######## block 1 ########
### config.mk
export PLATFORM = sky130hd
export DESIGN_NAME = pipe_ctrl
export DESIGN_NICKNAME = d
export VERILOG_FILES = /design/src/rtl/pipe_ctrl.sv
export SDC_FILE = /design/constraint.sdc
export NUM_CORES = 1
export LEC_CHECK = 0
export CAP_MARGIN = 20
export CORE_ASPECT_RATIO = 1.1
export CORE_UTILIZATION = 45
export CTS_BUF_LIST = sky130_fd_sc_hd__clkbuf_4
export CTS_CLUSTER_DIAMETER = 50
export DETAILED_ROUTE_END_ITERATION = 10
export GPL_TIMING_DRIVEN = 0
export PLACE_DENSITY = 0.75
export SETUP_SLACK_MARGIN = 0.05
export SLEW_MARGIN = 20
export SYNTH_ARGS = -nofsm -noshare
export SYNTH_HDL_FRONTEND = slang
export SYNTH_SLANG_ARGS = --single-unit
### constraint.sdc
create_clock -name clk -period 2.5 [get_ports clk]
set_clock_uncertainty 0.05 [all_clocks]
set_input_delay 0.5 -clock clk [delete_from_list [all_inputs] [get_ports clk]]
set_output_delay 0.5 -clock clk [all_outputs]
set_load 0.03 [all_outputs]
### src/rtl/pipe_ctrl.sv
// pipe_ctrl: Y86-64 five-stage pipeline control.
// Per-stage stall/bubble and set_cc decode, a run/drain/halt state machine,
// and saturating performance counters.
module pipe_ctrl #(
    parameter int unsigned CNT_W = 32,
    parameter logic [3:0]  RNONE = 4'hF
) (
    input  logic             clk,
    input  logic             rst,
    input  logic [3:0]       D_icode,
    input  logic [3:0]       E_icode,
    input  logic [3:0]       M_icode,
    input  logic [3:0]       d_srcA,
    input  logic [3:0]       d_srcB,
    input  logic [3:0]       E_dstM,
    input  logic             e_cnd,
    input  logic [1:0]       m_stat,
    input  logic [1:0]       W_stat,
    output logic             F_stall,
    output logic             D_stall,
    output logic             D_bubble,
    output logic             E_bubble,
    output logic             M_bubble,
    output logic             W_stall,
    output logic             set_cc,
    output logic             halted,
    output logic [1:0]       exc_code,
    output logic [CNT_W-1:0] cyc_cnt,
    output logic [CNT_W-1:0] stall_cnt,
    output logic [CNT_W-1:0] mispred_cnt
);

    localparam logic [3:0]       I_MRMOVQ = 4'h5;
    localparam logic [3:0]       I_OPQ    = 4'h6;
    localparam logic [3:0]       I_JXX    = 4'h7;
    localparam logic [3:0]       I_RET    = 4'h9;
    localparam logic [3:0]       I_POPQ   = 4'hB;
    localparam logic [1:0]       S_AOK    = 2'd0;
    localparam logic [CNT_W-1:0] CNT_MAX  = '1;

    typedef enum logic [1:0] {
        RUN    = 2'd0,
        DRAIN  = 2'd1,
        HALTED = 2'd2
    } state_t;

    state_t state;

    logic load_use;
    logic mispred;
    logic ret_any;
    logic exc_m;
    logic exc_w;

    // Hazard detection from the in-flight instructions.
    always_comb begin
        load_use = ((E_icode == I_MRMOVQ) || (E_icode == I_POPQ)) &&
                   (E_dstM != RNONE) &&
                   ((E_dstM == d_srcA) || (E_dstM == d_srcB));
        mispred  = (E_icode == I_JXX) && !e_cnd;
        ret_any  = (D_icode == I_RET) || (E_icode == I_RET) || (M_icode == I_RET);
        exc_m    = (m_stat != S_AOK);
        exc_w    = (W_stat != S_AOK);
    end

    // Zero-latency pipeline controls, selected by reset and machine state.
    always_comb begin
        F_stall  = 1'b0;
        D_stall  = 1'b0;
        D_bubble = 1'b0;
        E_bubble = 1'b0;
        M_bubble = 1'b0;
        W_stall  = 1'b0;
        set_cc   = 1'b0;
        if (rst) begin
            D_bubble = 1'b1;
            E_bubble = 1'b1;
            M_bubble = 1'b1;
        end else begin
            case (state)
                RUN: begin
                    F_stall  = load_use | ret_any;
                    D_stall  = load_use;
                    D_bubble = mispred | (ret_any & ~load_use);
                    E_bubble = mispred | load_use;
                    M_bubble = exc_m | exc_w;
                    W_stall  = exc_w;
                    set_cc   = (E_icode == I_OPQ) & ~exc_m & ~exc_w;
                end
                DRAIN: begin
                    F_stall  = 1'b1;
                    D_bubble = 1'b1;
                    E_bubble = 1'b1;
                    M_bubble = 1'b1;
                    W_stall  = exc_w;
                end
                HALTED: begin
                    F_stall  = 1'b1;
                    D_stall  = 1'b1;
                    M_bubble = 1'b1;
                    W_stall  = 1'b1;
                end
                default: begin
                    F_stall  = 1'b0;
                end
            endcase
        end
    end

    // Run/drain/halt state machine, exception capture and performance counters.
    always_ff @(posedge clk) begin
        if (rst) begin
            state       <= RUN;
            halted      <= 1'b0;
            exc_code    <= 2'd0;
            cyc_cnt     <= '0;
            stall_cnt   <= '0;
            mispred_cnt <= '0;
        end else begin
            case (state)
                RUN: begin
                    if (exc_w) begin
                        state    <= HALTED;
                        halted   <= 1'b1;
                        exc_code <= W_stat;
                    end else if (exc_m) begin
                        state <= DRAIN;
                    end
                end
                DRAIN: begin
                    if (exc_w) begin
                        state    <= HALTED;
                        halted   <= 1'b1;
                        exc_code <= W_stat;
                    end
                end
                HALTED: begin
                    state <= HALTED;
                end
                default: begin
                    state <= RUN;
                end
            endcase

            if ((state != HALTED) && (cyc_cnt != CNT_MAX))
                cyc_cnt <= cyc_cnt + CNT_W'(1);
            if ((state == RUN) && F_stall && (stall_cnt != CNT_MAX))
                stall_cnt <= stall_cnt + CNT_W'(1);
            if ((state == RUN) && mispred && (mispred_cnt != CNT_MAX))
                mispred_cnt <= mispred_cnt + CNT_W'(1);
        end
    end

endmodule

######## block 2 ########
File: src/rtl/ale_pkg.sv
// Shared types, widths and helpers for the atmospheric light estimation block.
// Holds the state encoding, the RGB payload struct, the per-channel clamp and
// the elaboration-time reciprocal table builder.
package ale_pkg;

    localparam int unsigned PIX_W       = 8;
    localparam int unsigned RECIP_W     = 10;
    localparam int unsigned RECIP_SCALE = 1024;
    localparam int unsigned ROM_DEPTH   = 1 << PIX_W;
    localparam int unsigned RECIP_MAX   = (1 << RECIP_W) - 1;
    localparam int unsigned ROM_BITS    = ROM_DEPTH * RECIP_W;
    localparam int unsigned ROM_IDX_W   = $clog2(ROM_BITS);

    typedef enum logic [2:0] {
        ACCUM,
        LUT_R,
        LUT_G,
        LUT_B,
        PUBLISH
    } ale_state_e;

    typedef struct packed {
        logic [PIX_W-1:0] r;
        logic [PIX_W-1:0] g;
        logic [PIX_W-1:0] b;
    } rgb_t;

    // Raise each channel to at least a_min.
    function automatic rgb_t clamp_rgb(input rgb_t px, input logic [PIX_W-1:0] a_min);
        rgb_t res;
        res.r = (px.r < a_min) ? a_min : px.r;
        res.g = (px.g < a_min) ? a_min : px.g;
        res.b = (px.b < a_min) ? a_min : px.b;
        return res;
    endfunction

    // Constant table of round(RECIP_SCALE/i), saturated to RECIP_MAX (covers i=0,1).
    function automatic logic [ROM_BITS-1:0] build_recip_table();
        logic [ROM_BITS-1:0] tbl;
        int unsigned         v;
        tbl = '0;
        for (int unsigned i = 0; i < ROM_DEPTH; i++) begin
            if (i < 2) begin
                v = RECIP_MAX;
            end else begin
                v = (RECIP_SCALE + i / 2) / i;
                if (v > RECIP_MAX) v = RECIP_MAX;
            end
            tbl[i*RECIP_W +: RECIP_W] = RECIP_W'(v);
        end
        return tbl;
    endfunction

endpackage

File: src/rtl/ale_recip_rom.sv
// Combinational reciprocal ROM: recip_c = round(1024/a_in), saturating to 1023
// for a_in of 0 or 1.
// Ports: a_in (PIX_W) lookup address; recip_c (RECIP_W) table entry.
module ale_recip_rom
    import ale_pkg::*;
(
    input  logic [PIX_W-1:0]   a_in,
    output logic [RECIP_W-1:0] recip_c
);

    localparam logic [ROM_BITS-1:0] RECIP_TABLE = build_recip_table();

    logic [ROM_IDX_W-1:0] idx;

    assign idx     = ROM_IDX_W'(32'(a_in) * RECIP_W);
    assign recip_c = RECIP_TABLE[idx +: RECIP_W];

endmodule

File: src/rtl/ale_light_sequencer.sv
// Atmospheric light estimation controller. Tracks the brightest dark-channel
// pixel of each frame, snapshots its clamped RGB at frame end, walks one shared
// reciprocal ROM over R/G/B and publishes A and 1024/A with a one-cycle strobe.
// Ports: clk, rst_n; frame_start/frame_end pulses; pix_valid qualifies
// pix_r/g/b and dc_val; a_r/g/b and inv_a_r/g/b published values; a_update
// publish strobe; a_valid level after first publish; busy outside ACCUM;
// overrun sticky on frame_end while busy.
module ale_light_sequencer
    import ale_pkg::*;
#(
    parameter int unsigned A_MIN = 100
) (
    input  logic               clk,
    input  logic               rst_n,
    input  logic               frame_start,
    input  logic               frame_end,
    input  logic               pix_valid,
    input  logic [PIX_W-1:0]   pix_r,
    input  logic [PIX_W-1:0]   pix_g,
    input  logic [PIX_W-1:0]   pix_b,
    input  logic [PIX_W-1:0]   dc_val,
    output logic [PIX_W-1:0]   a_r,
    output logic [PIX_W-1:0]   a_g,
    output logic [PIX_W-1:0]   a_b,
    output logic [RECIP_W-1:0] inv_a_r,
    output logic [RECIP_W-1:0] inv_a_g,
    output logic [RECIP_W-1:0] inv_a_b,
    output logic               a_update,
    output logic               a_valid,
    output logic               busy,
    output logic               overrun
);

    localparam logic [PIX_W-1:0] A_MIN_V = PIX_W'(A_MIN);

    ale_state_e         state_q, state_d;
    logic [PIX_W-1:0]   max_dc_q, max_dc_d;
    rgb_t               cand_q, cand_d;
    rgb_t               snap_q, snap_d;
    logic [RECIP_W-1:0] sh_r_q, sh_r_d, sh_g_q, sh_g_d, sh_b_q, sh_b_d;
    rgb_t               a_q, a_d;
    logic [RECIP_W-1:0] inv_r_q, inv_r_d, inv_g_q, inv_g_d, inv_b_q, inv_b_d;
    logic               a_update_q, a_update_d;
    logic               a_valid_q, a_valid_d;
    logic               busy_q, busy_d;
    logic               overrun_q, overrun_d;

    logic               new_frame_c;
    logic [PIX_W-1:0]   base_dc_c, eff_dc_c;
    rgb_t               base_cand_c, eff_cand_c, pix_c;
    logic               take_c;
    logic [PIX_W-1:0]   rom_in_c;
    logic [RECIP_W-1:0] rom_out_c;

    ale_recip_rom u_recip_rom (
        .a_in    (rom_in_c),
        .recip_c (rom_out_c)
    );

    // State, accumulator, shadow and published registers.
    always_ff @(posedge clk or negedge rst_n) begin
        if (!rst_n) begin
            state_q    <= ACCUM;
            max_dc_q   <= '0;
            cand_q     <= '0;
            snap_q     <= '0;
            sh_r_q     <= '0;
            sh_g_q     <= '0;
            sh_b_q     <= '0;
            a_q        <= '0;
            inv_r_q    <= '0;
            inv_g_q    <= '0;
            inv_b_q    <= '0;
            a_update_q <= 1'b0;
            a_valid_q  <= 1'b0;
            busy_q     <= 1'b0;
            overrun_q  <= 1'b0;
        end else begin
            state_q    <= state_d;
            max_dc_q   <= max_dc_d;
            cand_q     <= cand_d;
            snap_q     <= snap_d;
            sh_r_q     <= sh_r_d;
            sh_g_q     <= sh_g_d;
            sh_b_q     <= sh_b_d;
            a_q        <= a_d;
            inv_r_q    <= inv_r_d;
            inv_g_q    <= inv_g_d;
            inv_b_q    <= inv_b_d;
            a_update_q <= a_update_d;
            a_valid_q  <= a_valid_d;
            busy_q     <= busy_d;
            overrun_q  <= overrun_d;
        end
    end

    // Accumulator update, sequencing and publish.
    always_comb begin
        state_d    = state_q;
        snap_d     = snap_q;
        sh_r_d     = sh_r_q;
        sh_g_d     = sh_g_q;
        sh_b_d     = sh_b_q;
        a_d        = a_q;
        inv_r_d    = inv_r_q;
        inv_g_d    = inv_g_q;
        inv_b_d    = inv_b_q;
        a_update_d = 1'b0;
        a_valid_d  = a_valid_q;
        overrun_d  = overrun_q;
        rom_in_c   = '0;

        // A lone frame_start pixel competes against a cleared accumulator;
        // with frame_end in the same cycle it still belongs to the old frame.
        pix_c       = {pix_r, pix_g, pix_b};
        new_frame_c = frame_start && !frame_end;
        base_dc_c   = new_frame_c ? '0 : max_dc_q;
        base_cand_c = new_frame_c ? '0 : cand_q;
        take_c      = pix_valid && (dc_val > base_dc_c);
        eff_dc_c    = take_c ? dc_val : base_dc_c;
        eff_cand_c  = take_c ? pix_c  : base_cand_c;

        if (frame_start && frame_end) begin
            max_dc_d = '0;
            cand_d   = '0;
        end else begin
            max_dc_d = eff_dc_c;
            cand_d   = eff_cand_c;
        end

        if (frame_end && (state_q != ACCUM)) begin
            overrun_d = 1'b1;
        end

        case (state_q)
            ACCUM: begin
                if (frame_end) begin
                    snap_d  = clamp_rgb(eff_cand_c, A_MIN_V);
                    state_d = LUT_R;
                end
            end
            LUT_R: begin
                rom_in_c = snap_q.r;
                sh_r_d   = rom_out_c;
                state_d  = LUT_G;
            end
            LUT_G: begin
                rom_in_c = snap_q.g;
                sh_g_d   = rom_out_c;
                state_d  = LUT_B;
            end
            LUT_B: begin
                rom_in_c = snap_q.b;
                sh_b_d   = rom_out_c;
                state_d  = PUBLISH;
            end
            PUBLISH: begin
                a_d        = snap_q;
                inv_r_d    = sh_r_q;
                inv_g_d    = sh_g_q;
                inv_b_d    = sh_b_q;
                a_update_d = 1'b1;
                a_valid_d  = 1'b1;
                state_d    = ACCUM;
            end
            default: state_d = ACCUM;
        endcase

        busy_d = (state_d != ACCUM);
    end

    assign a_r      = a_q.r;
    assign a_g      = a_q.g;
    assign a_b      = a_q.b;
    assign inv_a_r  = inv_r_q;
    assign inv_a_g  = inv_g_q;
    assign inv_a_b  = inv_b_q;
    assign a_update = a_update_q;
    assign a_valid  = a_valid_q;
    assign busy     = busy_q;
    assign overrun  = overrun_q;

endmodule

File: config.mk
export PLATFORM = sky130hd
export DESIGN_NAME = ale_light_sequencer
export DESIGN_NICKNAME = d
export VERILOG_FILES = /design/src/rtl/ale_pkg.sv /design/src/rtl/ale_recip_rom.sv /design/src/rtl/ale_light_sequencer.sv
export SDC_FILE = /design/constraint.sdc
export NUM_CORES = 1
export LEC_CHECK = 0
export CAP_MARGIN = 10
export CORE_MARGIN = 10
export CORE_UTILIZATION = 50
export CTS_CLUSTER_SIZE = 30
export DETAILED_ROUTE_END_ITERATION = 16
export PLACE_DENSITY = 0.78
export REMOVE_ABC_BUFFERS = 1
export SETUP_SLACK_MARGIN = 0.2
export SLEW_MARGIN = 20
export SYNTH_ARGS = -nofsm -noshare
export SYNTH_HDL_FRONTEND = slang
export SYNTH_SLANG_ARGS = --single-unit
File: constraint.sdc
create_clock -name clk -period 2.72 [get_ports clk]
set_input_delay 0.816 -clock clk [delete_from_list [all_inputs] [get_ports clk]]
set_output_delay 0.816 -clock clk [all_outputs]
set_load 0.01 [all_outputs]
######## block 3 ########
<file path="src/rtl/fpa_pkg.sv">
// Shared constants for the FP adder pipeline controller: stage count, tag width,
// stage indices and a small popcount helper for the valid bits.
package fpa_pkg;

    localparam int FPA_STAGES = 3;
    localparam int FPA_TAG_W  = 5;

    localparam int S_A2C = 0;
    localparam int S_C2N = 1;
    localparam int S_N2O = 2;

    function automatic logic [1:0] fpa_popcount(input logic [FPA_STAGES-1:0] v);
        logic [1:0] cnt;
        cnt = 2'd0;
        for (int i = 0; i < FPA_STAGES; i++) begin
            cnt = cnt + {1'b0, v[i]};
        end
        return cnt;
    endfunction

endpackage

</file>
<file path="src/rtl/fpa_stage_slot.sv">
// One pipeline stage's bookkeeping: valid+tag flop with load, clear and tag compare.
// Latency 1 (load at edge); holds when load is low; clear drops valid but keeps the tag.
import fpa_pkg::*;

module fpa_stage_slot #(
    parameter int TAG_W = FPA_TAG_W
) (
    input  logic             clk,
    input  logic             rst_n,
    input  logic             load,
    input  logic             clear,
    input  logic             v_in,
    input  logic [TAG_W-1:0] t_in,
    input  logic [TAG_W-1:0] chk_tag,
    output logic             v,
    output logic [TAG_W-1:0] t,
    output logic             match
);

    logic             v_q, v_d;
    logic [TAG_W-1:0] t_q, t_d;

    always_comb begin
        v_d = v_q;
        t_d = t_q;
        if (clear) begin
            v_d = 1'b0;
        end else if (load) begin
            v_d = v_in;
            t_d = t_in;
        end
    end

    always_ff @(posedge clk or negedge rst_n) begin
        if (!rst_n) begin
            v_q <= 1'b0;
            t_q <= '0;
        end else begin
            v_q <= v_d;
            t_q <= t_d;
        end
    end

    assign v     = v_q;
    assign t     = t_q;
    assign match = v_q && (t_q == chk_tag);

endmodule

</file>
<file path="src/rtl/float_adder_pipe_ctrl.sv">
// Sequencer for the 3-stage FP adder: stage enables, valid/tag tracking, flush, hazard.
// Latency 3 cycles; empty stages always load (bubbles collapse), full stalled pipe freezes.
import fpa_pkg::*;

module float_adder_pipe_ctrl #(
    parameter int TAG_W = FPA_TAG_W
) (
    input  logic             clk,
    input  logic             rst_n,
    input  logic             in_valid,
    input  logic [TAG_W-1:0] in_tag,
    output logic             in_ready,
    output logic             out_valid,
    output logic [TAG_W-1:0] out_tag,
    input  logic             out_ready,
    input  logic             flush,
    input  logic [TAG_W-1:0] chk_tag,
    output logic             hazard,
    output logic             en_a2c,
    output logic             en_c2n,
    output logic             en_n2o,
    output logic [1:0]       occupancy,
    output logic             idle
);

    logic             v_c, v_n, v_o;
    logic [TAG_W-1:0] t_c, t_n, t_o;
    logic             m_c, m_n, m_o;
    logic             go_n2o, go_c2n, go_a2c;
    logic [FPA_STAGES-1:0] v_vec;

    // Ready ripples back from writeback; a stage advances if empty or its successor advances.
    always_comb begin
        go_n2o = !v_o || out_ready;
        go_c2n = !v_n || go_n2o;
        go_a2c = !v_c || go_c2n;
    end

    // Flush overrides every enable so the datapath registers hold while valids are cleared.
    assign en_n2o   = go_n2o && !flush;
    assign en_c2n   = go_c2n && !flush;
    assign en_a2c   = go_a2c && !flush;
    assign in_ready = en_a2c;

    fpa_stage_slot #(.TAG_W(TAG_W)) u_slot_a2c (
        .clk     (clk),
        .rst_n   (rst_n),
        .load    (en_a2c),
        .clear   (flush),
        .v_in    (in_valid),
        .t_in    (in_tag),
        .chk_tag (chk_tag),
        .v       (v_c),
        .t       (t_c),
        .match   (m_c)
    );

    fpa_stage_slot #(.TAG_W(TAG_W)) u_slot_c2n (
        .clk     (clk),
        .rst_n   (rst_n),
        .load    (en_c2n),
        .clear   (flush),
        .v_in    (v_c),
        .t_in    (t_c),
        .chk_tag (chk_tag),
        .v       (v_n),
        .t       (t_n),
        .match   (m_n)
    );

    fpa_stage_slot #(.TAG_W(TAG_W)) u_slot_n2o (
        .clk     (clk),
        .rst_n   (rst_n),
        .load    (en_n2o),
        .clear   (flush),
        .v_in    (v_n),
        .t_in    (t_n),
        .chk_tag (chk_tag),
        .v       (v_o),
        .t       (t_o),
        .match   (m_o)
    );

    assign out_valid = v_o && !flush;
    assign out_tag   = t_o;

    // The op being issued this cycle is deliberately not part of the hazard check.
    assign hazard = !flush && (m_c || m_n || m_o);

    always_comb begin
        v_vec        = '0;
        v_vec[S_A2C] = v_c;
        v_vec[S_C2N] = v_n;
        v_vec[S_N2O] = v_o;
    end

    assign occupancy = fpa_popcount(v_vec);
    assign idle      = (occupancy == 2'd0);

endmodule
</file>
<file path="config.mk">
export PLATFORM = sky130hd
export DESIGN_NAME = float_adder_pipe_ctrl
export DESIGN_NICKNAME = d
export VERILOG_FILES = /design/src/rtl/fpa_pkg.sv /design/src/rtl/fpa_stage_slot.sv /design/src/rtl/float_adder_pipe_ctrl.sv
export SDC_FILE = /design/constraint.sdc
export NUM_CORES = 1
export LEC_CHECK = 0
export CORE_ASPECT_RATIO = 1.5
export CORE_MARGIN = 2
export CORE_UTILIZATION = 35
export DETAILED_ROUTE_END_ITERATION = 8
export PLACE_DENSITY = 0.63
export SYNTH_ARGS = -nofsm -noshare
export SYNTH_HDL_FRONTEND = slang
export SYNTH_SLANG_ARGS = --single-unit
</file>
<file path="constraint.sdc">
create_clock -name clk -period 1.7 [get_ports clk]
set_input_delay 0.255 -clock clk [delete_from_list [all_inputs] [get_ports clk]]
set_output_delay 0.255 -clock clk [all_outputs]
set_load 0.02 [all_outputs]
</file>
### Met2 routing, block 2

Drawn at 3 px/micron. Cells faint in the background.
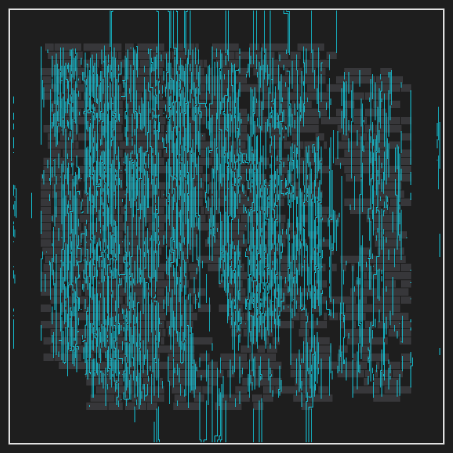
- share of all routed wire: 51%
- nets with wire on the layer: 904
- longest straight run: 57.1 microns
- main direction: vertical

==> flow_summary_export.csv, block 2 <==
group,metric,value,unit
power,power.total,13.95,mW
finish,n_antenna_cell,0,
finish,final_cell_mix,"dfrtp_1 (146), nand2_1 (112), buf_4 (93)",
drt,num_vias,6976,
floorplanning,fp_util,0.5102,
logic_synthesis,synth.most_common_cell,"dfrtp_1",
outcome,violations,"setup timing",
floorplanning,fp.dieW,144.3,microns
sta,layout_setup_ws,-0.05025,ns
setup_path,path_delay_family,"buffers and inverters",
floorplanning,nWellTaps,188,
global_route,grt_max_degree,60,
clock_network,cts_hold_buf,0,
sta,fmax,0.3610,GHz
power,ir_drop,704.2,uV
power,pwr-share-clk,0.166,
logic_synthesis,syn_inst,727,
power,clk-power,2.32,mW
setup_path,worstPathRequired,3.02,ns
drt,drtPass1Iterations,5,
sta,fin_tns_setup,-0.2037,ns
clock_network,cts_buffer_depth,2,
power,p_leak,4.866,nW
sta,min_period,2.770,ns
logic_synthesis,ys_ff,147,
sta,rsz0062_at_grt,"true",
logic_synthesis,top_cell_area_share,0.4760,
logic_synthesis,syn_area_per_cell,10.63,sq um
floorplanning,fp.dieArea,20830,sq um
finish,layout-drive-gt1-share,0.3810,
sta,finalSetupViolations,11,
power,p_seq,3.65,mW
setup_path,path_cells,"buf_8 > clkinv_4 > nand2_4 > buf_6 > buf_6 > nand2_4 > ha_4 > o21a_1 > o21a_1 > o21bai_4 > a21oi_4 > buf_12 > buf_6 > buf_12 > buf_12 > mux2i_1 > o21ai_1",
place,post-place-ws,-1.008,ns
finish,finalNetCount,988,
global_route,grt_pass1_wl,38210,microns
outcome,status,"finished, violations left",
clock_network,htreeDepth,4,
logic_synthesis,synthArstFlopShare,1.000,
setup_path,critical_path_class,"in2reg",
[block 2: stage by stage]
stage / utilization / std cells / cell area, sq um / hold slack [ns]
after floorplan: - / 677 / 7458 / 0.4429
after global placement: 0.6145 / 1043 / 9308 / 0.4522
after detailed placement: 0.6145 / 1043 / 9308 / 0.4571
after CTS: 0.7050 / 1112 / 10680 / 0.2929
after global routing: 0.7465 / 1133 / 11310 / 0.2972
final: 0.7465 / 1133 / 11310 / 0.2926
[block 2: worst paths after layout]
| kind | end | slack (ns) |
|---|---|---|
| worst max-delay path | snap_q[15] | -0.05 |
| worst min-delay path | inv_a_b[4] | 0.29 |
| worst max register to register | sh_g_q[4] | -0.04 |
| worst min register to register | a_valid | 0.47 |
| max in group asynchronous | state_q[0] | 1.78 |
| min in group clk | a_valid | 0.47 |
[block 2: cells by family after synthesis]
kind of cell	count (synthesis)	synth area share
fa+ha+maj	18	0.02915
mux	113	0.1585
flops	147	0.4760
compound gates	194	0.1817
buf+inv	61	0.04015
simple gates	193	0.1133
xor+xnor	1	0.001134
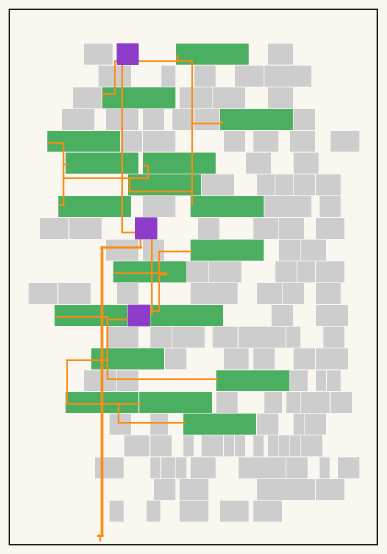
*Routed clock nets over the placement, block 3*
Drawn at 8 px/micron.
- clock drivers: purple (count 3)
- flip-flops: green (count 18)
- clock wires: orange (length 238 microns)
- routed clock nets: 4

==> flow_summary_export.csv, block 3 <==
group,metric,value,unit
outcome,status,"finished, violations left",
outcome,violations,"setup timing",
logic_synthesis,topCellsByArea,"dfrtp_1 (49%), mux2_2 (18%), xnor2_1 (8.6%), xor2_1 (5.7%), nor2_1 (3.3%)",
global_route,grt_usage,0.1585,
clock_network,cts_hold_buf,0,
logic_synthesis,synthArstFlopShare,1.000,
flow_run,tool_warnings,28,
logic_synthesis,synthXorXnorAreaFrac,0.1431,
logic_synthesis,ys_seq_frac,0.4905,
global_route,grt_pass1_vias,784,
finish,finalNetCount,152,
clock_network,clkSinkCount,18,
setup_path,end_kind,"output pin",
drt,num_vias,754,
finish,lay_top_count,"buf_4",
sta,period_used_share,1.101,
logic_synthesis,simple_gate_share,0.1117,
logic_synthesis,logic_family,"multiplexers",
setup_path,crit_path_start_kind,"flop",
floorplanning,fp.dieW,45.83,microns
sta,finClkSkew,0.001618,ns
power,pwr_density_cell,805.0,nW/um^2
setup_path,cp_max_fo,2,
global_route,grt_use_met2,0.2535,
setup_path,rr_worst_depth,7,
drt,top_layer_used,"met4",
global_route,grt_pass1_wl,3436,microns
global_route,gr-usage-met1,0.2021,
sta,finalSetupViolations,2,
logic_synthesis,ys_sh_aoi,0.01499,
logic_synthesis,synthMuxAreaShare,0.1839,
clock_network,path_clk_slew,0.09,ns
global_route,grt_antenna_before_repair,0,
setup_path,crit_buf_inv,1,
setup_path,cp.depth,5,
setup_path,critical_path_class,"reg2out",
setup_path,max_stage_delay,0.43,ns
global_route,grt_max_degree,19,
sta,layout_setup_ws,-0.1709,ns
place,finalWeightedCongestion,0.7112,
-- block 3: where the power goes --
part | internal, mW | leakage, nW | switching [mW]
sequential | 0.487 | 0.216 | 0.0480
combinational | 0.260 | 0.460 | 0.176
clock | 0.0823 | 0.0138 | 0.122
-- block 3: metrics by stage --
step                      utilization  std cells  total power, mW  worst slack [ns]
after CTS                      0.5773        157            1.181           -0.2047
after floorplan                     -         76           0.7259           0.04917
final                          0.5894        158            1.175           -0.1709
after global placement         0.5758        154           0.9700           -0.7664
after global routing           0.5894        158            1.245           -0.2464
after detailed placement       0.5758        154           0.9799           -0.8102
-- block 3: worst max-delay path by stage --
stage	startpoint	end	slack (ns)
floorplan	u_slot_a2c.v	idle	0.05
global placement	chk_tag[3]	hazard	-0.77
detailed placement	chk_tag[3]	hazard	-0.81
CTS	u_slot_c2n.t[1]	hazard	-0.20
global route	u_slot_c2n.t[2]	hazard	-0.25
finish	u_slot_a2c.t[3]	hazard	-0.17
-- block 3: final cells by class --
class,count,area [sq um],share of cell area
multi-input combinational,51,474.2,0.3248
timing repair buffer,57,464.2,0.3179
inverter,5,18.77,0.01285
tap,24,30.03,0.02057
clock buffer,3,22.52,0.01542
sequential,18,450.4,0.3085
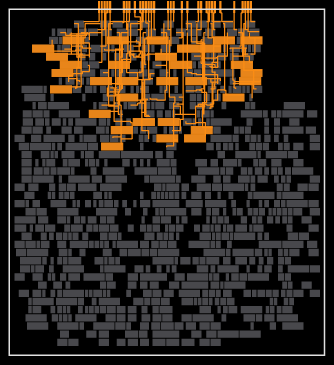
*I/O nets highlighted, block 1*
Drawn at 3 px/micron.
- cyc_cnt: orange (bits 32; direction output; edge north; end cells 32; wire 1,370 microns)

==> flow_summary_export.csv, block 1 <==
group,metric,value,unit
outcome,status,"completed",
place,placed_area,6755,sq um
setup_path,max_stage_delay,0.38,ns
clock_network,cts_resized,96,
finish,layout-drive-gt1-share,0.1192,
setup_path,r2r_start,"state[1]",
power,p_seq,1.65,mW
finish,instances_no_fill,944,
setup_path,r2r_slack,0.11,ns
worst_hold_path,whs_endpoint,"exc_code[0]",
sta,layout_setup_ws,0.09825,ns
global_route,grt_use_met2,0.4313,
logic_synthesis,syn_area_per_cell,8.166,sq um
clock_network,cts_tree,"done",
sta,min_period,2.402,ns
clock_network,cts_hold_buf,0,
floorplanning,rows,40,
setup_path,crit_path_start_kind,"flop",
power,clk-power,0.985,mW
logic_synthesis,synthFlopType,"dfxtp_1",
power,power.total,3.037,mW
floorplanning,die_y,114.9,microns
logic_synthesis,simple_gate_share,0.3362,
sta,finalSetupViolations,0,
## block 1: layout make-up
cell class,instances,area (sq um)
Fill cell,966,3940
Multi-Input combinational cell,503,3222
Sequential cell,101,2027
Timing Repair Buffer,143,1391
Tap cell,147,183.9
Buffer,23,140.1
Clock inverter,7,97.59
Clock buffer,9,67.56
Inverter,11,41.29
## block 1: synthesized netlist by cell type (5+ instances only)
cell type / count / area (sq um)
dfxtp_1: 101 / 2022
nor2_1: 82 / 307.8
nand2_1: 45 / 168.9
a21oi_1: 38 / 190.2
nand3_1: 38 / 190.2
nand4_1: 36 / 225.2
xor2_1: 34 / 297.8
o21ai_0: 31 / 155.2
xnor2_1: 29 / 254.0
nor3_1: 28 / 140.1
or3_1: 28 / 175.2
and3_1: 17 / 106.4
clkbuf_1: 16 / 60.06
inv_1: 11 / 41.29
mux2_2: 8 / 90.09
nor2b_1: 8 / 50.05
and4_1: 7 / 61.31
ha_1: 7 / 87.58
buf_2: 6 / 30.03
o31ai_1: 6 / 45.04
nor4_1: 5 / 31.28
or4_1: 5 / 37.54
## block 1: state kept, by name, indices dropped and copies added, names as in the netlist
signal,cells
cyc_cnt,32
mispred_cnt,32
stall_cnt,32
exc_code,2
state,2
halted,1

######## block 4 ########
### Routed clock nets over the placement, block 4

Drawn at 2 px/micron.
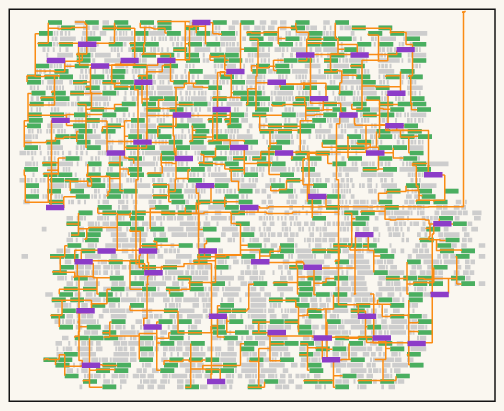

===== src/rtl/branch_predictor_pkg.sv =====
// Shared types and helpers for the branch predictor: counter encoding,
// BTB entry layout and saturating counter arithmetic.
package bp_pkg;

  localparam int unsigned BP_INDEX_BITS_DEFAULT = 4;

  // 2-bit direction counter encoding; bit 1 set means predict taken.
  localparam logic [1:0] CTR_SNT = 2'd0;
  localparam logic [1:0] CTR_WNT = 2'd1;
  localparam logic [1:0] CTR_WT  = 2'd2;
  localparam logic [1:0] CTR_ST  = 2'd3;

  // Tag is kept at full 16-bit width as pc >> INDEX_BITS so the entry type
  // does not depend on the index width; the upper bits are simply zero.
  typedef struct packed {
    logic        valid;
    logic [15:0] tag;
    logic [15:0] target;
    logic [1:0]  ctr;
  } bp_entry_t;

  function automatic logic [1:0] sat_inc(input logic [1:0] c);
    return (c == CTR_ST) ? CTR_ST : c + 2'd1;
  endfunction

  function automatic logic [1:0] sat_dec(input logic [1:0] c);
    return (c == CTR_SNT) ? CTR_SNT : c - 2'd1;
  endfunction

endpackage


===== src/rtl/branch_predictor_if.sv =====
// Fetch/execute-facing signal bundle of the branch predictor.
// Stats outputs exist only when BP_STATS_EN is defined.
interface branch_predictor_if;
  logic [15:0] next_program_counter_if_to_bp;
  logic        flush;
  logic        update_en;
  logic [15:0] update_pc;
  logic        update_taken;
  logic [15:0] update_target;
  logic [15:0] target_bp;
  logic        target_en_bp;
`ifdef BP_STATS_EN
  logic [15:0] lookup_count;
  logic [15:0] taken_count;

  modport master (
    output next_program_counter_if_to_bp, flush, update_en, update_pc, update_taken,
           update_target,
    input  target_bp, target_en_bp, lookup_count, taken_count
  );
  modport slave (
    input  next_program_counter_if_to_bp, flush, update_en, update_pc, update_taken,
           update_target,
    output target_bp, target_en_bp, lookup_count, taken_count
  );
`else
  modport master (
    output next_program_counter_if_to_bp, flush, update_en, update_pc, update_taken,
           update_target,
    input  target_bp, target_en_bp
  );
  modport slave (
    input  next_program_counter_if_to_bp, flush, update_en, update_pc, update_taken,
           update_target,
    output target_bp, target_en_bp
  );
`endif
endinterface


===== src/rtl/branch_predictor_sat_counter.sv =====
// 2-bit saturating direction counter next-state logic.
module bp_sat_counter
  import bp_pkg::*;
(
  input  logic [1:0] ctr_i,
  input  logic       taken_i,
  output logic [1:0] ctr_o
);

  // Move toward the resolved direction, clamping at either end.
  always_comb begin
    ctr_o = taken_i ? sat_inc(ctr_i) : sat_dec(ctr_i);
  end

endmodule


===== src/rtl/branch_predictor.sv =====
// Direct-mapped BTB branch predictor with 2-bit direction counters and a
// registered redirect to fetch. Optional stats counters under BP_STATS_EN.
module branch_predictor
  import bp_pkg::*;
#(
  parameter int unsigned INDEX_BITS = BP_INDEX_BITS_DEFAULT
) (
  input logic               clk,
  input logic               rst,
  branch_predictor_if.slave bp
);

  localparam int unsigned Entries = 1 << INDEX_BITS;

  bp_entry_t btb_q [Entries];
  bp_entry_t btb_d [Entries];

  logic [INDEX_BITS-1:0] lk_idx, up_idx;
  bp_entry_t             lk_entry, up_entry;
  logic                  lk_hit, up_hit;
  logic [1:0]            up_ctr_next;

  logic [15:0] target_q, target_d;
  logic        target_en_q, target_en_d;

  assign lk_idx   = bp.next_program_counter_if_to_bp[INDEX_BITS-1:0];
  assign up_idx   = bp.update_pc[INDEX_BITS-1:0];
  assign lk_entry = btb_q[lk_idx];
  assign up_entry = btb_q[up_idx];

  bp_sat_counter u_sat_counter (
    .ctr_i   (up_entry.ctr),
    .taken_i (bp.update_taken),
    .ctr_o   (up_ctr_next)
  );

  // Lookup on registered BTB contents; same-edge updates are not visible yet.
  always_comb begin
    lk_hit = lk_entry.valid && (lk_entry.tag == (bp.next_program_counter_if_to_bp >> INDEX_BITS))
             && lk_entry.ctr[1];
    target_en_d = lk_hit && !bp.flush;
    target_d    = lk_entry.target;
  end

  // BTB next state: train on a tag hit, allocate on a taken miss.
  always_comb begin
    btb_d  = btb_q;
    up_hit = up_entry.valid && (up_entry.tag == (bp.update_pc >> INDEX_BITS));
    if (bp.update_en) begin
      if (up_hit) begin
        btb_d[up_idx].ctr = up_ctr_next;
        if (bp.update_taken) btb_d[up_idx].target = bp.update_target;
      end else if (bp.update_taken) begin
        btb_d[up_idx] = '{valid: 1'b1, tag: bp.update_pc >> INDEX_BITS,
                          target: bp.update_target, ctr: CTR_WT};
      end
    end
  end

  // State registers; reset drops any update and the in-flight prediction.
  always_ff @(posedge clk) begin
    if (rst) begin
      for (int i = 0; i < int'(Entries); i++) begin
        btb_q[i] <= '{valid: 1'b0, tag: '0, target: '0, ctr: CTR_WNT};
      end
      target_q    <= 16'h0000;
      target_en_q <= 1'b0;
    end else begin
      btb_q       <= btb_d;
      target_q    <= target_d;
      target_en_q <= target_en_d;
    end
  end

  assign bp.target_bp    = target_q;
  assign bp.target_en_bp = target_en_q;

`ifdef BP_STATS_EN
  logic [15:0] lookup_count_q, lookup_count_d;
  logic [15:0] taken_count_q, taken_count_d;

  // Saturating event counters.
  always_comb begin
    lookup_count_d = lookup_count_q;
    taken_count_d  = taken_count_q;
    if (!bp.flush && lookup_count_q != 16'hFFFF) lookup_count_d = lookup_count_q + 16'd1;
    if (target_en_d && taken_count_q != 16'hFFFF) taken_count_d = taken_count_q + 16'd1;
  end

  // Stats registers.
  always_ff @(posedge clk) begin
    if (rst) begin
      lookup_count_q <= 16'h0000;
      taken_count_q  <= 16'h0000;
    end else begin
      lookup_count_q <= lookup_count_d;
      taken_count_q  <= taken_count_d;
    end
  end

  assign bp.lookup_count = lookup_count_q;
  assign bp.taken_count  = taken_count_q;
`endif

endmodule

===== src/flat_wrapper.sv =====
// flat-port wrapper written by rule: the top's interface ports become plain ports
module branch_predictor_flat import bp_pkg::*;
#(
  parameter int unsigned INDEX_BITS = BP_INDEX_BITS_DEFAULT
)
  (clk, rst, bp_next_program_counter_if_to_bp, bp_flush, bp_update_en, bp_update_pc, bp_update_taken, bp_update_target, bp_target_bp, bp_target_en_bp);
  branch_predictor_if bp_i ();
  input logic clk;
  input logic rst;
  input wire logic [$bits(bp_i.next_program_counter_if_to_bp)-1:0] bp_next_program_counter_if_to_bp;
  input wire logic [$bits(bp_i.flush)-1:0] bp_flush;
  input wire logic [$bits(bp_i.update_en)-1:0] bp_update_en;
  input wire logic [$bits(bp_i.update_pc)-1:0] bp_update_pc;
  input wire logic [$bits(bp_i.update_taken)-1:0] bp_update_taken;
  input wire logic [$bits(bp_i.update_target)-1:0] bp_update_target;
  output wire logic [$bits(bp_i.target_bp)-1:0] bp_target_bp;
  output wire logic [$bits(bp_i.target_en_bp)-1:0] bp_target_en_bp;
  assign bp_i.next_program_counter_if_to_bp = bp_next_program_counter_if_to_bp;
  assign bp_i.flush = bp_flush;
  assign bp_i.update_en = bp_update_en;
  assign bp_i.update_pc = bp_update_pc;
  assign bp_i.update_taken = bp_update_taken;
  assign bp_i.update_target = bp_update_target;
  assign bp_target_bp = bp_i.target_bp;
  assign bp_target_en_bp = bp_i.target_en_bp;
  branch_predictor #(.INDEX_BITS(INDEX_BITS)) u_core (.clk(clk), .rst(rst), .bp(bp_i));
endmodule

===== config.mk =====
export PLATFORM = sky130hd
export DESIGN_NAME = branch_predictor_flat
export DESIGN_NICKNAME = d
export VERILOG_FILES = /design/src/rtl/branch_predictor_pkg.sv /design/src/rtl/branch_predictor_if.sv /design/src/rtl/branch_predictor_sat_counter.sv /design/src/rtl/branch_predictor.sv /design/src/flat_wrapper.sv
export SDC_FILE = /design/constraint.sdc
export NUM_CORES = 1
export LEC_CHECK = 0
export CAP_MARGIN = 20
export CORE_ASPECT_RATIO = 0.8
export CORE_MARGIN = 4
export CORE_UTILIZATION = 55
export CTS_CLUSTER_DIAMETER = 200
export DETAILED_ROUTE_END_ITERATION = 12
export PLACE_DENSITY = 0.72
export SLEW_MARGIN = 40
export SYNTH_ARGS = -nofsm -noshare
export SYNTH_HDL_FRONTEND = slang
export SYNTH_HIERARCHICAL = 1
export SYNTH_SLANG_ARGS = --single-unit

===== constraint.sdc =====
create_clock -name clk -period 6.1 [get_ports clk]
set_clock_uncertainty 0.1 [all_clocks]
set_input_delay 0.915 -clock clk [delete_from_list [all_inputs] [get_ports clk]]
set_output_delay 0.915 -clock clk [all_outputs]
set_load 0.03 [all_outputs]

######## block 5 ########
[config.mk]
export PLATFORM = sky130hd
export DESIGN_NAME = vec_mem_seq_flat
export DESIGN_NICKNAME = d
export VERILOG_FILES = /design/src/rtl/vec_mem_seq_if.sv /design/src/rtl/vec_mem_seq.sv /design/src/flat_wrapper.sv
export SDC_FILE = /design/constraint.sdc
export NUM_CORES = 1
export LEC_CHECK = 0
export CORE_MARGIN = 4
export CORE_UTILIZATION = 38
export DETAILED_ROUTE_END_ITERATION = 16
export GPL_ROUTABILITY_DRIVEN = 0
export PLACE_DENSITY_LB_ADDON = 0.3
export SLEW_MARGIN = 5
export SYNTH_ARGS = -nofsm -noshare
export SYNTH_HDL_FRONTEND = slang
export SYNTH_SLANG_ARGS = --single-unit
[constraint.sdc]
create_clock -name Clk1 -period 2.7 [get_ports Clk1]
set_input_delay 0.54 -clock Clk1 [delete_from_list [all_inputs] [get_ports Clk1]]
set_output_delay 0.54 -clock Clk1 [all_outputs]
set_load 0.1 [all_outputs]
[src/rtl/vec_mem_seq_if.sv]
// vec_mem_seq_if: request, register-file, SRAM and writeback signals of the vector memory sequencer.
interface vec_mem_seq_if #(
    parameter int VLEN = 16,
    parameter int DW   = 16,
    parameter int AW   = 16
);
    localparam int IW = $clog2(VLEN);
    logic          req_valid;
    logic          req_ready;
    logic          req_store;
    logic [AW-1:0] req_base;
    logic [2:0]    req_vreg;
    logic [2:0]    st_rd_vreg;
    logic [IW-1:0] st_rd_idx;
    logic [DW-1:0] st_data;
    logic [AW-1:0] Addr;
    logic          RD;
    logic          WR;
    logic [DW-1:0] DataOut;
    logic [DW-1:0] DataIn;
    logic          wb_valid;
    logic [2:0]    wb_vreg;
    logic [IW-1:0] wb_idx;
    logic [DW-1:0] wb_data;
    logic          done;
    modport master (
        input  req_valid, req_store, req_base, req_vreg, st_data, DataIn,
        output req_ready, st_rd_vreg, st_rd_idx, Addr, RD, WR, DataOut,
               wb_valid, wb_vreg, wb_idx, wb_data, done
    );
    modport slave (
        output req_valid, req_store, req_base, req_vreg, st_data, DataIn,
        input  req_ready, st_rd_vreg, st_rd_idx, Addr, RD, WR, DataOut,
               wb_valid, wb_vreg, wb_idx, wb_data, done
    );
endinterface

[src/rtl/vec_mem_seq.sv]
// vec_mem_seq: expands one vector load/store into VLEN single-word SRAM accesses.
module vec_mem_seq #(
    parameter int VLEN   = 16,
    parameter int DW     = 16,
    parameter int AW     = 16,
    parameter int RD_LAT = 1
) (
    input logic           Clk1,
    input logic           Reset,
    vec_mem_seq_if.master m
);
    localparam int IW = $clog2(VLEN);
    localparam int CW = IW + 1;
    localparam logic [2:0] IDLE = 3'd0, LOAD = 3'd1, DRAIN = 3'd2, STORE = 3'd3, DONE = 3'd4;
    logic [2:0]        state;
    logic [CW-1:0]     cnt;
    logic [AW-1:0]     base;
    logic [2:0]        vreg;
    logic [RD_LAT-1:0] pv;
    logic [IW-1:0]     pidx [RD_LAT];
    logic              ld, st, last, wb_last;
    assign ld      = state == LOAD;
    assign st      = state == STORE;
    assign last    = cnt == CW'(VLEN - 1);
    assign wb_last = pv[RD_LAT-1] && pidx[RD_LAT-1] == IW'(VLEN - 1);
    // pv/pidx shadow the SRAM read latency so each writeback carries its element index
    always_ff @(posedge Clk1 or posedge Reset)
        if (Reset) begin
            state <= IDLE;
            cnt   <= '0;
            base  <= '0;
            vreg  <= '0;
            pv    <= '0;
            for (int i = 0; i < RD_LAT; i++) pidx[i] <= '0;
        end else begin
            pv[0]   <= ld;
            pidx[0] <= cnt[IW-1:0];
            for (int i = 1; i < RD_LAT; i++) begin
                pv[i]   <= pv[i-1];
                pidx[i] <= pidx[i-1];
            end
            case (state)
                IDLE: if (m.req_valid) begin
                    state <= m.req_store ? STORE : LOAD;
                    base  <= m.req_base;
                    vreg  <= m.req_vreg;
                    cnt   <= '0;
                end
                LOAD: begin
                    cnt <= cnt + CW'(1);
                    if (last) state <= DRAIN;
                end
                STORE: begin
                    cnt <= cnt + CW'(1);
                    if (last) state <= DONE;
                end
                DRAIN: if (wb_last) state <= DONE;
                default: state <= IDLE;
            endcase
        end
    assign m.req_ready  = state == IDLE;
    assign m.RD         = ld;
    assign m.WR         = st;
    assign m.Addr       = (ld || st) ? base + AW'(cnt) : '0;
    assign m.st_rd_vreg = vreg;
    assign m.st_rd_idx  = st ? cnt[IW-1:0] : '0;
    assign m.DataOut    = st ? m.st_data : '0;
    assign m.wb_valid   = pv[RD_LAT-1];
    assign m.wb_vreg    = m.wb_valid ? vreg : '0;
    assign m.wb_idx     = m.wb_valid ? pidx[RD_LAT-1] : '0;
    assign m.wb_data    = m.wb_valid ? m.DataIn : '0;
    assign m.done       = state == DONE;
endmodule

[src/flat_wrapper.sv]
// flat-port wrapper written by rule: the top's interface ports become plain ports
module vec_mem_seq_flat 
#(
    parameter int VLEN   = 16,
    parameter int DW     = 16,
    parameter int AW     = 16,
    parameter int RD_LAT = 1
)
  (Clk1, Reset, m_req_valid, m_req_store, m_req_base, m_req_vreg, m_st_data, m_DataIn, m_req_ready, m_st_rd_vreg, m_st_rd_idx, m_Addr, m_RD, m_WR, m_DataOut, m_wb_valid, m_wb_vreg, m_wb_idx, m_wb_data, m_done);
  vec_mem_seq_if #(.VLEN(VLEN), .DW(DW), .AW(AW)) m_i ();
  input logic Clk1;
  input logic Reset;
  input wire logic [$bits(m_i.req_valid)-1:0] m_req_valid;
  input wire logic [$bits(m_i.req_store)-1:0] m_req_store;
  input wire logic [$bits(m_i.req_base)-1:0] m_req_base;
  input wire logic [$bits(m_i.req_vreg)-1:0] m_req_vreg;
  input wire logic [$bits(m_i.st_data)-1:0] m_st_data;
  input wire logic [$bits(m_i.DataIn)-1:0] m_DataIn;
  output wire logic [$bits(m_i.req_ready)-1:0] m_req_ready;
  output wire logic [$bits(m_i.st_rd_vreg)-1:0] m_st_rd_vreg;
  output wire logic [$bits(m_i.st_rd_idx)-1:0] m_st_rd_idx;
  output wire logic [$bits(m_i.Addr)-1:0] m_Addr;
  output wire logic [$bits(m_i.RD)-1:0] m_RD;
  output wire logic [$bits(m_i.WR)-1:0] m_WR;
  output wire logic [$bits(m_i.DataOut)-1:0] m_DataOut;
  output wire logic [$bits(m_i.wb_valid)-1:0] m_wb_valid;
  output wire logic [$bits(m_i.wb_vreg)-1:0] m_wb_vreg;
  output wire logic [$bits(m_i.wb_idx)-1:0] m_wb_idx;
  output wire logic [$bits(m_i.wb_data)-1:0] m_wb_data;
  output wire logic [$bits(m_i.done)-1:0] m_done;
  assign m_i.req_valid = m_req_valid;
  assign m_i.req_store = m_req_store;
  assign m_i.req_base = m_req_base;
  assign m_i.req_vreg = m_req_vreg;
  assign m_i.st_data = m_st_data;
  assign m_i.DataIn = m_DataIn;
  assign m_req_ready = m_i.req_ready;
  assign m_st_rd_vreg = m_i.st_rd_vreg;
  assign m_st_rd_idx = m_i.st_rd_idx;
  assign m_Addr = m_i.Addr;
  assign m_RD = m_i.RD;
  assign m_WR = m_i.WR;
  assign m_DataOut = m_i.DataOut;
  assign m_wb_valid = m_i.wb_valid;
  assign m_wb_vreg = m_i.wb_vreg;
  assign m_wb_idx = m_i.wb_idx;
  assign m_wb_data = m_i.wb_data;
  assign m_done = m_i.done;
  vec_mem_seq #(.VLEN(VLEN), .DW(DW), .AW(AW), .RD_LAT(RD_LAT)) u_core (.Clk1(Clk1), .Reset(Reset), .m(m_i));
endmodule
######## block 6 ########
File: config.mk
export PLATFORM = sky130hd
export DESIGN_NAME = fetch_pc_gen
export DESIGN_NICKNAME = d
export VERILOG_FILES = /design/src/rtl/fetch_pc_gen.sv
export SDC_FILE = /design/constraint.sdc
export NUM_CORES = 1
export LEC_CHECK = 0
export CAP_MARGIN = 15
export CORE_MARGIN = 1
export CORE_UTILIZATION = 30
export DETAILED_ROUTE_END_ITERATION = 6
export PLACE_DENSITY_LB_ADDON = 0.25
export REMOVE_ABC_BUFFERS = 1
export SLEW_MARGIN = 5
export SYNTH_ARGS = -nofsm -noshare
export SYNTH_HDL_FRONTEND = slang
export SYNTH_SLANG_ARGS = --single-unit
File: constraint.sdc
create_clock -name clock -period 4.8 [get_ports clock]
set_clock_uncertainty 0.15 [all_clocks]
set_input_delay 0.48 -clock clock [delete_from_list [all_inputs] [get_ports clock]]
set_output_delay 0.48 -clock clock [all_outputs]
set_load 0.01 [all_outputs]
File: src/rtl/fetch_pc_gen.sv
// Fetch-stage next-PC generator: owns the fetch PC, looks up a direct-mapped
// BTB on the current PC, combines it with the bimodal predictor's hit/taken,
// and picks the next PC. Execute-stage mispredicts override the choice and
// execute-stage resolutions train the BTB.
// Optional feature macro: FETCH_STATS_EN adds saturating redirect and
// predicted-taken fetch counters as extra output ports.

`ifndef XLEN
`define XLEN 32
`endif

module fetch_pc_gen #(
  parameter int               BTB_ENTRIES = 16,
  parameter logic [`XLEN-1:0] RESET_PC    = '0
) (
  input  logic             clock,
  input  logic             reset,
  input  logic             if_ready,
  input  logic             bp_predict_taken,
  input  logic             bp_hit,
  input  logic             ex_resolve_valid,
  input  logic [`XLEN-1:0] ex_pc,
  input  logic             ex_taken,
  input  logic [`XLEN-1:0] ex_target,
  input  logic             ex_mispredict,
  input  logic [`XLEN-1:0] ex_redirect_pc,
  output logic [`XLEN-1:0] if_pc,
  output logic             if_valid,
  output logic             if_pred_taken,
  output logic [`XLEN-1:0] if_pred_target
`ifdef FETCH_STATS_EN
  ,
  output logic [`XLEN-1:0] stat_redirects,
  output logic [`XLEN-1:0] stat_pred_taken
`endif
);

  localparam int IDX   = $clog2(BTB_ENTRIES);
  localparam int TAG_W = `XLEN - IDX - 2;

  typedef enum logic [1:0] {
    BOOT  = 2'd0,
    RUN   = 2'd1,
    FLUSH = 2'd2
  } state_t;

  state_t           state_q, state_d;
  logic [`XLEN-1:0] pc_q, pc_d;

  // BTB storage: valid bits are reset, tag and target are only meaningful when valid
  logic [BTB_ENTRIES-1:0] btb_valid;
  logic [TAG_W-1:0]       btb_tag    [BTB_ENTRIES];
  logic [`XLEN-3:0]       btb_target [BTB_ENTRIES];

  logic [IDX-1:0]   rd_idx, wr_idx;
  logic [TAG_W-1:0] rd_tag, wr_tag;
  logic             btb_hit;
  logic             btb_wr_en;
  logic [`XLEN-1:0] pc_plus4;
  logic [`XLEN-1:0] redirect_pc;

  // Address low bits are architecturally zero and are dropped on every path
  logic unused_low_bits;
  assign unused_low_bits = ^{ex_pc[1:0], ex_target[1:0], ex_redirect_pc[1:0]};

  assign rd_idx    = pc_q[IDX+1:2];
  assign rd_tag    = pc_q[`XLEN-1:IDX+2];
  assign wr_idx    = ex_pc[IDX+1:2];
  assign wr_tag    = ex_pc[`XLEN-1:IDX+2];
  assign btb_wr_en = ex_resolve_valid && ex_taken;

  assign btb_hit     = btb_valid[rd_idx] && (btb_tag[rd_idx] == rd_tag);
  assign pc_plus4    = pc_q + `XLEN'(4);
  assign redirect_pc = {ex_redirect_pc[`XLEN-1:2], 2'b00};

  assign if_pc          = pc_q;
  assign if_valid       = (state_q == RUN);
  assign if_pred_taken  = if_valid && bp_hit && bp_predict_taken && btb_hit;
  assign if_pred_target = if_pred_taken ? {btb_target[rd_idx], 2'b00} : pc_plus4;

  // Next-state and next-PC: mispredict wins, then an accepted RUN fetch, else hold
  always_comb begin
    state_d = state_q;
    pc_d    = pc_q;
    case (state_q)
      BOOT:    state_d = RUN;
      RUN:     state_d = RUN;
      FLUSH:   state_d = RUN;
      default: state_d = BOOT;
    endcase
    if (ex_mispredict) begin
      state_d = FLUSH;
      pc_d    = redirect_pc;
    end else if ((state_q == RUN) && if_ready) begin
      pc_d = if_pred_target;
    end
  end

  // PC and FSM state registers
  always_ff @(posedge clock or negedge reset) begin
    if (!reset) begin
      state_q <= BOOT;
      pc_q    <= RESET_PC;
    end else begin
      state_q <= state_d;
      pc_q    <= pc_d;
    end
  end

  // BTB valid bits: set on a taken resolution, cleared only by reset
  always_ff @(posedge clock or negedge reset) begin
    if (!reset) begin
      btb_valid <= '0;
    end else if (btb_wr_en) begin
      btb_valid[wr_idx] <= 1'b1;
    end
  end

  // BTB tag/target write; reads this cycle still see the old entry
  always_ff @(posedge clock) begin
    if (btb_wr_en) begin
      btb_tag[wr_idx]    <= wr_tag;
      btb_target[wr_idx] <= ex_target[`XLEN-1:2];
    end
  end

`ifdef FETCH_STATS_EN
  // Saturating counters for redirects and predicted-taken accepted fetches
  always_ff @(posedge clock or negedge reset) begin
    if (!reset) begin
      stat_redirects  <= '0;
      stat_pred_taken <= '0;
    end else begin
      if (ex_mispredict && (stat_redirects != '1)) begin
        stat_redirects <= stat_redirects + `XLEN'(1);
      end
      if (if_valid && if_ready && if_pred_taken && (stat_pred_taken != '1)) begin
        stat_pred_taken <= stat_pred_taken + `XLEN'(1);
      end
    end
  end
`endif

endmodule


==> layout pictures side by side <==
Met2 routing.
shot_01.png
Drawn at 2 px/micron. Cells faint in the background.
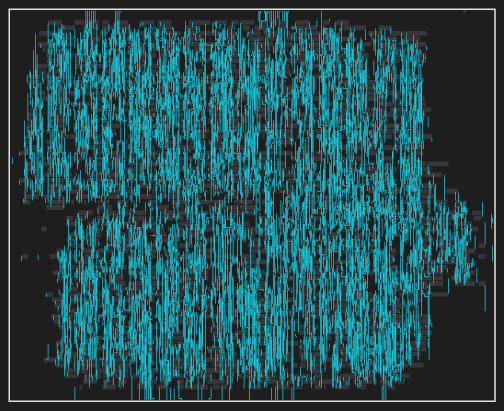
shot_02.png
Drawn at 6 px/micron. Cells faint in the background.
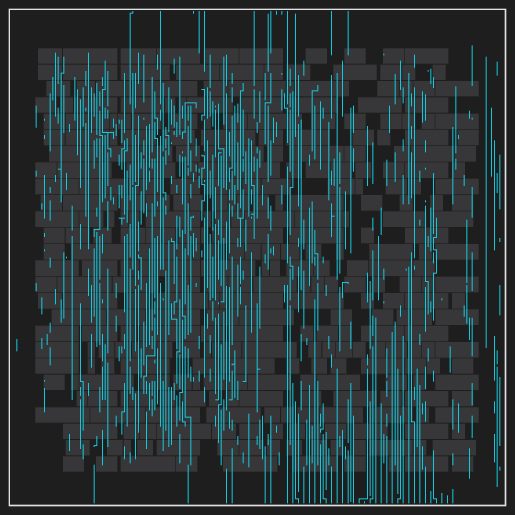
shot_03.png
Drawn at 1 px/micron. Cells faint in the background.
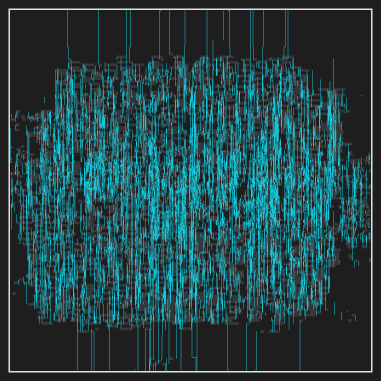
The one with the largest die is shot_03.png.
The one with the smallest die is shot_02.png.
shot_02.png: block 5
shot_01.png: block 4
shot_03.png: block 6

Key to shot_02.png:
- main direction: vertical
- nets with wire on the layer: 374

### I/O nets highlighted, block 4

Drawn at 1.5 px/micron.
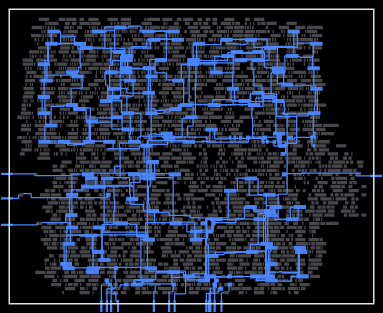
- bp_next_program_counter_if_to_bp: blue (bits 16; direction input; edge 12 south, 3 west, 1 east; end cells 176; wire 5,300 microns)

Notes on 'Routed clock nets over the placement' of block 4 above:
- clock wires: orange (length 6,150 microns)
- clock drivers: purple (count 51)
- flip-flops: green (count 513)
- routed clock nets: 52

==> flow_summary_export.csv, block 4 <==
group,metric,value,unit
setup_path,end_kind,"flop",
setup_path,crit_end,"u_core/btb_q[512]",
clock_network,cts_tree,"done",
drt,num_vias,19800,
drt,drt_iter0_drc,2104,
logic_synthesis,syn_inst,2530,
finish,instances_no_fill,3080,
logic_synthesis,netlist_top_cells_count,"nand2_1 (769), dfxtp_1 (513), a21oi_1 (277)",
outcome,status,"completed",
clock_network,cts_resized,0,
finish,layout-drive-gt1-share,0.1397,
logic_synthesis,synth.most_common_cell,"nand2_1",
setup_path,worstPathArrival,4.81,ns
place,post-place-ws,1.231,ns
==> block 4: critical path, cell delays in order <==
cell,delay (ns)
buf_2,0.45
buf_4,0.50
nand2b_1,0.76
nor3_1,0.10
nor4_1,0.36
nand3_1,0.23
and4b_1,0.24
nand4_1,0.14
buf_4,0.36
and2_1,0.19
buf_4,0.27
mux2i_1,0.24
==> block 4: metal layers <==
| layer | vias to the layer above | GRT usage | wire length (microns) |
|---|---|---|---|
| li1 | 8744 | - | - |
| met5 | - | 0 | 27 |
| met3 | 185 | 0.07921 | 8270 |
| met4 | 4 | 0.1042 | 2434 |
| met2 | 1092 | 0.4642 | 32640 |
| met1 | 9773 | 0.4158 | 29730 |
==> block 4: state kept, by name (all words and copies together) (netlist names) <==
register / count
u_core/btb_q: 496
u_core/bp.target_bp: 16
u_core/bp.target_en_bp: 1
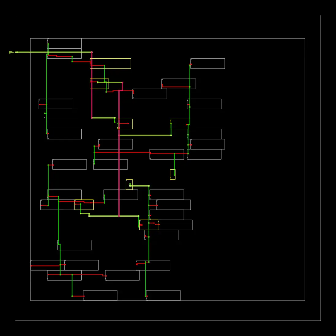
*Clock nets, block 5*
clk sinks: 32
clock latency on the worst-skew pair: 0.29 ns
Flops: 32

==> flow_summary_export.csv, block 5 <==
group,metric,value,unit
logic_synthesis,largest_area_cell,"dfrtp_1",
setup_path,cp_max_fo,7,
global_route,grt_pass1_vias,2276,
clock_network,cts-root-buf,"clkbuf_8",
place,post-place-ws,0.05530,ns
sta,layout_setup_ws,-0.1417,ns
clock_network,cts_hold_buf,0,
setup_path,cp.depth,8,
global_route,grt_usage,0.2418,
logic_synthesis,synth-edff-count,0,
logic_synthesis,logic_family,"simple AND/OR/NAND/NOR gates",
global_route,gr-usage-met1,0.2796,
setup_path,crit_end,"m_Addr[8]",
logic_synthesis,synthFlopType,"dfrtp_1",
clock_network,cts_buffers,5,
floorplanning,io_pins,122,
finish,finalNetCount,420,
outcome,status,"finished, violations left",
outcome,violations,"setup timing",
drt,wl_per_cell,19.46,microns
finish,final-comb-area,1546,sq um
logic_synthesis,ys_sh_aoi,0.1116,
finish,final_cell_mix,"clkdlybuf4s50_1 (54), buf_12 (54), and2_1 (45)",
sta,finalSetupViolations,12,
sta,rsz0062_at_grt,"true",
setup_path,crit_buf_inv,2,
worst_hold_path,hold_path_depth,1,
clock_network,cts_buffer_depth,2,
[block 5: stage by stage]
| step | setup TNS, ns | hold slack, ns | cell area, sq um | instances |
|---|---|---|---|---|
| finish | -1.123 | 0.5343 | 4438 | 428 |
| global route | -1.834 | 0.5762 | 4438 | 428 |
| CTS | -1.040 | 0.5375 | 4375 | 426 |
| detailed placement | 0 | 0.5070 | 4158 | 413 |
| global placement | 0 | 0.4971 | 4158 | 413 |
| floorplan | -1.009 | 0.4307 | 2318 | 221 |
[block 5: cell type report]
cell class,instances,area share
well taps,70,0.01973
inverters,6,0.005075
flip-flops and latches,32,0.1804
repair buffers,141,0.4220
clock buffers,6,0.01635
clock inverters,2,0.007894
multi-input cells,171,0.3485
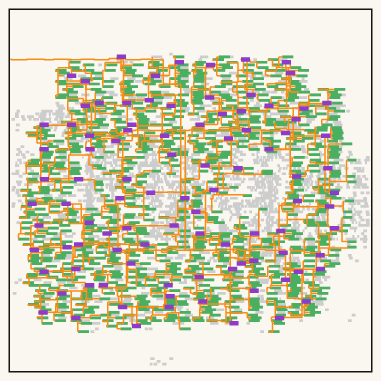
*Routed clock nets over the placement, block 6*
Drawn at 1 px/micron.
- clock wires: orange (length 11,500 microns)
- flip-flops: green (count 946)
- clock drivers: purple (count 97)
- routed clock nets: 98

==> flow_summary_export.csv, block 6 <==
group,metric,value,unit
floorplanning,fp.dieW,361.0,microns
place,port_buffers,163,
sta,worstMarginPinSlew,0.9869,ns
outcome,violations,"setup timing",
drt,ant_nets,0,
drt,wl_per_cell,29.29,microns
logic_synthesis,ys_cells,1966,
global_route,grt_usage,0.1809,
finish,final-comb-area,11050,sq um
clock_network,cts_buffer_depth,3,
setup_path,worstPathRequired,4.17,ns
sta,min_period,4.963,ns
global_route,grt_pass1_vias,22310,
setup_path,cp.depth,13,
finish,instances_no_fill,4108,
clock_network,clkLatencyLatePin,0.67,ns
setup_path,r2r_slack,0.75,ns
sta,rsz0062_at_grt,"true",
setup_path,critical_path_class,"reg2out",
global_route,gr-usage-met1,0.2660,
global_route,grt_max_degree,58,
sta,finalSetupViolations,28,
drt,drtPass1Iterations,6,
floorplanning,fp_util,0.3027,
logic_synthesis,synthDistinctLibCells,76,
sta,layout_setup_ws,-0.1627,ns
setup_path,crit_buf_inv,5,
logic_synthesis,syn_area,38660,sq um
place,dp_hpwl,69430,microns
outcome,status,"finished, violations left",
setup_path,crit_end,"if_pred_target[29]",
logic_synthesis,syn_area_per_cell,19.66,sq um
setup_path,slowest_stage,"or4_4",
setup_path,r2r_start,"if_pc[3]",
worst_hold_path,whs_endpoint,"state_q[1]",
sta,max_slew_margin,0.3421,
drt,via_per_inst,5.347,
block 6: cell families after synthesis:
kind of cell / synth area share
compound gates: 0.03305
simple gates: 0.04865
buf+inv: 0.01974
fa+ha+maj: 0.0003236
flops: 0.7284
mux: 0.1585
xor+xnor: 0.01133
block 6: repair_timing:
item                                   CTS  global route
endpoints found under the hold margin   50             0
hold buffers                             1             0
gates resized                          269           159
pin swaps                               37            69
setup endpoints to repair               33            32
cloned                                  13             7
setup buffers                           31            58
block 6: cell type report:
type	instances	area share
diodes	1	0.00005102
clock buffers	116	0.05222
clock inverters	59	0.009337
inverters	12	0.0009439
multi-input cells	881	0.2254
flip-flops and latches	946	0.5744
well taps	1662	0.04240
repair buffers	431	0.09526
block 6: flip-flops by register name, indices dropped and copies added, names as in the netlist:
signal and cells:
btb_target 480, state_q 2, if_pc 32, btb_tag 416, btb_valid 16

######## block 7 ########
### config.mk
export PLATFORM = sky130hd
export DESIGN_NAME = delay_pulse_scheduler_flat
export DESIGN_NICKNAME = d
export VERILOG_FILES = /design/src/rtl/delay_pulse_scheduler_pkg.sv /design/src/rtl/delay_pulse_scheduler_if.sv /design/src/rtl/delay_pulse_scheduler_rr_arbiter.sv /design/src/rtl/delay_pulse_scheduler.sv /design/src/flat_wrapper.sv
export SDC_FILE = /design/constraint.sdc
export NUM_CORES = 1
export LEC_CHECK = 0
export CAP_MARGIN = 10
export CORE_MARGIN = 5
export CORE_UTILIZATION = 51
export DETAILED_ROUTE_END_ITERATION = 8
export PLACE_DENSITY = 0.81
export SYNTH_ARGS = -nofsm -noshare
export SYNTH_HDL_FRONTEND = slang
export SYNTH_HIERARCHICAL = 1
export SYNTH_SLANG_ARGS = --single-unit
### constraint.sdc
create_clock -name CLK -period 2.85 [get_ports CLK]
set_input_delay 0.57 -clock CLK [delete_from_list [all_inputs] [get_ports CLK]]
set_output_delay 0.57 -clock CLK [all_outputs]
set_load 0.03 [all_outputs]
### src/rtl/delay_pulse_scheduler_pkg.sv
// delay_sched_pkg: FSM state encoding and index helpers shared by the scheduler files.
package delay_sched_pkg;
    typedef enum logic [1:0] {ST_IDLE = 2'd0, ST_COUNT = 2'd1, ST_FIRE = 2'd2} state_t;
    function automatic int clog2(input int v);
        int r;
        r = 0;
        while ((1 << r) < v) r++;
        return r;
    endfunction
    function automatic int rr_next(input int idx, input int n);
        return (idx + 1 >= n) ? 0 : idx + 1;
    endfunction
endpackage

### src/rtl/delay_pulse_scheduler_if.sv
// delay_pulse_scheduler_if: request/status bundle; cancel exists only with DELAY_SCHED_CANCEL_EN.
interface delay_pulse_scheduler_if #(parameter int N_CH = 4);
    import delay_sched_pkg::*;
    localparam int CW = clog2(N_CH);
    logic [N_CH-1:0] req;
`ifdef DELAY_SCHED_CANCEL_EN
    logic [N_CH-1:0] cancel;
`endif
    logic [N_CH-1:0] done;
    logic [N_CH-1:0] pending;
    logic busy;
    logic [CW-1:0] active_ch;
`ifdef DELAY_SCHED_CANCEL_EN
    modport master (output req, output cancel, input done, input pending, input busy, input active_ch);
    modport slave (input req, input cancel, output done, output pending, output busy, output active_ch);
`else
    modport master (output req, input done, input pending, input busy, input active_ch);
    modport slave (input req, output done, output pending, output busy, output active_ch);
`endif
endinterface

### src/rtl/delay_pulse_scheduler_rr_arbiter.sv
// rr_arbiter: combinational pick of the first set request at or after the pointer, wrapping.
module rr_arbiter
    import delay_sched_pkg::*;
#(
    parameter int N_CH = 4,
    localparam int CW = clog2(N_CH)
) (
    input  logic [N_CH-1:0] i_req,
    input  logic [CW-1:0]   i_ptr,
    output logic            o_grant_valid,
    output logic [CW-1:0]   o_grant_idx
);
    logic [CW-1:0] w_idx;
    // Scan from the farthest offset down so the nearest hit is the last write.
    always_comb begin
        o_grant_valid = 1'b0;
        o_grant_idx = '0;
        w_idx = '0;
        for (int k = N_CH - 1; k >= 0; k--) begin
            w_idx = CW'((int'(i_ptr) + k) % N_CH);
            if (i_req[w_idx]) begin
                o_grant_valid = 1'b1;
                o_grant_idx = w_idx;
            end
        end
    end
endmodule

### src/rtl/delay_pulse_scheduler.sv
// delay_pulse_scheduler: one shared delay timer granted round-robin to N_CH latched requests.
// Define DELAY_SCHED_CANCEL_EN to add the per-channel cancel input.
module delay_pulse_scheduler
    import delay_sched_pkg::*;
#(
    parameter int N_CH = 4,
    parameter int CLKS_DELAY = 5
) (
    input logic CLK,
    input logic RST,
    delay_pulse_scheduler_if.slave bus
);
    localparam int CW = clog2(N_CH);
    localparam int TW = clog2(CLKS_DELAY + 1);
    state_t r_state, w_next;
    logic [TW-1:0] r_ticks;
    logic [N_CH-1:0] r_pending, r_done, w_clr, w_cancel;
    logic [CW-1:0] r_active, r_ptr, w_sel;
    logic w_valid, w_last, w_abort, w_grant;
`ifdef DELAY_SCHED_CANCEL_EN
    assign w_cancel = bus.cancel;
`else
    assign w_cancel = '0;
`endif
    rr_arbiter #(.N_CH(N_CH)) u_arb (
        .i_req(r_pending),
        .i_ptr(r_ptr),
        .o_grant_valid(w_valid),
        .o_grant_idx(w_sel)
    );
    assign w_grant = r_state == ST_IDLE && w_valid;
    assign w_last = r_ticks == TW'(CLKS_DELAY);
    assign w_abort = r_state == ST_COUNT && w_cancel[r_active];
    assign w_clr = w_grant ? N_CH'(1) << w_sel : '0;
    always_ff @(posedge CLK) r_state <= RST ? ST_IDLE : w_next;
    always_comb begin
        w_next = r_state == ST_IDLE  ? (w_valid ? ST_COUNT : ST_IDLE) :
                 r_state == ST_COUNT ? (w_abort ? ST_IDLE : w_last ? ST_FIRE : ST_COUNT) :
                 ST_IDLE;
    end
    // A request landing on the grant edge re-queues; cancel beats both.
    always_ff @(posedge CLK) begin
        if (RST) begin
            r_pending <= '0;
            r_done <= '0;
            r_active <= '0;
            r_ptr <= '0;
            r_ticks <= '0;
        end else begin
            r_pending <= ((r_pending & ~w_clr) | bus.req) & ~w_cancel;
            r_done <= (r_state == ST_COUNT && w_last && !w_abort) ? N_CH'(1) << r_active : '0;
            if (w_grant) begin
                r_active <= w_sel;
                r_ticks <= TW'(1);
            end else if (w_abort) begin
                r_ptr <= CW'(rr_next(int'(r_active), N_CH));
                r_ticks <= '0;
            end else if (r_state == ST_COUNT && !w_last) begin
                r_ticks <= r_ticks + TW'(1);
            end else if (r_state == ST_FIRE) begin
                r_ptr <= CW'(rr_next(int'(r_active), N_CH));
            end
        end
    end
    always_comb begin
        bus.done = r_done;
        bus.pending = r_pending;
        bus.busy = r_state != ST_IDLE;
        bus.active_ch = r_active;
    end
endmodule

### src/flat_wrapper.sv
// flat-port wrapper written by rule: the top's interface ports become plain ports
module delay_pulse_scheduler_flat import delay_sched_pkg::*;
#(
    parameter int N_CH = 4,
    parameter int CLKS_DELAY = 5
)
  (CLK, RST, bus_req, bus_done, bus_pending, bus_busy, bus_active_ch);
  delay_pulse_scheduler_if #(.N_CH(N_CH)) bus_i ();
  input logic CLK;
  input logic RST;
  input wire logic [$bits(bus_i.req)-1:0] bus_req;
  output wire logic [$bits(bus_i.done)-1:0] bus_done;
  output wire logic [$bits(bus_i.pending)-1:0] bus_pending;
  output wire logic [$bits(bus_i.busy)-1:0] bus_busy;
  output wire logic [$bits(bus_i.active_ch)-1:0] bus_active_ch;
  assign bus_i.req = bus_req;
  assign bus_done = bus_i.done;
  assign bus_pending = bus_i.pending;
  assign bus_busy = bus_i.busy;
  assign bus_active_ch = bus_i.active_ch;
  delay_pulse_scheduler #(.N_CH(N_CH), .CLKS_DELAY(CLKS_DELAY)) u_core (.CLK(CLK), .RST(RST), .bus(bus_i));
endmodule
######## block 8 ########
[src/rtl/keypad_entry.sv]
// Keypad entry: debounces scanner presses into single key events, collects a decimal
// entry with backspace/enter, and converts it to binary one digit per cycle.
module keypad_entry #(
    parameter int unsigned DEBOUNCE_CYCLES = 250000,
    parameter int unsigned MAX_DIGITS      = 4,
    parameter int unsigned VALUE_W         = 14
) (
    input  logic                                clock,
    input  logic                                reset,
    input  logic [3:0]                          key_code,
    input  logic                                key_pressed,
    output logic                                key_event,
    output logic [3:0]                          key_event_code,
    output logic [4*MAX_DIGITS-1:0]             entry_bcd,
    output logic [$clog2(MAX_DIGITS+1)-1:0]     digit_count,
    output logic                                busy,
    output logic                                entry_valid,
    output logic [VALUE_W-1:0]                  entry_value
);

    localparam int unsigned CntW = $clog2(MAX_DIGITS + 1);
    localparam int unsigned IdxW = (MAX_DIGITS > 1) ? $clog2(MAX_DIGITS) : 1;
    localparam int unsigned DbW  = $clog2(DEBOUNCE_CYCLES + 1);
    localparam int unsigned BcdW = 4 * MAX_DIGITS;

    localparam logic [3:0] KeyStar = 4'd10;
    localparam logic [3:0] KeyHash = 4'd11;

    typedef enum logic {DbWaitPress, DbWaitRelease} db_state_e;
    typedef enum logic {StEntry, StConvert} entry_state_e;

    db_state_e      db_state_q, db_state_d;
    logic [3:0]     cand_q, cand_d;
    logic [DbW-1:0] db_cnt_q, db_cnt_d;
    logic [DbW-1:0] db_cnt_inc;
    logic           db_done;
    logic           qualifies;
    logic           key_event_q, key_event_d;
    logic [3:0]     key_event_code_q, key_event_code_d;

    entry_state_e       st_q, st_d;
    logic [BcdW-1:0]    bcd_q, bcd_d;
    logic [CntW-1:0]    cnt_q, cnt_d;
    logic [IdxW-1:0]    idx_q, idx_d;
    logic [VALUE_W-1:0] acc_q, acc_d, acc_step;
    logic [VALUE_W-1:0] value_q, value_d;
    logic               busy_q, busy_d;
    logic               valid_q, valid_d;
    logic [3:0]         nibble;

    assign qualifies  = key_pressed && (key_code <= KeyHash);
    assign db_cnt_inc = db_cnt_q + DbW'(1);
    assign db_done    = (db_cnt_inc == DbW'(DEBOUNCE_CYCLES));

    always_comb begin
        db_state_d       = db_state_q;
        cand_d           = cand_q;
        db_cnt_d         = db_cnt_q;
        key_event_d      = 1'b0;
        key_event_code_d = key_event_code_q;
        case (db_state_q)
            DbWaitPress: begin
                if (qualifies && (key_code == cand_q)) begin
                    if (db_done) begin
                        key_event_d      = 1'b1;
                        key_event_code_d = cand_q;
                        db_cnt_d         = '0;
                        db_state_d       = DbWaitRelease;
                    end else begin
                        db_cnt_d = db_cnt_inc;
                    end
                end else begin
                    // Any break in a matching run restarts it on the new code.
                    cand_d   = key_code;
                    db_cnt_d = '0;
                end
            end
            DbWaitRelease: begin
                if (key_pressed) begin
                    db_cnt_d = '0;
                end else if (db_done) begin
                    db_cnt_d   = '0;
                    db_state_d = DbWaitPress;
                end else begin
                    db_cnt_d = db_cnt_inc;
                end
            end
            default: db_state_d = DbWaitPress;
        endcase
    end

    assign nibble   = bcd_q[{idx_q, 2'b00} +: 4];
    assign acc_step = (acc_q << 3) + (acc_q << 1) + VALUE_W'(nibble);

    always_comb begin
        st_d    = st_q;
        bcd_d   = bcd_q;
        cnt_d   = cnt_q;
        idx_d   = idx_q;
        acc_d   = acc_q;
        value_d = value_q;
        busy_d  = busy_q;
        valid_d = 1'b0;
        case (st_q)
            StEntry: begin
                if (key_event_q) begin
                    if (key_event_code_q <= 4'd9) begin
                        if (cnt_q != CntW'(MAX_DIGITS)) begin
                            bcd_d = (bcd_q << 4) | BcdW'(key_event_code_q);
                            cnt_d = cnt_q + CntW'(1);
                        end
                    end else if (key_event_code_q == KeyStar) begin
                        if (cnt_q != '0) begin
                            bcd_d = bcd_q >> 4;
                            cnt_d = cnt_q - CntW'(1);
                        end
                    end else if (key_event_code_q == KeyHash) begin
                        if (cnt_q != '0) begin
                            st_d   = StConvert;
                            busy_d = 1'b1;
                            acc_d  = '0;
                            idx_d  = IdxW'(cnt_q - CntW'(1));
                        end
                    end
                end
            end
            StConvert: begin
                // Most significant digit first; nibble 0 is the final step.
                acc_d = acc_step;
                idx_d = idx_q - IdxW'(1);
                if (idx_q == '0) begin
                    valid_d = 1'b1;
                    value_d = acc_step;
                    bcd_d   = '0;
                    cnt_d   = '0;
                    busy_d  = 1'b0;
                    st_d    = StEntry;
                end
            end
            default: st_d = StEntry;
        endcase
    end

    always_ff @(posedge clock or posedge reset) begin
        if (reset) begin
            db_state_q       <= DbWaitPress;
            cand_q           <= '0;
            db_cnt_q         <= '0;
            key_event_q      <= 1'b0;
            key_event_code_q <= '0;
            st_q             <= StEntry;
            bcd_q            <= '0;
            cnt_q            <= '0;
            idx_q            <= '0;
            acc_q            <= '0;
            value_q          <= '0;
            busy_q           <= 1'b0;
            valid_q          <= 1'b0;
        end else begin
            db_state_q       <= db_state_d;
            cand_q           <= cand_d;
            db_cnt_q         <= db_cnt_d;
            key_event_q      <= key_event_d;
            key_event_code_q <= key_event_code_d;
            st_q             <= st_d;
            bcd_q            <= bcd_d;
            cnt_q            <= cnt_d;
            idx_q            <= idx_d;
            acc_q            <= acc_d;
            value_q          <= value_d;
            busy_q           <= busy_d;
            valid_q          <= valid_d;
        end
    end

    assign key_event      = key_event_q;
    assign key_event_code = key_event_code_q;
    assign entry_bcd      = bcd_q;
    assign digit_count    = cnt_q;
    assign busy           = busy_q;
    assign entry_valid    = valid_q;
    assign entry_value    = value_q;

endmodule

[config.mk]
export PLATFORM = sky130hd
export DESIGN_NAME = keypad_entry
export DESIGN_NICKNAME = d
export VERILOG_FILES = /design/src/rtl/keypad_entry.sv
export SDC_FILE = /design/constraint.sdc
export NUM_CORES = 1
export LEC_CHECK = 0
export CORE_UTILIZATION = 46
export CTS_BUF_LIST = sky130_fd_sc_hd__clkbuf_16
export DETAILED_ROUTE_END_ITERATION = 10
export GPL_TIMING_DRIVEN = 1
export PLACE_DENSITY = 0.78
export SYNTH_ARGS = -nofsm -noshare
export SYNTH_HDL_FRONTEND = slang
export SYNTH_SLANG_ARGS = --single-unit
[constraint.sdc]
create_clock -name clock -period 3.3 [get_ports clock]
set_input_delay 0.33 -clock clock [delete_from_list [all_inputs] [get_ports clock]]
set_output_delay 0.33 -clock clock [all_outputs]
set_load 0.01 [all_outputs]
######## block 9 ########
File: src/rtl/uart_rx_multiformat.sv
// UART receiver with run-time 5-8 data bits, none/odd/even parity, 1/1.5/2 stop bits and a flagged RX FIFO.
// Define UART_RX_TIMEOUT_EN to add the idle receive-timeout register (addr 3) and STATUS[5].
module uart_rx_multiformat #(
  parameter int DBIT_MAX     = 8,
  parameter int FIFO_DEPTH   = 16,
  parameter int OVERSAMPLE   = 16,
  parameter int DVSR_WIDTH   = 11,
  parameter int DEFAULT_DVSR = 650
) (
  input  logic        clk,
  input  logic        reset,
  input  logic        cs,
  input  logic        read,
  input  logic        write,
  input  logic [4:0]  reg_addr,
  input  logic [31:0] wr_data,
  output logic [31:0] rd_data,
  input  logic        rx,
  output logic        irq
);
  localparam int PTR_W = $clog2(FIFO_DEPTH);
  localparam int CNT_W = PTR_W + 1;
  localparam int ENT_W = DBIT_MAX + 2;
  localparam int S_W   = $clog2(2 * OVERSAMPLE) + 1;
  localparam int N_W   = $clog2(DBIT_MAX) + 1;

  typedef enum logic [2:0] {
    ST_IDLE   = 3'd0,
    ST_START  = 3'd1,
    ST_DATA   = 3'd2,
    ST_PARITY = 3'd3,
    ST_STOP   = 3'd4
  } state_t;

  logic                  ctrl_wr_s, stat_wr_s, pop_s, tick_s, rx_s, start_det_s;
  logic                  empty_s, full_s, wr_en_s, ferr_now_s;
  logic [N_W-1:0]        nbits_s, shift_s;
  logic [S_W-1:0]        stop_len_s;
  logic [DBIT_MAX-1:0]   data_just_s;
  logic [ENT_W-1:0]      head_s;
  logic                  to_st_s;
  logic [7:0]            to_thr_s;
  logic                  unused_s;

  logic [DVSR_WIDTH-1:0] dvsr_q;
  logic                  par_en_q, par_even_q;
  logic [1:0]            stop_q, dsel_q;
  logic [DVSR_WIDTH-1:0] bcnt_q;
  logic                  sync1_q, sync2_q, rx_prev_q;
  state_t                state_q;
  logic [S_W-1:0]        s_q;
  logic [N_W-1:0]        n_q;
  logic [DBIT_MAX-1:0]   b_q;
  logic                  perr_q, ferr_q, push_q;
  logic [ENT_W-1:0]      push_ent_q;
  logic [ENT_W-1:0]      mem_q [FIFO_DEPTH];
  logic [PTR_W-1:0]      wr_ptr_q, rd_ptr_q;
  logic [CNT_W-1:0]      count_q;
  logic                  perr_st_q, ferr_st_q, ovr_st_q, irq_q;

  assign ctrl_wr_s   = cs & write & (reg_addr == 5'd0);
  assign stat_wr_s   = cs & write & (reg_addr == 5'd1);
  assign pop_s       = cs & read & (reg_addr == 5'd2) & ~empty_s;
  assign tick_s      = (bcnt_q == dvsr_q);
  assign rx_s        = sync2_q;
  assign start_det_s = (state_q == ST_IDLE) & tick_s & rx_prev_q & ~rx_s;
  assign empty_s     = (count_q == CNT_W'(0));
  assign full_s      = (count_q == CNT_W'(FIFO_DEPTH));
  assign wr_en_s     = push_q & (~full_s | pop_s);
  assign head_s      = mem_q[rd_ptr_q];
  assign nbits_s     = N_W'(8) - N_W'(dsel_q);
  assign shift_s     = N_W'(DBIT_MAX) - nbits_s;
  assign data_just_s = b_q >> shift_s;
  assign ferr_now_s  = (s_q == S_W'(OVERSAMPLE - 1)) ? ~rx_s : ferr_q;
  assign unused_s    = ^wr_data[31:17];
  assign irq         = irq_q;

  always_comb begin
    case (stop_q)
      2'b00:   stop_len_s = S_W'(OVERSAMPLE);
      2'b01:   stop_len_s = S_W'(OVERSAMPLE + OVERSAMPLE / 2);
      default: stop_len_s = S_W'(2 * OVERSAMPLE);
    endcase
  end

  always_ff @(posedge clk) begin
    if (reset) begin
      dvsr_q     <= DVSR_WIDTH'(DEFAULT_DVSR);
      par_en_q   <= 1'b0;
      par_even_q <= 1'b0;
      stop_q     <= 2'b00;
      dsel_q     <= 2'b00;
    end else if (ctrl_wr_s) begin
      dvsr_q     <= wr_data[DVSR_WIDTH-1:0];
      par_en_q   <= wr_data[11];
      par_even_q <= wr_data[12];
      stop_q     <= wr_data[14:13];
      dsel_q     <= wr_data[16:15];
    end
  end

  // Baud divider restarts on every CTRL write so new settings begin on a clean tick grid.
  always_ff @(posedge clk) begin
    if (reset || ctrl_wr_s || tick_s) begin
      bcnt_q <= '0;
    end else begin
      bcnt_q <= bcnt_q + DVSR_WIDTH'(1);
    end
  end

  always_ff @(posedge clk) begin
    if (reset) begin
      sync1_q   <= 1'b1;
      sync2_q   <= 1'b1;
      rx_prev_q <= 1'b1;
    end else begin
      sync1_q <= rx;
      sync2_q <= sync1_q;
      if (tick_s) begin
        rx_prev_q <= rx_s;
      end
    end
  end

  always_ff @(posedge clk) begin
    if (reset) begin
      state_q    <= ST_IDLE;
      s_q        <= '0;
      n_q        <= '0;
      b_q        <= '0;
      perr_q     <= 1'b0;
      ferr_q     <= 1'b0;
      push_q     <= 1'b0;
      push_ent_q <= '0;
    end else begin
      push_q <= 1'b0;
      if (ctrl_wr_s) begin
        state_q <= ST_IDLE;
        s_q     <= '0;
        n_q     <= '0;
      end else if (tick_s) begin
        case (state_q)
          ST_IDLE: begin
            if (start_det_s) begin
              state_q <= ST_START;
              s_q     <= '0;
            end
          end
          ST_START: begin
            if (s_q == S_W'(OVERSAMPLE / 2 - 1)) begin
              s_q <= '0;
              if (!rx_s) begin
                state_q <= ST_DATA;
                n_q     <= '0;
                b_q     <= '0;
                perr_q  <= 1'b0;
                ferr_q  <= 1'b0;
              end else begin
                state_q <= ST_IDLE;
              end
            end else begin
              s_q <= s_q + S_W'(1);
            end
          end
          ST_DATA: begin
            if (s_q == S_W'(OVERSAMPLE - 1)) begin
              s_q <= '0;
              b_q <= {rx_s, b_q[DBIT_MAX-1:1]};
              if (n_q == nbits_s - N_W'(1)) begin
                state_q <= par_en_q ? ST_PARITY : ST_STOP;
              end else begin
                n_q <= n_q + N_W'(1);
              end
            end else begin
              s_q <= s_q + S_W'(1);
            end
          end
          ST_PARITY: begin
            if (s_q == S_W'(OVERSAMPLE - 1)) begin
              s_q     <= '0;
              // Unused low bits of b_q are zero, so its reduction XOR is the data parity.
              perr_q  <= par_even_q ? (^b_q ^ rx_s) : ~(^b_q ^ rx_s);
              state_q <= ST_STOP;
            end else begin
              s_q <= s_q + S_W'(1);
            end
          end
          ST_STOP: begin
            if (s_q == S_W'(OVERSAMPLE - 1)) begin
              ferr_q <= ~rx_s;
            end
            if (s_q == stop_len_s - S_W'(1)) begin
              s_q        <= '0;
              state_q    <= ST_IDLE;
              push_q     <= 1'b1;
              push_ent_q <= {ferr_now_s, perr_q, data_just_s};
            end else begin
              s_q <= s_q + S_W'(1);
            end
          end
          default: begin
            state_q <= ST_IDLE;
            s_q     <= '0;
          end
        endcase
      end
    end
  end

  always_ff @(posedge clk) begin
    if (wr_en_s) begin
      mem_q[wr_ptr_q] <= push_ent_q;
    end
  end

  always_ff @(posedge clk) begin
    if (reset) begin
      wr_ptr_q <= '0;
      rd_ptr_q <= '0;
      count_q  <= '0;
    end else begin
      if (wr_en_s) begin
        wr_ptr_q <= wr_ptr_q + PTR_W'(1);
      end
      if (pop_s) begin
        rd_ptr_q <= rd_ptr_q + PTR_W'(1);
      end
      case ({wr_en_s, pop_s})
        2'b10:   count_q <= count_q + CNT_W'(1);
        2'b01:   count_q <= count_q - CNT_W'(1);
        default: count_q <= count_q;
      endcase
    end
  end

  // Sticky status: a set in the same cycle as a W1C wins.
  always_ff @(posedge clk) begin
    if (reset) begin
      perr_st_q <= 1'b0;
      ferr_st_q <= 1'b0;
      ovr_st_q  <= 1'b0;
      irq_q     <= 1'b0;
    end else begin
      perr_st_q <= (push_q & push_ent_q[DBIT_MAX])     | (perr_st_q & ~(stat_wr_s & wr_data[0]));
      ferr_st_q <= (push_q & push_ent_q[DBIT_MAX + 1]) | (ferr_st_q & ~(stat_wr_s & wr_data[1]));
      ovr_st_q  <= (push_q & full_s & ~pop_s)          | (ovr_st_q  & ~(stat_wr_s & wr_data[2]));
      irq_q     <= ~empty_s | perr_st_q | ferr_st_q | ovr_st_q | to_st_s;
    end
  end

`ifdef UART_RX_TIMEOUT_EN
  localparam int TO_W = 8 + $clog2(OVERSAMPLE) + 1;
  logic [7:0]      to_thr_q;
  logic [TO_W-1:0] to_cnt_q, to_target_s;
  logic            to_st_q, to_inc_s;

  assign to_target_s = TO_W'(to_thr_q) * TO_W'(OVERSAMPLE);
  assign to_inc_s    = tick_s & (state_q == ST_IDLE) & ~empty_s & (to_cnt_q < to_target_s);
  assign to_st_s     = to_st_q;
  assign to_thr_s    = to_thr_q;

  // The flag fires only on the increment that reaches the target, so a W1C sticks while the counter holds.
  always_ff @(posedge clk) begin
    if (reset) begin
      to_thr_q <= 8'd0;
      to_cnt_q <= '0;
      to_st_q  <= 1'b0;
    end else begin
      if (cs && write && (reg_addr == 5'd3)) begin
        to_thr_q <= wr_data[7:0];
      end
      if (start_det_s || pop_s || ctrl_wr_s) begin
        to_cnt_q <= '0;
      end else if (to_inc_s) begin
        to_cnt_q <= to_cnt_q + TO_W'(1);
      end
      to_st_q <= (to_inc_s & (to_cnt_q + TO_W'(1) == to_target_s)) | (to_st_q & ~(stat_wr_s & wr_data[5]));
    end
  end
`else
  assign to_st_s  = 1'b0;
  assign to_thr_s = 8'd0;
`endif

  always_comb begin
    rd_data = 32'd0;
    case (reg_addr)
      5'd0: rd_data = 32'(dvsr_q) | {15'd0, dsel_q, stop_q, par_even_q, par_en_q, 11'd0};
      5'd1: rd_data = {16'd0, 8'(count_q), 2'd0, to_st_s, full_s, empty_s, ovr_st_q, ferr_st_q, perr_st_q};
      5'd2: rd_data = empty_s ? 32'h0000_0400
                              : {21'd0, 1'b0, head_s[DBIT_MAX + 1], head_s[DBIT_MAX], 8'(head_s[DBIT_MAX-1:0])};
      5'd3: rd_data = {24'd0, to_thr_s};
      default: rd_data = 32'd0;
    endcase
  end

endmodule

File: config.mk
export PLATFORM = sky130hd
export DESIGN_NAME = uart_rx_multiformat
export DESIGN_NICKNAME = d
export VERILOG_FILES = /design/src/rtl/uart_rx_multiformat.sv
export SDC_FILE = /design/constraint.sdc
export NUM_CORES = 1
export LEC_CHECK = 0
export ABC_AREA = 1
export CAP_MARGIN = 20
export CORE_ASPECT_RATIO = 1.75
export CORE_MARGIN = 1.5
export CORE_UTILIZATION = 45
export CTS_CLUSTER_SIZE = 25
export DETAILED_ROUTE_END_ITERATION = 10
export PLACE_DENSITY = 0.65
export SLEW_MARGIN = 30
export SYNTH_ARGS = -nofsm -noshare
export SYNTH_HDL_FRONTEND = slang
export SYNTH_SLANG_ARGS = --single-unit
File: constraint.sdc
create_clock -name clk -period 4.43 [get_ports clk]
set_clock_uncertainty 0.1 [all_clocks]
set_input_delay 0.443 -clock clk [delete_from_list [all_inputs] [get_ports clk]]
set_output_delay 0.443 -clock clk [all_outputs]
set_load 0.02 [all_outputs]
### Met2 routing, block 7

Drawn at 10 px/micron. Cells faint in the background.
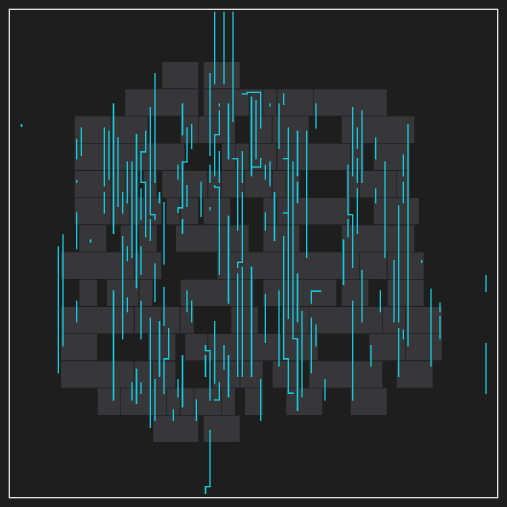
- wire length on this layer: 700 microns
- longest straight run: 22.1 microns
- nets with wire on the layer: 91
- main direction: vertical
- share of all routed wire: 49%

==> flow_summary_export.csv, block 7 <==
group,metric,value,unit
outcome,status,"completed",
finish,layout.nonclk_buf_frac,0.1656,
drt,drc,0,
power,pg_comb,0.112,mW
sta,min_period,2.135,ns
drt,num_vias,642,
logic_synthesis,syn_area_per_cell,9.540,sq um
logic_synthesis,netlist_top_cells_count,"dfxtp_1 (17), nor2_1 (15), mux2i_1 (5)",
power,intPower,0.3550,mW
place,placed_area,939.7,sq um
floorplanning,fp.dieArea,2370,sq um
sta,hold_viol_final,0,
power,p_comb_frac,0.221,
logic_synthesis,synth.most_common_cell,"dfxtp_1",
drt,wl,1436,microns
setup_path,crit_path_start_kind,"flop",
logic_synthesis,topCellsByArea,"dfxtp_1 (45%), nor2_1 (7.4%), mux2i_1 (6.6%), ha_1 (4.9%), a211oi_1 (3.0%)",
clock_network,path_clk_slew,0.10,ns
finish,final_cell_mix,"dfxtp_1 (17), clkdlybuf4s50_1 (16), nor2_1 (15)",
sta,layout_setup_ws,0.7153,ns
clock_network,cts-root-buf,"clkbuf_4",
power,power.total,0.5058,mW
power,switching_share,0.2982,
setup_path,cp_max_fo,5,
finish,design_area,967.2,sq um
finish,nNonClkBuffers,16,
floorplanning,die_y,48.69,microns
finish,finalNetCount,109,
logic_synthesis,synthArstFlopShare,0,
finish,syn2layout_area_growth,26.72,%
finish,nMultiInputCombCells,59,
logic_synthesis,ys_ff,17,
floorplanning,nWellTaps,16,
logic_synthesis,syn_area,763.2,sq um
power,pwr-share-clk,0.248,
finish,dominant_cells,"multi-input combinational cells",
floorplanning,coreArea,1454,sq um
## block 7: metal layers
metal	track usage	wire length, microns
met5	0	0
met4	0.04036	10
met3	0.05215	105
met2	0.2043	700
met1	0.1588	620
## block 7: final timing paths
| path | from | to | slack (ns) | cells after the start |
|---|---|---|---|---|
| min reg2reg | u_core/r_ticks[2] | u_core/r_ticks[2] | 0.50 | 2 |
| max | u_core/r_state[1] | bus_busy | 0.72 | 2 |
| min | u_core/r_ticks[2] | u_core/r_ticks[2] | 0.50 | 2 |
| max reg2reg | u_core/bus.pending[3] | u_core/bus.pending[1] | 1.37 | 5 |
## block 7: state kept, by name, summed over array words and instances (netlist names)
signal and cells:
u_core/bus.pending 4, u_core/r_ptr 2, u_core/bus.active_ch 2, u_core/r_ticks 3, u_core/r_state 2, u_core/bus.done 4
## block 7: critical path, cell delays in order, from the launching register on
cell and delay (ns):
dfxtp_1 0.37, or2_2 0.31, clkdlybuf4s50_1 0.60
## block 7: cells by family after synthesis
family | synth area share
buffers and inverters | 0.01967
AND/OR/NAND/NOR | 0.3115
adder cells (fa/ha/maj) | 0.04919
AND-OR/OR-AND | 0.1082
multiplexers | 0.06558
flip-flops | 0.4459
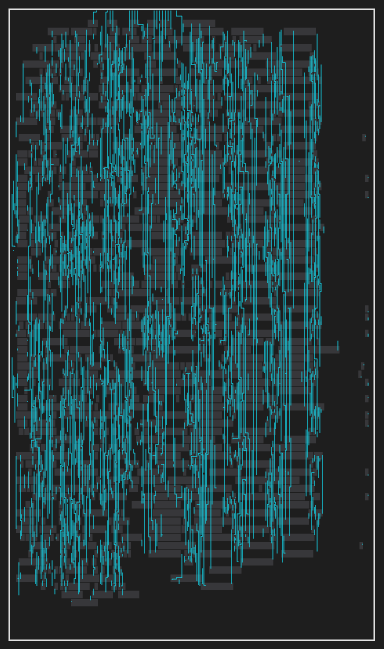
*Met2 routing, block 9*
Drawn at 3 px/micron. Cells faint in the background.
- share of all routed wire: 55%
- main direction: vertical
- longest straight run: 97.6 microns
- nets with wire on the layer: 968
- wire length on this layer: 14,000 microns

==> flow_summary_export.csv, block 9 <==
group,metric,value,unit
power,p_leak,4.773,nW
drt,via_per_inst,5.363,
logic_synthesis,top_cell_area_share,0.4369,
logic_synthesis,synthArstFlopShare,0,
global_route,grt_pass1_wl,40110,microns
logic_synthesis,synthDistinctLibCells,56,
setup_path,path_cells,"buf_4 > nor2_1 > o32ai_1 > o22ai_1 > nand2_1 > nand3_1 > o211ai_1 > clkdlybuf4s50_1",
drt,ant_nets,0,
worst_hold_path,hp-class,"reg2reg",
finish,finalNetCount,1224,
drt,wl_met3,922,microns
finish,layout-drive-gt1-share,0.1088,
finish,syn2layout_area_growth,14.25,%
flow_run,tool_warnings,45,
floorplanning,die_y,209.8,microns
clock_network,cts_resized,0,
logic_synthesis,adder_share,0.01252,
clock_network,path_clk_slew,0.06,ns
drt,num_vias,8012,
clock_network,cts_tree,"done",
sta,max_slew_margin,0.4164,
power,pwr_density_cell,356.8,nW/um^2
drt,drt_iter0_drc,312,
sta,fin_tns_setup,0,ns
power,p_comb_frac,0.019,
setup_path,end_kind,"output pin",
logic_synthesis,syn_inst,1119,
sta,fmax,0.2455,GHz
place,place_inst,1454,
sta,period_used_share,0.9196,
sta,worstMarginPinSlew,0.8754,ns
place,dp_hpwl,17680,microns
setup_path,worstPathRequired,3.89,ns
floorplanning,fp_util,0.4578,
drt,drtPass1Iterations,5,
floorplanning,io_pins,76,
drt,wl_met2,14020,microns
setup_path,cp_max_fo,80,
global_route,grt_antenna_before_repair,0,
outcome,status,"completed",
logic_synthesis,ys_sh_aoi,0.1300,
[block 9: path summary, 6_finish.rpt]
| check | to | from | slack (ns) | cells past startpoint |
|---|---|---|---|---|
| hold / removal | rx_s | sync1_q | 0.31 | 1 |
| setup reg to reg | state_q[2] | dsel_q[0] | 1.79 | 14 |
| hold reg to reg | rx_s | sync1_q | 0.31 | 1 |
| setup / recovery | rd_data[0] | flop | 0.36 | 8 |
[block 9: area by class of cell]
class                      instances  area (sq um)
clock buffer                      29         639.4
clock inverter                    11         120.1
fill                            2201         11460
inverter                          88         340.3
multi-input combinational        742          3896
sequential                       246          6531
tap                              308         385.4
timing repair buffer              70         650.6
[block 9: flip-flops by register name, summed over array words and instances (netlist names), 2 cells and up, named ones only]
name and cells:
rd_ptr_q 4, count_q 5, dvsr_q 11, n_q 4
s_q 6, b_q 8, dsel_q 2, state_q 3
mem_q 160, bcnt_q 11, stop_q 2, wr_ptr_q 4
push_ent_q 10
[block 9: power by group through the flow]
stage,logic (mW),registers (mW),clock network [mW]
finish,0.0873,2.42,1.98
global route,0.0955,2.42,2.12
CTS,0.0883,2.42,2.01
detailed placement,0.0880,2.47,0
global placement,0.0871,2.47,0
floorplan,0.0591,2.47,0
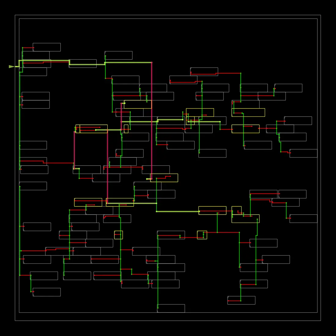
*Clock nets, block 8*
clock latency on the worst-skew pair: 0.33 ns
CLK BUF: 9
CTS buffer count: 9

==> flow_summary_export.csv, block 8 <==
group,metric,value,unit
power,switching_share,0.2129,
power,seqPwrFrac,0.489,
sta,finalSetupViolations,0,
setup_path,max_stage_delay,0.43,ns
sta,fmax,0.3103,GHz
clock_network,clkSinkCount,79,
logic_synthesis,synthMuxAreaShare,0.06438,
global_route,grt_pass1_wl,17190,microns
logic_synthesis,ys_seq_frac,0.4310,
logic_synthesis,ys_sh_aoi,0.1372,
flow_run,drv_cap,0,
logic_synthesis,simple_gate_share,0.1920,
setup_path,rr_endpoint,"acc_q[12]",
global_route,grt_max_degree,37,
finish,nMultiInputCombCells,357,
sta,hold_viol_final,0,
sta,worstMarginPinSlew,0.7836,ns
logic_synthesis,adder_share,0.08238,
sta,period_used_share,0.9766,
outcome,status,"completed",
clock_network,cts_resized,3,
finish,final_cell_mix,"dfrtp_1 (78), nand2_1 (72), clkdlybuf4s50_1 (46)",
finish,layout.nonclk_buf_frac,0.1090,
setup_path,cp.depth,14,
setup_path,rr_worst_depth,14,
power,power.largest_group,"the clock network",
logic_synthesis,ys_cells,484,
drt,drc,0,
power,switching_power,0.4256,mW
finish,lay_top_count,"dfrtp_1",
global_route,grt_pass1_vias,3697,
global_route,use_met3,0.05198,
clock_network,cts_tree,"done",
drt,via_per_inst,5.528,
place,place_inst,656,
power,ir_drop,271.6,uV
drt,top_layer_used,"met4",
global_route,busiest_layer,"met2",
==> block 8: cells in the mapped netlist (all sizes together) (3+ instances only) <==
library cell,number,area share
nor2,36,0.029
nand3,15,0.017
or4,4,0.0074
a21oi,13,0.014
a22o,3,0.0057
nand4,7,0.011
nand2,72,0.059
a21o,3,0.0049
mux2,8,0.023
inv,23,0.019
and2,4,0.0055
mux4,4,0.020
xnor2,18,0.034
a22oi,3,0.0049
a31o,3,0.0057
clkbuf,18,0.015
nor4,4,0.0068
nor3,8,0.0087
xor2,9,0.017
a31oi,5,0.0068
nand2b,4,0.0055
o31ai,10,0.016
o21ai,40,0.044
buf,7,0.0076
nor2b,9,0.012
dfrtp,79,0.43
or3,8,0.011
ha,27,0.074
mux2i,10,0.022
==> block 8: state kept, by name (all words and copies together) (netlist names) <==
register and count:
db_cnt_q 18, entry_bcd 16, entry_value 14, acc_q 13, cand_q 4, key_event_code 4
digit_count 3, idx_q 2, busy 1, db_state_q 1, entry_valid 1, key_event 1
st_q 1
==> block 8: cells by family after synthesis <==
family                     Yosys count
AOI/OAI and AO/OA                   97
xor gates and xnor gates            27
adders and majority gates           29
buffers and inverters               48
DFF                                 79
muxes                               22
and+or+nand+nor                    182

######## block 10 ########
### Routed clock nets over the placement, block 10

Drawn at 4 px/micron.
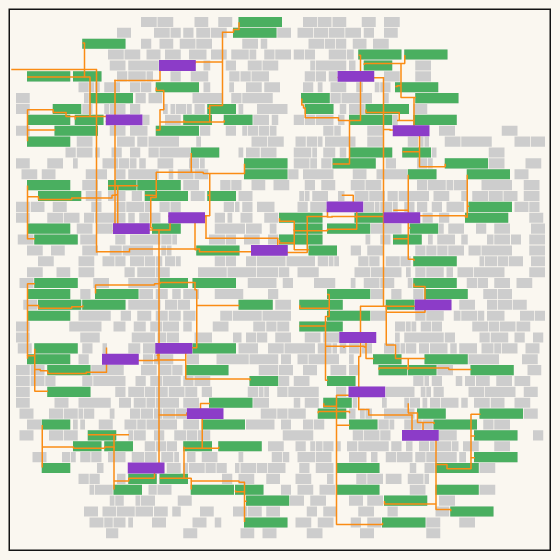

### config.mk
export PLATFORM = sky130hd
export DESIGN_NAME = writeback_buffer
export DESIGN_NICKNAME = d
export VERILOG_FILES = /design/src/rtl/writeback_buffer.sv
export SDC_FILE = /design/constraint.sdc
export NUM_CORES = 1
export LEC_CHECK = 0
export CAP_MARGIN = 20
export CORE_UTILIZATION = 40
export CTS_CLUSTER_DIAMETER = 40
export DETAILED_ROUTE_END_ITERATION = 16
export MAX_ROUTING_LAYER = met4
export PLACE_DENSITY = 0.68
export SLEW_MARGIN = 20
export SYNTH_ARGS = -nofsm -noshare
export SYNTH_HDL_FRONTEND = slang
export SYNTH_SLANG_ARGS = --single-unit
### constraint.sdc
create_clock -name Clock -period 3.03 [get_ports Clock]
set_input_delay 0.303 -clock Clock [delete_from_list [all_inputs] [get_ports Clock]]
set_output_delay 0.303 -clock Clock [all_outputs]
set_load 0.05 [all_outputs]
### src/rtl/writeback_buffer.sv
// Write-back FIFO in front of the register file write port.
// Drains one entry per cycle and forwards the newest pending data per operand.
module writeback_buffer #(
  parameter int DEPTH = 2,
  parameter int AW    = 1
) (
  input  logic        Clock,
  input  logic        Reset,
  input  logic        InValid,
  output logic        InReady,
  input  logic [4:0]  InRegAddress,
  input  logic [31:0] InData,
  input  logic        HoldWrite,
  output logic        WriteControl,
  output logic [4:0]  WriteRegAddress,
  output logic [31:0] DataOfWrite,
  input  logic [4:0]  ReadReg1Address,
  input  logic [4:0]  ReadReg2Address,
  output logic        PendingHit1,
  output logic        PendingHit2,
  output logic [31:0] ForwardData1,
  output logic [31:0] ForwardData2,
  output logic        Empty
);

  typedef struct packed {
    logic [4:0]  addr;
    logic [31:0] data;
  } wb_entry_t;

  localparam logic [AW:0] FULL = (AW+1)'(DEPTH);

  wb_entry_t     mem_q [DEPTH];
  wb_entry_t     mem_d [DEPTH];
  logic [AW-1:0] head_q, head_d, tail_q, tail_d;
  logic [AW:0]   count_q, count_d;
  logic          wc_q, wc_d;
  logic [4:0]    wa_q, wa_d;
  logic [31:0]   wd_q, wd_d;
  logic          accept, drain;
  logic [AW-1:0] idx;

  assign InReady         = (count_q != FULL);
  assign WriteControl    = wc_q;
  assign WriteRegAddress = wa_q;
  assign DataOfWrite     = wd_q;
  assign Empty           = (count_q == '0) & ~wc_q;

  always_comb begin
    // r0 writes are swallowed: they handshake but never occupy a slot
    accept  = InValid & InReady & (InRegAddress != 5'd0);
    drain   = (count_q != '0) & ~HoldWrite;
    mem_d   = mem_q;
    head_d  = head_q;
    tail_d  = tail_q;
    count_d = count_q;
    wc_d    = drain;
    wa_d    = wa_q;
    wd_d    = wd_q;
    if (drain) begin
      wa_d   = mem_q[head_q].addr;
      wd_d   = mem_q[head_q].data;
      head_d = head_q + 1'b1;
    end
    if (accept) begin
      mem_d[tail_q] = '{addr: InRegAddress, data: InData};
      tail_d        = tail_q + 1'b1;
    end
    case ({accept, drain})
      2'b10:   count_d = count_q + 1'b1;
      2'b01:   count_d = count_q - 1'b1;
      default: count_d = count_q;
    endcase
  end

  // Scan oldest to youngest so the last match wins; output register is oldest of all
  always_comb begin
    PendingHit1  = wc_q & (ReadReg1Address != 5'd0) & (wa_q == ReadReg1Address);
    PendingHit2  = wc_q & (ReadReg2Address != 5'd0) & (wa_q == ReadReg2Address);
    ForwardData1 = PendingHit1 ? wd_q : 32'd0;
    ForwardData2 = PendingHit2 ? wd_q : 32'd0;
    idx          = head_q;
    for (int i = 0; i < DEPTH; i++) begin
      idx = head_q + AW'(i);
      if ((AW+1)'(i) < count_q) begin
        if (ReadReg1Address != 5'd0 && mem_q[idx].addr == ReadReg1Address) begin
          PendingHit1  = 1'b1;
          ForwardData1 = mem_q[idx].data;
        end
        if (ReadReg2Address != 5'd0 && mem_q[idx].addr == ReadReg2Address) begin
          PendingHit2  = 1'b1;
          ForwardData2 = mem_q[idx].data;
        end
      end
    end
  end

  always_ff @(posedge Clock) begin
    if (!Reset) begin
      head_q  <= '0;
      tail_q  <= '0;
      count_q <= '0;
      wc_q    <= 1'b0;
      wa_q    <= 5'd0;
      wd_q    <= 32'd0;
    end else begin
      head_q  <= head_d;
      tail_q  <= tail_d;
      count_q <= count_d;
      wc_q    <= wc_d;
      wa_q    <= wa_d;
      wd_q    <= wd_d;
    end
  end

  // Storage needs no reset; occupancy is tracked by count_q alone
  always_ff @(posedge Clock) begin
    mem_q <= mem_d;
  end

endmodule

######## block 11 ########
$ cat src/rtl/fifo_stream_reader.sv
// Read-side master for a synchronous FIFO. It pulls words into a 3-entry buffer
// and presents them as a valid/ready stream, framed into fixed-length bursts.
module fifo_stream_reader #(
  parameter int DATAWIDTH = 8,
  parameter int BURST_LEN = 4,
  parameter int BEATWIDTH = 2
) (
  input  logic                 clk,
  input  logic                 rst,
  input  logic                 en,
  input  logic                 fifo_empty,
  input  logic [DATAWIDTH-1:0] fifo_data,
  output logic                 fifo_rd_en,
  output logic                 m_valid,
  input  logic                 m_ready,
  output logic [DATAWIDTH-1:0] m_data,
  output logic                 m_last,
  output logic [15:0]          frame_cnt,
  output logic                 idle
);

  localparam logic [BEATWIDTH-1:0] LAST_BEAT = BEATWIDTH'(BURST_LEN - 1);

  logic [1:0]           occ_q, occ_d;
  logic [1:0]           head_q, head_d;
  logic [1:0]           tail_q, tail_d;
  logic                 inflight_q, inflight_d;
  logic [BEATWIDTH-1:0] beat_q, beat_d;
  logic [15:0]          frame_cnt_q, frame_cnt_d;
  logic [DATAWIDTH-1:0] buf_q [3];
  logic [DATAWIDTH-1:0] buf_d [3];

  logic push;
  logic pop;
  logic credit_ok;

  function automatic logic [1:0] ptr_inc(input logic [1:0] p);
    return (p == 2'd2) ? 2'd0 : p + 2'd1;
  endfunction

  // Reads are credited against buffered plus in-flight words, so the buffer
  // can absorb every outstanding read without ever looking at m_ready.
  always_comb begin
    credit_ok  = (3'(occ_q) + 3'(inflight_q)) < 3'd3;
    fifo_rd_en = !rst && en && !fifo_empty && credit_ok;
  end

  always_comb begin
    m_valid = (occ_q != 2'd0);
    case (head_q)
      2'd1:    m_data = buf_q[1];
      2'd2:    m_data = buf_q[2];
      default: m_data = buf_q[0];
    endcase
    m_last    = m_valid && (beat_q == LAST_BEAT);
    frame_cnt = frame_cnt_q;
    idle      = (occ_q == 2'd0) && !inflight_q;
  end

  always_comb begin
    push       = inflight_q;
    pop        = m_valid && m_ready;
    inflight_d = fifo_rd_en && !fifo_empty;

    occ_d = occ_q;
    case ({push, pop})
      2'b10:   occ_d = occ_q + 2'd1;
      2'b01:   occ_d = occ_q - 2'd1;
      default: occ_d = occ_q;
    endcase

    head_d = pop  ? ptr_inc(head_q) : head_q;
    tail_d = push ? ptr_inc(tail_q) : tail_q;

    beat_d      = beat_q;
    frame_cnt_d = frame_cnt_q;
    if (pop) begin
      if (m_last) begin
        beat_d      = '0;
        frame_cnt_d = frame_cnt_q + 16'd1;
      end else begin
        beat_d = beat_q + 1'b1;
      end
    end
  end

  always_ff @(posedge clk) begin
    if (rst) begin
      occ_q       <= 2'd0;
      head_q      <= 2'd0;
      tail_q      <= 2'd0;
      inflight_q  <= 1'b0;
      beat_q      <= '0;
      frame_cnt_q <= 16'd0;
    end else begin
      occ_q       <= occ_d;
      head_q      <= head_d;
      tail_q      <= tail_d;
      inflight_q  <= inflight_d;
      beat_q      <= beat_d;
      frame_cnt_q <= frame_cnt_d;
    end
  end

  // Each buffer slot captures fifo_data only when the tail points at it.
  for (genvar gi = 0; gi < 3; gi++) begin : g_buf
    always_comb begin
      buf_d[gi] = buf_q[gi];
      if (push && (tail_q == 2'(gi))) begin
        buf_d[gi] = fifo_data;
      end
    end

    always_ff @(posedge clk) begin
      if (rst) begin
        buf_q[gi] <= '0;
      end else begin
        buf_q[gi] <= buf_d[gi];
      end
    end
  end

endmodule

$ cat config.mk
export PLATFORM = sky130hd
export DESIGN_NAME = fifo_stream_reader
export DESIGN_NICKNAME = d
export VERILOG_FILES = /design/src/rtl/fifo_stream_reader.sv
export SDC_FILE = /design/constraint.sdc
export NUM_CORES = 1
export LEC_CHECK = 0
export CORE_MARGIN = 3
export CORE_UTILIZATION = 40
export CTS_CLUSTER_DIAMETER = 100
export DETAILED_ROUTE_END_ITERATION = 8
export PLACE_DENSITY_LB_ADDON = 0.2
export SYNTH_ARGS = -nofsm -noshare
export SYNTH_HDL_FRONTEND = slang
export SYNTH_SLANG_ARGS = --single-unit
$ cat constraint.sdc
create_clock -name clk -period 2.7 [get_ports clk]
set_clock_uncertainty 0.1 [all_clocks]
set_input_delay 0.405 -clock clk [delete_from_list [all_inputs] [get_ports clk]]
set_output_delay 0.405 -clock clk [all_outputs]
set_load 0.1 [all_outputs]
######## block 12 ########
==> config.mk <==
export PLATFORM = sky130hd
export DESIGN_NAME = datamem_arbiter
export DESIGN_NICKNAME = d
export VERILOG_FILES = /design/src/rtl/datamem_arbiter.sv
export SDC_FILE = /design/constraint.sdc
export NUM_CORES = 1
export LEC_CHECK = 0
export CORE_UTILIZATION = 35
export CTS_CLUSTER_DIAMETER = 30
export DETAILED_ROUTE_END_ITERATION = 6
export PLACE_DENSITY_LB_ADDON = 0.15
export RECOVER_POWER = 25
export SYNTH_ARGS = -nofsm -noshare
export SYNTH_HDL_FRONTEND = slang
export SYNTH_SLANG_ARGS = --single-unit
==> constraint.sdc <==
create_clock -name clk_i -period 3 [get_ports clk_i]
set_input_delay 0.9 -clock clk_i [delete_from_list [all_inputs] [get_ports clk_i]]
set_output_delay 0.9 -clock clk_i [all_outputs]
set_load 0.01 [all_outputs]
==> src/rtl/datamem_arbiter.sv <==
// Two-port arbiter for a single-port, sync-read data memory: core (C) and loader (L).
// Fixed L>C priority by default; define ROUND_ROBIN_EN for alternating grants on contention.
module datamem_arbiter #(
    parameter int DATA_W    = 32,
    parameter int MEM_DEPTH = 32,
    parameter int ADDR_W    = $clog2(MEM_DEPTH)
) (
    input  logic              clk_i,
    input  logic              rst_i,
    input  logic              c_req_i,
    input  logic              c_we_i,
    input  logic [ADDR_W-1:0] c_addr_i,
    input  logic [DATA_W-1:0] c_wdata_i,
    output logic              c_ack_o,
    output logic [DATA_W-1:0] c_rdata_o,
    input  logic              l_req_i,
    input  logic              l_we_i,
    input  logic [ADDR_W-1:0] l_addr_i,
    input  logic [DATA_W-1:0] l_wdata_i,
    output logic              l_ack_o,
    output logic [DATA_W-1:0] l_rdata_o,
    output logic              mem_we_o,
    output logic [ADDR_W-1:0] mem_addr_o,
    output logic [DATA_W-1:0] mem_wdata_o,
    input  logic [DATA_W-1:0] mem_rdata_i,
    output logic              core_stall_o,
    output logic              busy_o
);
    typedef enum logic [1:0] {IDLE, ACCESS, RESP} state_t;

    state_t              state_q, state_d;
    logic                port_q;     // 1 = loader owns the transaction
    logic                we_q;
    logic [ADDR_W-1:0]   addr_q;
    logic [DATA_W-1:0]   wdata_q;
    logic [DATA_W-1:0]   c_rdata_q, l_rdata_q;
    logic                any_req, grant_l;

    assign any_req = c_req_i | l_req_i;

`ifdef ROUND_ROBIN_EN
    logic last_l_q;  // 1 = loader was granted last
    assign grant_l = l_req_i & (~c_req_i | ~last_l_q);

    always_ff @(posedge clk_i) begin
        if (rst_i)
            last_l_q <= 1'b0;
        else if (state_q == IDLE && any_req)
            last_l_q <= grant_l;
    end
`else
    // Loader always wins; a continuously requesting loader starves the core.
    assign grant_l = l_req_i;
`endif

    always_ff @(posedge clk_i) begin
        if (rst_i) begin
            state_q   <= IDLE;
            port_q    <= 1'b0;
            we_q      <= 1'b0;
            addr_q    <= '0;
            wdata_q   <= '0;
            c_rdata_q <= '0;
            l_rdata_q <= '0;
        end else begin
            state_q <= state_d;
            if (state_q == IDLE && any_req) begin
                port_q  <= grant_l;
                we_q    <= grant_l ? l_we_i    : c_we_i;
                addr_q  <= grant_l ? l_addr_i  : c_addr_i;
                wdata_q <= grant_l ? l_wdata_i : c_wdata_i;
            end
            if (c_ack_o && !we_q) c_rdata_q <= mem_rdata_i;
            if (l_ack_o && !we_q) l_rdata_q <= mem_rdata_i;
        end
    end

    always_comb begin
        state_d = state_q;
        case (state_q)
            IDLE:    if (any_req) state_d = ACCESS;
            ACCESS:  state_d = RESP;
            RESP:    state_d = IDLE;
            default: state_d = IDLE;
        endcase
    end

    // Reset gates the write strobe and acks in the same cycle it is raised.
    always_comb begin
        mem_we_o = 1'b0;
        c_ack_o  = 1'b0;
        l_ack_o  = 1'b0;
        case (state_q)
            ACCESS: mem_we_o = we_q & ~rst_i;
            RESP: begin
                c_ack_o = ~port_q & ~rst_i;
                l_ack_o =  port_q & ~rst_i;
            end
            default: ;
        endcase
    end

    // Address/data registers are loaded at grant, so they already hold the
    // transaction values during ACCESS and keep them afterwards.
    assign mem_addr_o   = addr_q;
    assign mem_wdata_o  = wdata_q;
    assign c_rdata_o    = (c_ack_o && !we_q) ? mem_rdata_i : c_rdata_q;
    assign l_rdata_o    = (l_ack_o && !we_q) ? mem_rdata_i : l_rdata_q;
    assign core_stall_o = c_req_i & ~c_ack_o;
    assign busy_o       = (state_q != IDLE);
endmodule

### Placement by cell class, block 11

Drawn at 4 px/micron. Fill, decap, tap and diode cells in gray.
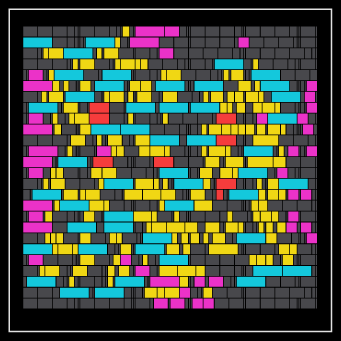
- clock drivers and dummy loads: red (cells 8)
- combinational and other logic: yellow (cells 175)
- flops: cyan (cells 49)
- other buffers and delay cells: magenta (cells 42)

==> flow_summary_export.csv, block 11 <==
group,metric,value,unit
setup_path,crit_buf_inv,1,
clock_network,cts_buffer_depth,2,
drt,num_vias,1707,
setup_path,path_delay_family,"simple AND/OR/NAND/NOR gates",
global_route,grt_use_met2,0.2417,
logic_synthesis,logic_family,"simple AND/OR/NAND/NOR gates",
clock_network,cts_setup_buffers,0,
finish,layout-drive-gt1-share,0.1679,
setup_path,cp.depth,5,
place,placed_area,2704,sq um
finish,instances_no_fill,344,
place,place_inst,336,
drt,drc,0,
outcome,status,"completed",
setup_path,r2r_slack,0.70,ns
floorplanning,coreArea,5205,sq um
logic_synthesis,ys_ff,49,
floorplanning,fp_util,0.4231,
==> block 11: area by class of cell <==
cell class | count | share of cell area
Clock inverter | 1 | 0.001784
Clock buffer | 7 | 0.03434
Tap cell | 70 | 0.03122
Sequential cell | 49 | 0.3497
Inverter | 4 | 0.005352
Timing Repair Buffer | 42 | 0.1632
Multi-Input combinational cell | 171 | 0.4144
==> block 11: registers in the layout, summed over array words and instances, names as in the netlist <==
signal / count
buf_q: 24
frame_cnt: 16
beat_q: 2
head_q: 2
occ_q: 2
tail_q: 2
inflight_q: 1
==> block 11: routing by layer <==
| layer | wire length, microns | vias to the layer above | share of wire |
|---|---|---|---|
| met3 | 226 | 2 | 0.053 |
| met5 | 0 | - | 0 |
| li1 | - | 896 | - |
| met1 | 1979 | 775 | 0.46 |
| met2 | 2045 | 34 | 0.48 |
| met4 | 19 | 0 | 0.0044 |
==> block 11: power by group through the flow <==
stage                     combinational [mW]  sequential [mW]  clock (mW)
after floorplan                        0.393            0.774           0
after global placement                 0.571            0.777           0
after detailed placement               0.570            0.778           0
after CTS                              0.572            0.761       0.477
after global routing                   0.595            0.765       0.505
final                                  0.567            0.761       0.461
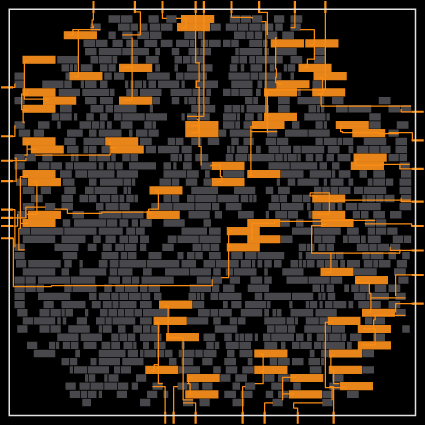
*I/O nets highlighted, block 10*
Drawn at 3 px/micron.
- InData: orange (bits 32; direction input; edge 9 north, 8 east, 8 west, 7 south; end cells 64; wire 1,330 microns)

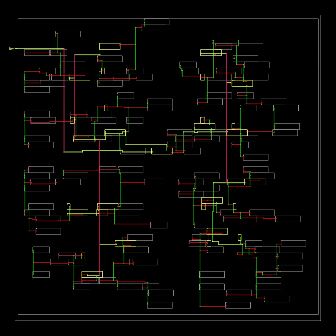
*Clock nets, block 10*
CTS buffer count: 17
clock latency on the worst-skew pair: 0.42 ns
Flops: 116
clk_skew: 0.008786 ns
CLK BUF: 21

About 'Routed clock nets over the placement' of block 10:
- clock drivers: purple (count 17)
- flip-flops: green (count 116)
- clock wires: orange (length 1,570 microns)
- flops lie: widely spread

==> flow_summary_export.csv, block 10 <==
group,metric,value,unit
sta,finalSetupViolations,3,
clock_network,htreeDepth,4,
logic_synthesis,netlist_top_cells_count,"edfxtp_1 (74), nor2_1 (70), o211ai_1 (65)",
outcome,violations,"setup timing",
sta,hold_viol_final,0,
logic_synthesis,synthFlopType,"edfxtp_1",
floorplanning,fp.dieArea,18200,sq um
finish,layout.nonclk_buf_frac,0.2097,
drt,wl_per_cell,22.72,microns
setup_path,cp_max_fo,15,
outcome,status,"finished, violations left",
setup_path,path_cells,"buf_12 > mux2i_4 > xnor2_2 > or4_4 > buf_8 > o211ai_1 > a31oi_4 > buf_6",
logic_synthesis,synthMuxAreaShare,0.1190,
sta,layout_setup_ws,-0.01960,ns
sta,min_period,3.050,ns
finish,largest_register_ffs,74,
floorplanning,coreArea,17300,sq um
floorplanning,nWellTaps,225,
logic_synthesis,syn_area_per_cell,9.980,sq um
finish,inv_count,5,
drt,via_per_inst,6.124,
finish,dominant_cells,"multi-input combinational cells",
logic_synthesis,synthArstFlopShare,0,
setup_path,cp.depth,8,
setup_path,path_delay_family,"simple AND/OR/NAND/NOR gates",
[block 10: worst register-to-register path, cell delays in order (launching register included)]
cell,delay (ns)
dfxtp_1,0.37
inv_1,0.08
ha_1,0.27
or2_2,0.33
clkinv_1,0.18
buf_4,0.47
nor2_1,0.12
nor3b_1,0.24
[block 10: per-layer routing]
| layer | wire [microns] | track usage | vias up |
|---|---|---|---|
| met2 | 12450 | 0.4631 | 331 |
| met5 | 0 | - | - |
| met3 | 1676 | 0.04955 | 66 |
| met4 | 555 | 0.1330 | 0 |
| met1 | 10520 | 0.3546 | 3359 |
| li1 | - | - | 3036 |
[block 10: power by group through the flow]
| stage | combinational (mW) | sequential, mW | clock (mW) |
|---|---|---|---|
| 6_report | 4.45 | 2.39 | 1.71 |
| 5_1_grt | 4.67 | 2.42 | 1.80 |
| 4_1_cts | 4.31 | 2.37 | 1.73 |
| 3_5_place_dp | 3.87 | 2.41 | 0 |
| 3_3_place_gp | 3.81 | 2.39 | 0 |
| 2_1_floorplan | 2.09 | 2.88 | 0 |
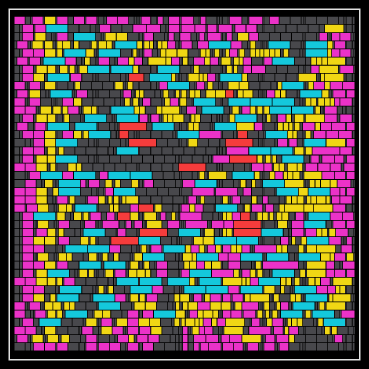
*Placement by cell class, block 12*
Drawn at 3 px/micron. Fill, decap, tap and diode cells in gray.
- other buffers and delay cells: magenta (cells 324)
- combinational and other logic: yellow (cells 387)
- flops: cyan (cells 105)
- clock drivers and dummy loads: red (cells 16)

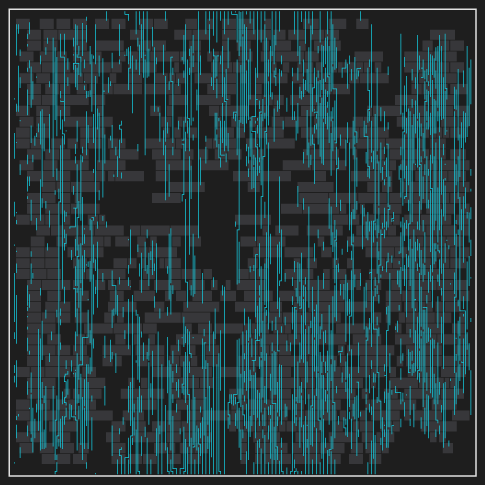
*Met2 routing, block 12*
Drawn at 4 px/micron. Cells faint in the background.
- wire length on this layer: 8,350 microns
- main direction: vertical

==> flow_summary_export.csv, block 12 <==
group,metric,value,unit
finish,clkbuf_count,11,
sta,layout_setup_ws,-0.2147,ns
logic_synthesis,synthFlopType,"dfxtp_1",
clock_network,cts_tree,"done",
setup_path,end_kind,"output pin",
logic_synthesis,topCellsByArea,"dfxtp_1 (46%), a21oi_1 (11%), mux2i_1 (8.3%), nand3_1 (6.3%), a211oi_1 (6.2%)",
global_route,grt_pass1_vias,4894,
finish,seqCellArea,2103,sq um
worst_hold_path,hp-class,"reg2reg",
outcome,violations,"setup timing",
logic_synthesis,ys_ff,105,
setup_path,crit_start,"rst_i",
finish,fillers,1016,
clock_network,cts_buffers,9,
finish,final_util,0.6665,
worst_hold_path,whs_endpoint,"c_rdata_q[19]",
place,place_inst,943,
sta,rsz0062_at_grt,"true",
drt,wl_met3,1115,microns
sta,fmax,0.3111,GHz
power,switching_power,0.9615,mW
outcome,status,"finished, violations left",
drt,wl_per_cell,16.33,microns
global_route,grt_overflow,0,
worst_hold_path,hold_start,"c_rdata_q[19]",
power,intPower,2.484,mW
logic_synthesis,synth-edff-count,0,
clock_network,htreeDepth,3,
logic_synthesis,synth.most_common_cell,"dfxtp_1",
sta,finalSetupViolations,46,
setup_path,worstPathRequired,2.10,ns
block 12: state kept, by name, summed over array words and instances, names as in the netlist:
name and cells:
port_q 1, mem_addr_o 5, l_rdata_q 32, we_q 1, mem_wdata_o 32, c_rdata_q 32, state_q 2
block 12: cell families after synthesis:
group	synth area share
AND-OR/OR-AND	0.2461
buffers and inverters	0.06672
multiplexers	0.08313
flip-flops	0.4594
AND/OR/NAND/NOR	0.1447
block 12: stage by stage:
step / worst slack [ns] / power [mW] / setup TNS, ns
floorplan: 0.05459 / 1.830 / 0
global placement: -0.4453 / 2.218 / -20.89
detailed placement: -0.4915 / 2.231 / -22.07
CTS: -0.2599 / 3.411 / -8.603
global route: -0.2483 / 3.614 / -7.030
finish: -0.2147 / 3.445 / -5.039
block 12: placed cells by master (no fill, tap or decap), types with 9 or more instances in the layout:
cell type          n
nand3_2            9
o21ai_2           25
dlymetal6s2s_1    12
clkbuf_16         10
nand3_4           18
buf_4             76
a211oi_1          38
mux2i_1           38
buf_6             34
dlygate4sd2_1     18
nand3_1           37
o21ai_1           28
nand2_2           16
nand2_1           49
clkdlybuf4s50_1  148
dfxtp_1          104
buf_2             14
buf_12             9
a21oi_1          102


==> gallery <==
Met2 routing.
(a)
Drawn at 4 px/micron. Cells faint in the background.
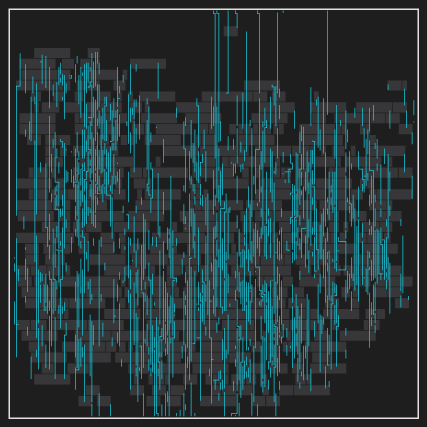
(b)
Drawn at 6 px/micron. Cells faint in the background.
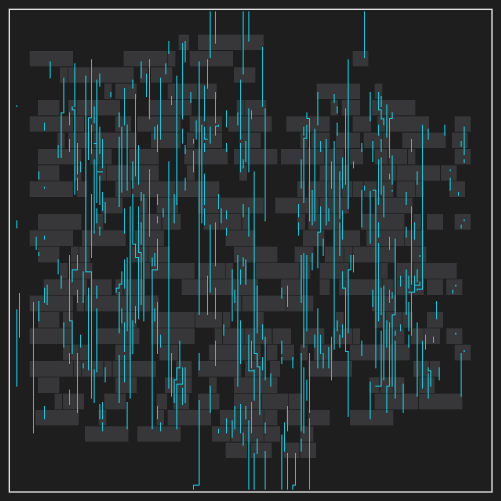
(c)
Drawn at 4 px/micron. Cells faint in the background.
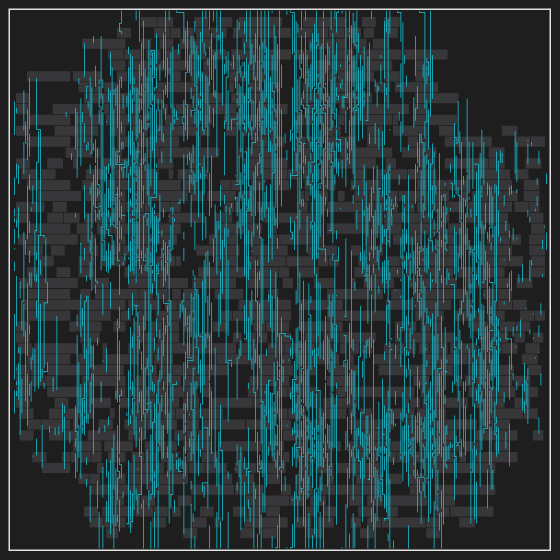
(d)
Drawn at 4 px/micron. Cells faint in the background.
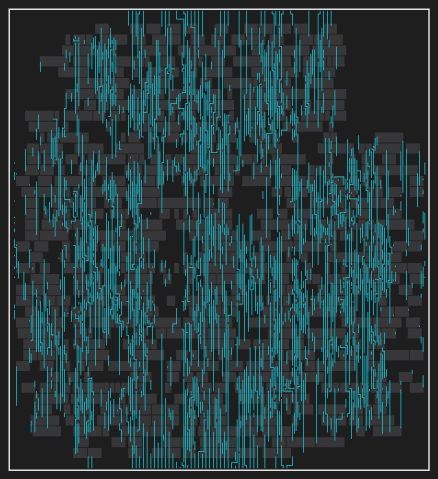
(e)
Drawn at 8 px/micron. Cells faint in the background.
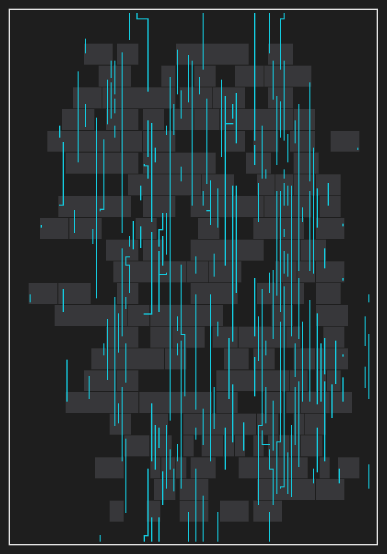
- (d) = block 1
- (c) = block 10
- (b) = block 11
- (a) = block 8
- (e) = block 3

Key to (b):
- share of all routed wire: 48%
- longest straight run: 42.2 microns
- wire length on this layer: 2,050 microns
- main direction: vertical


==> layout pictures side by side <==
I/O nets highlighted.
panel A
Drawn at 4 px/micron.
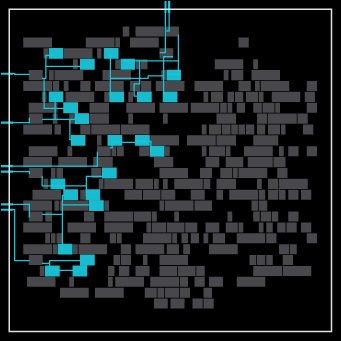
panel B
Drawn at 4 px/micron.
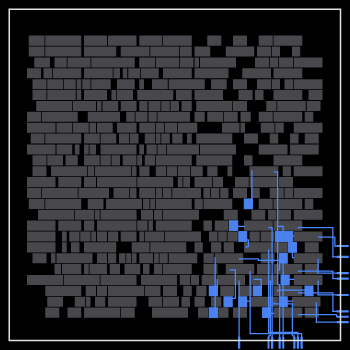
panel C
Drawn at 2 px/micron.
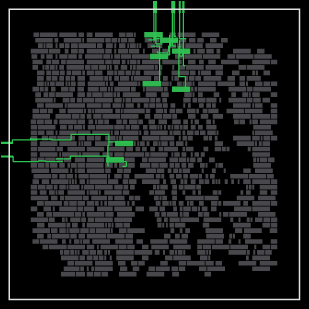
panel D
Drawn at 1 px/micron.
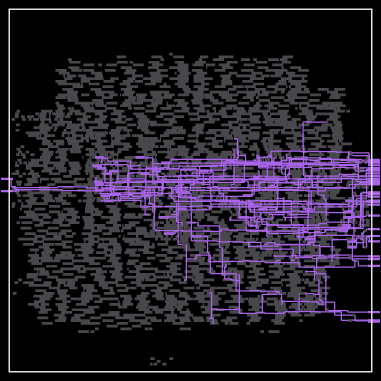
panel E
Drawn at 3 px/micron.
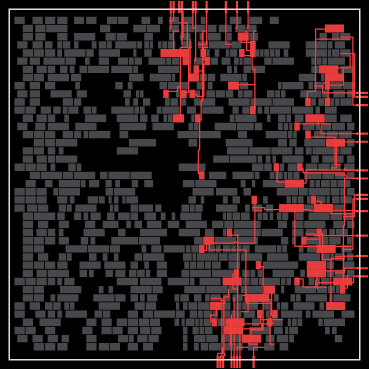
panel F
Drawn at 6 px/micron.
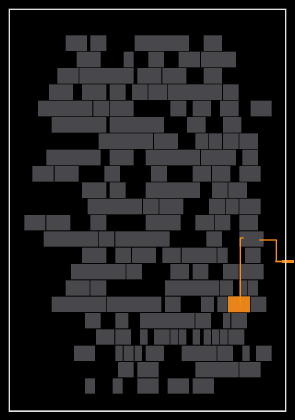
Panel D is block 6.
Panel F is block 3.
Panel B is block 5.
Panel A is block 11.
Panel E is block 12.
Panel C is block 2.
The one with the most cells is panel D.
The one with the largest die is panel D.

Key to panel E:
- mem_rdata_i: red (bits 32; direction input; edge 14 east, 10 north, 8 south; end cells 64; wire 1,260 microns)

Power is estimated from default activity; no workload was simulated.
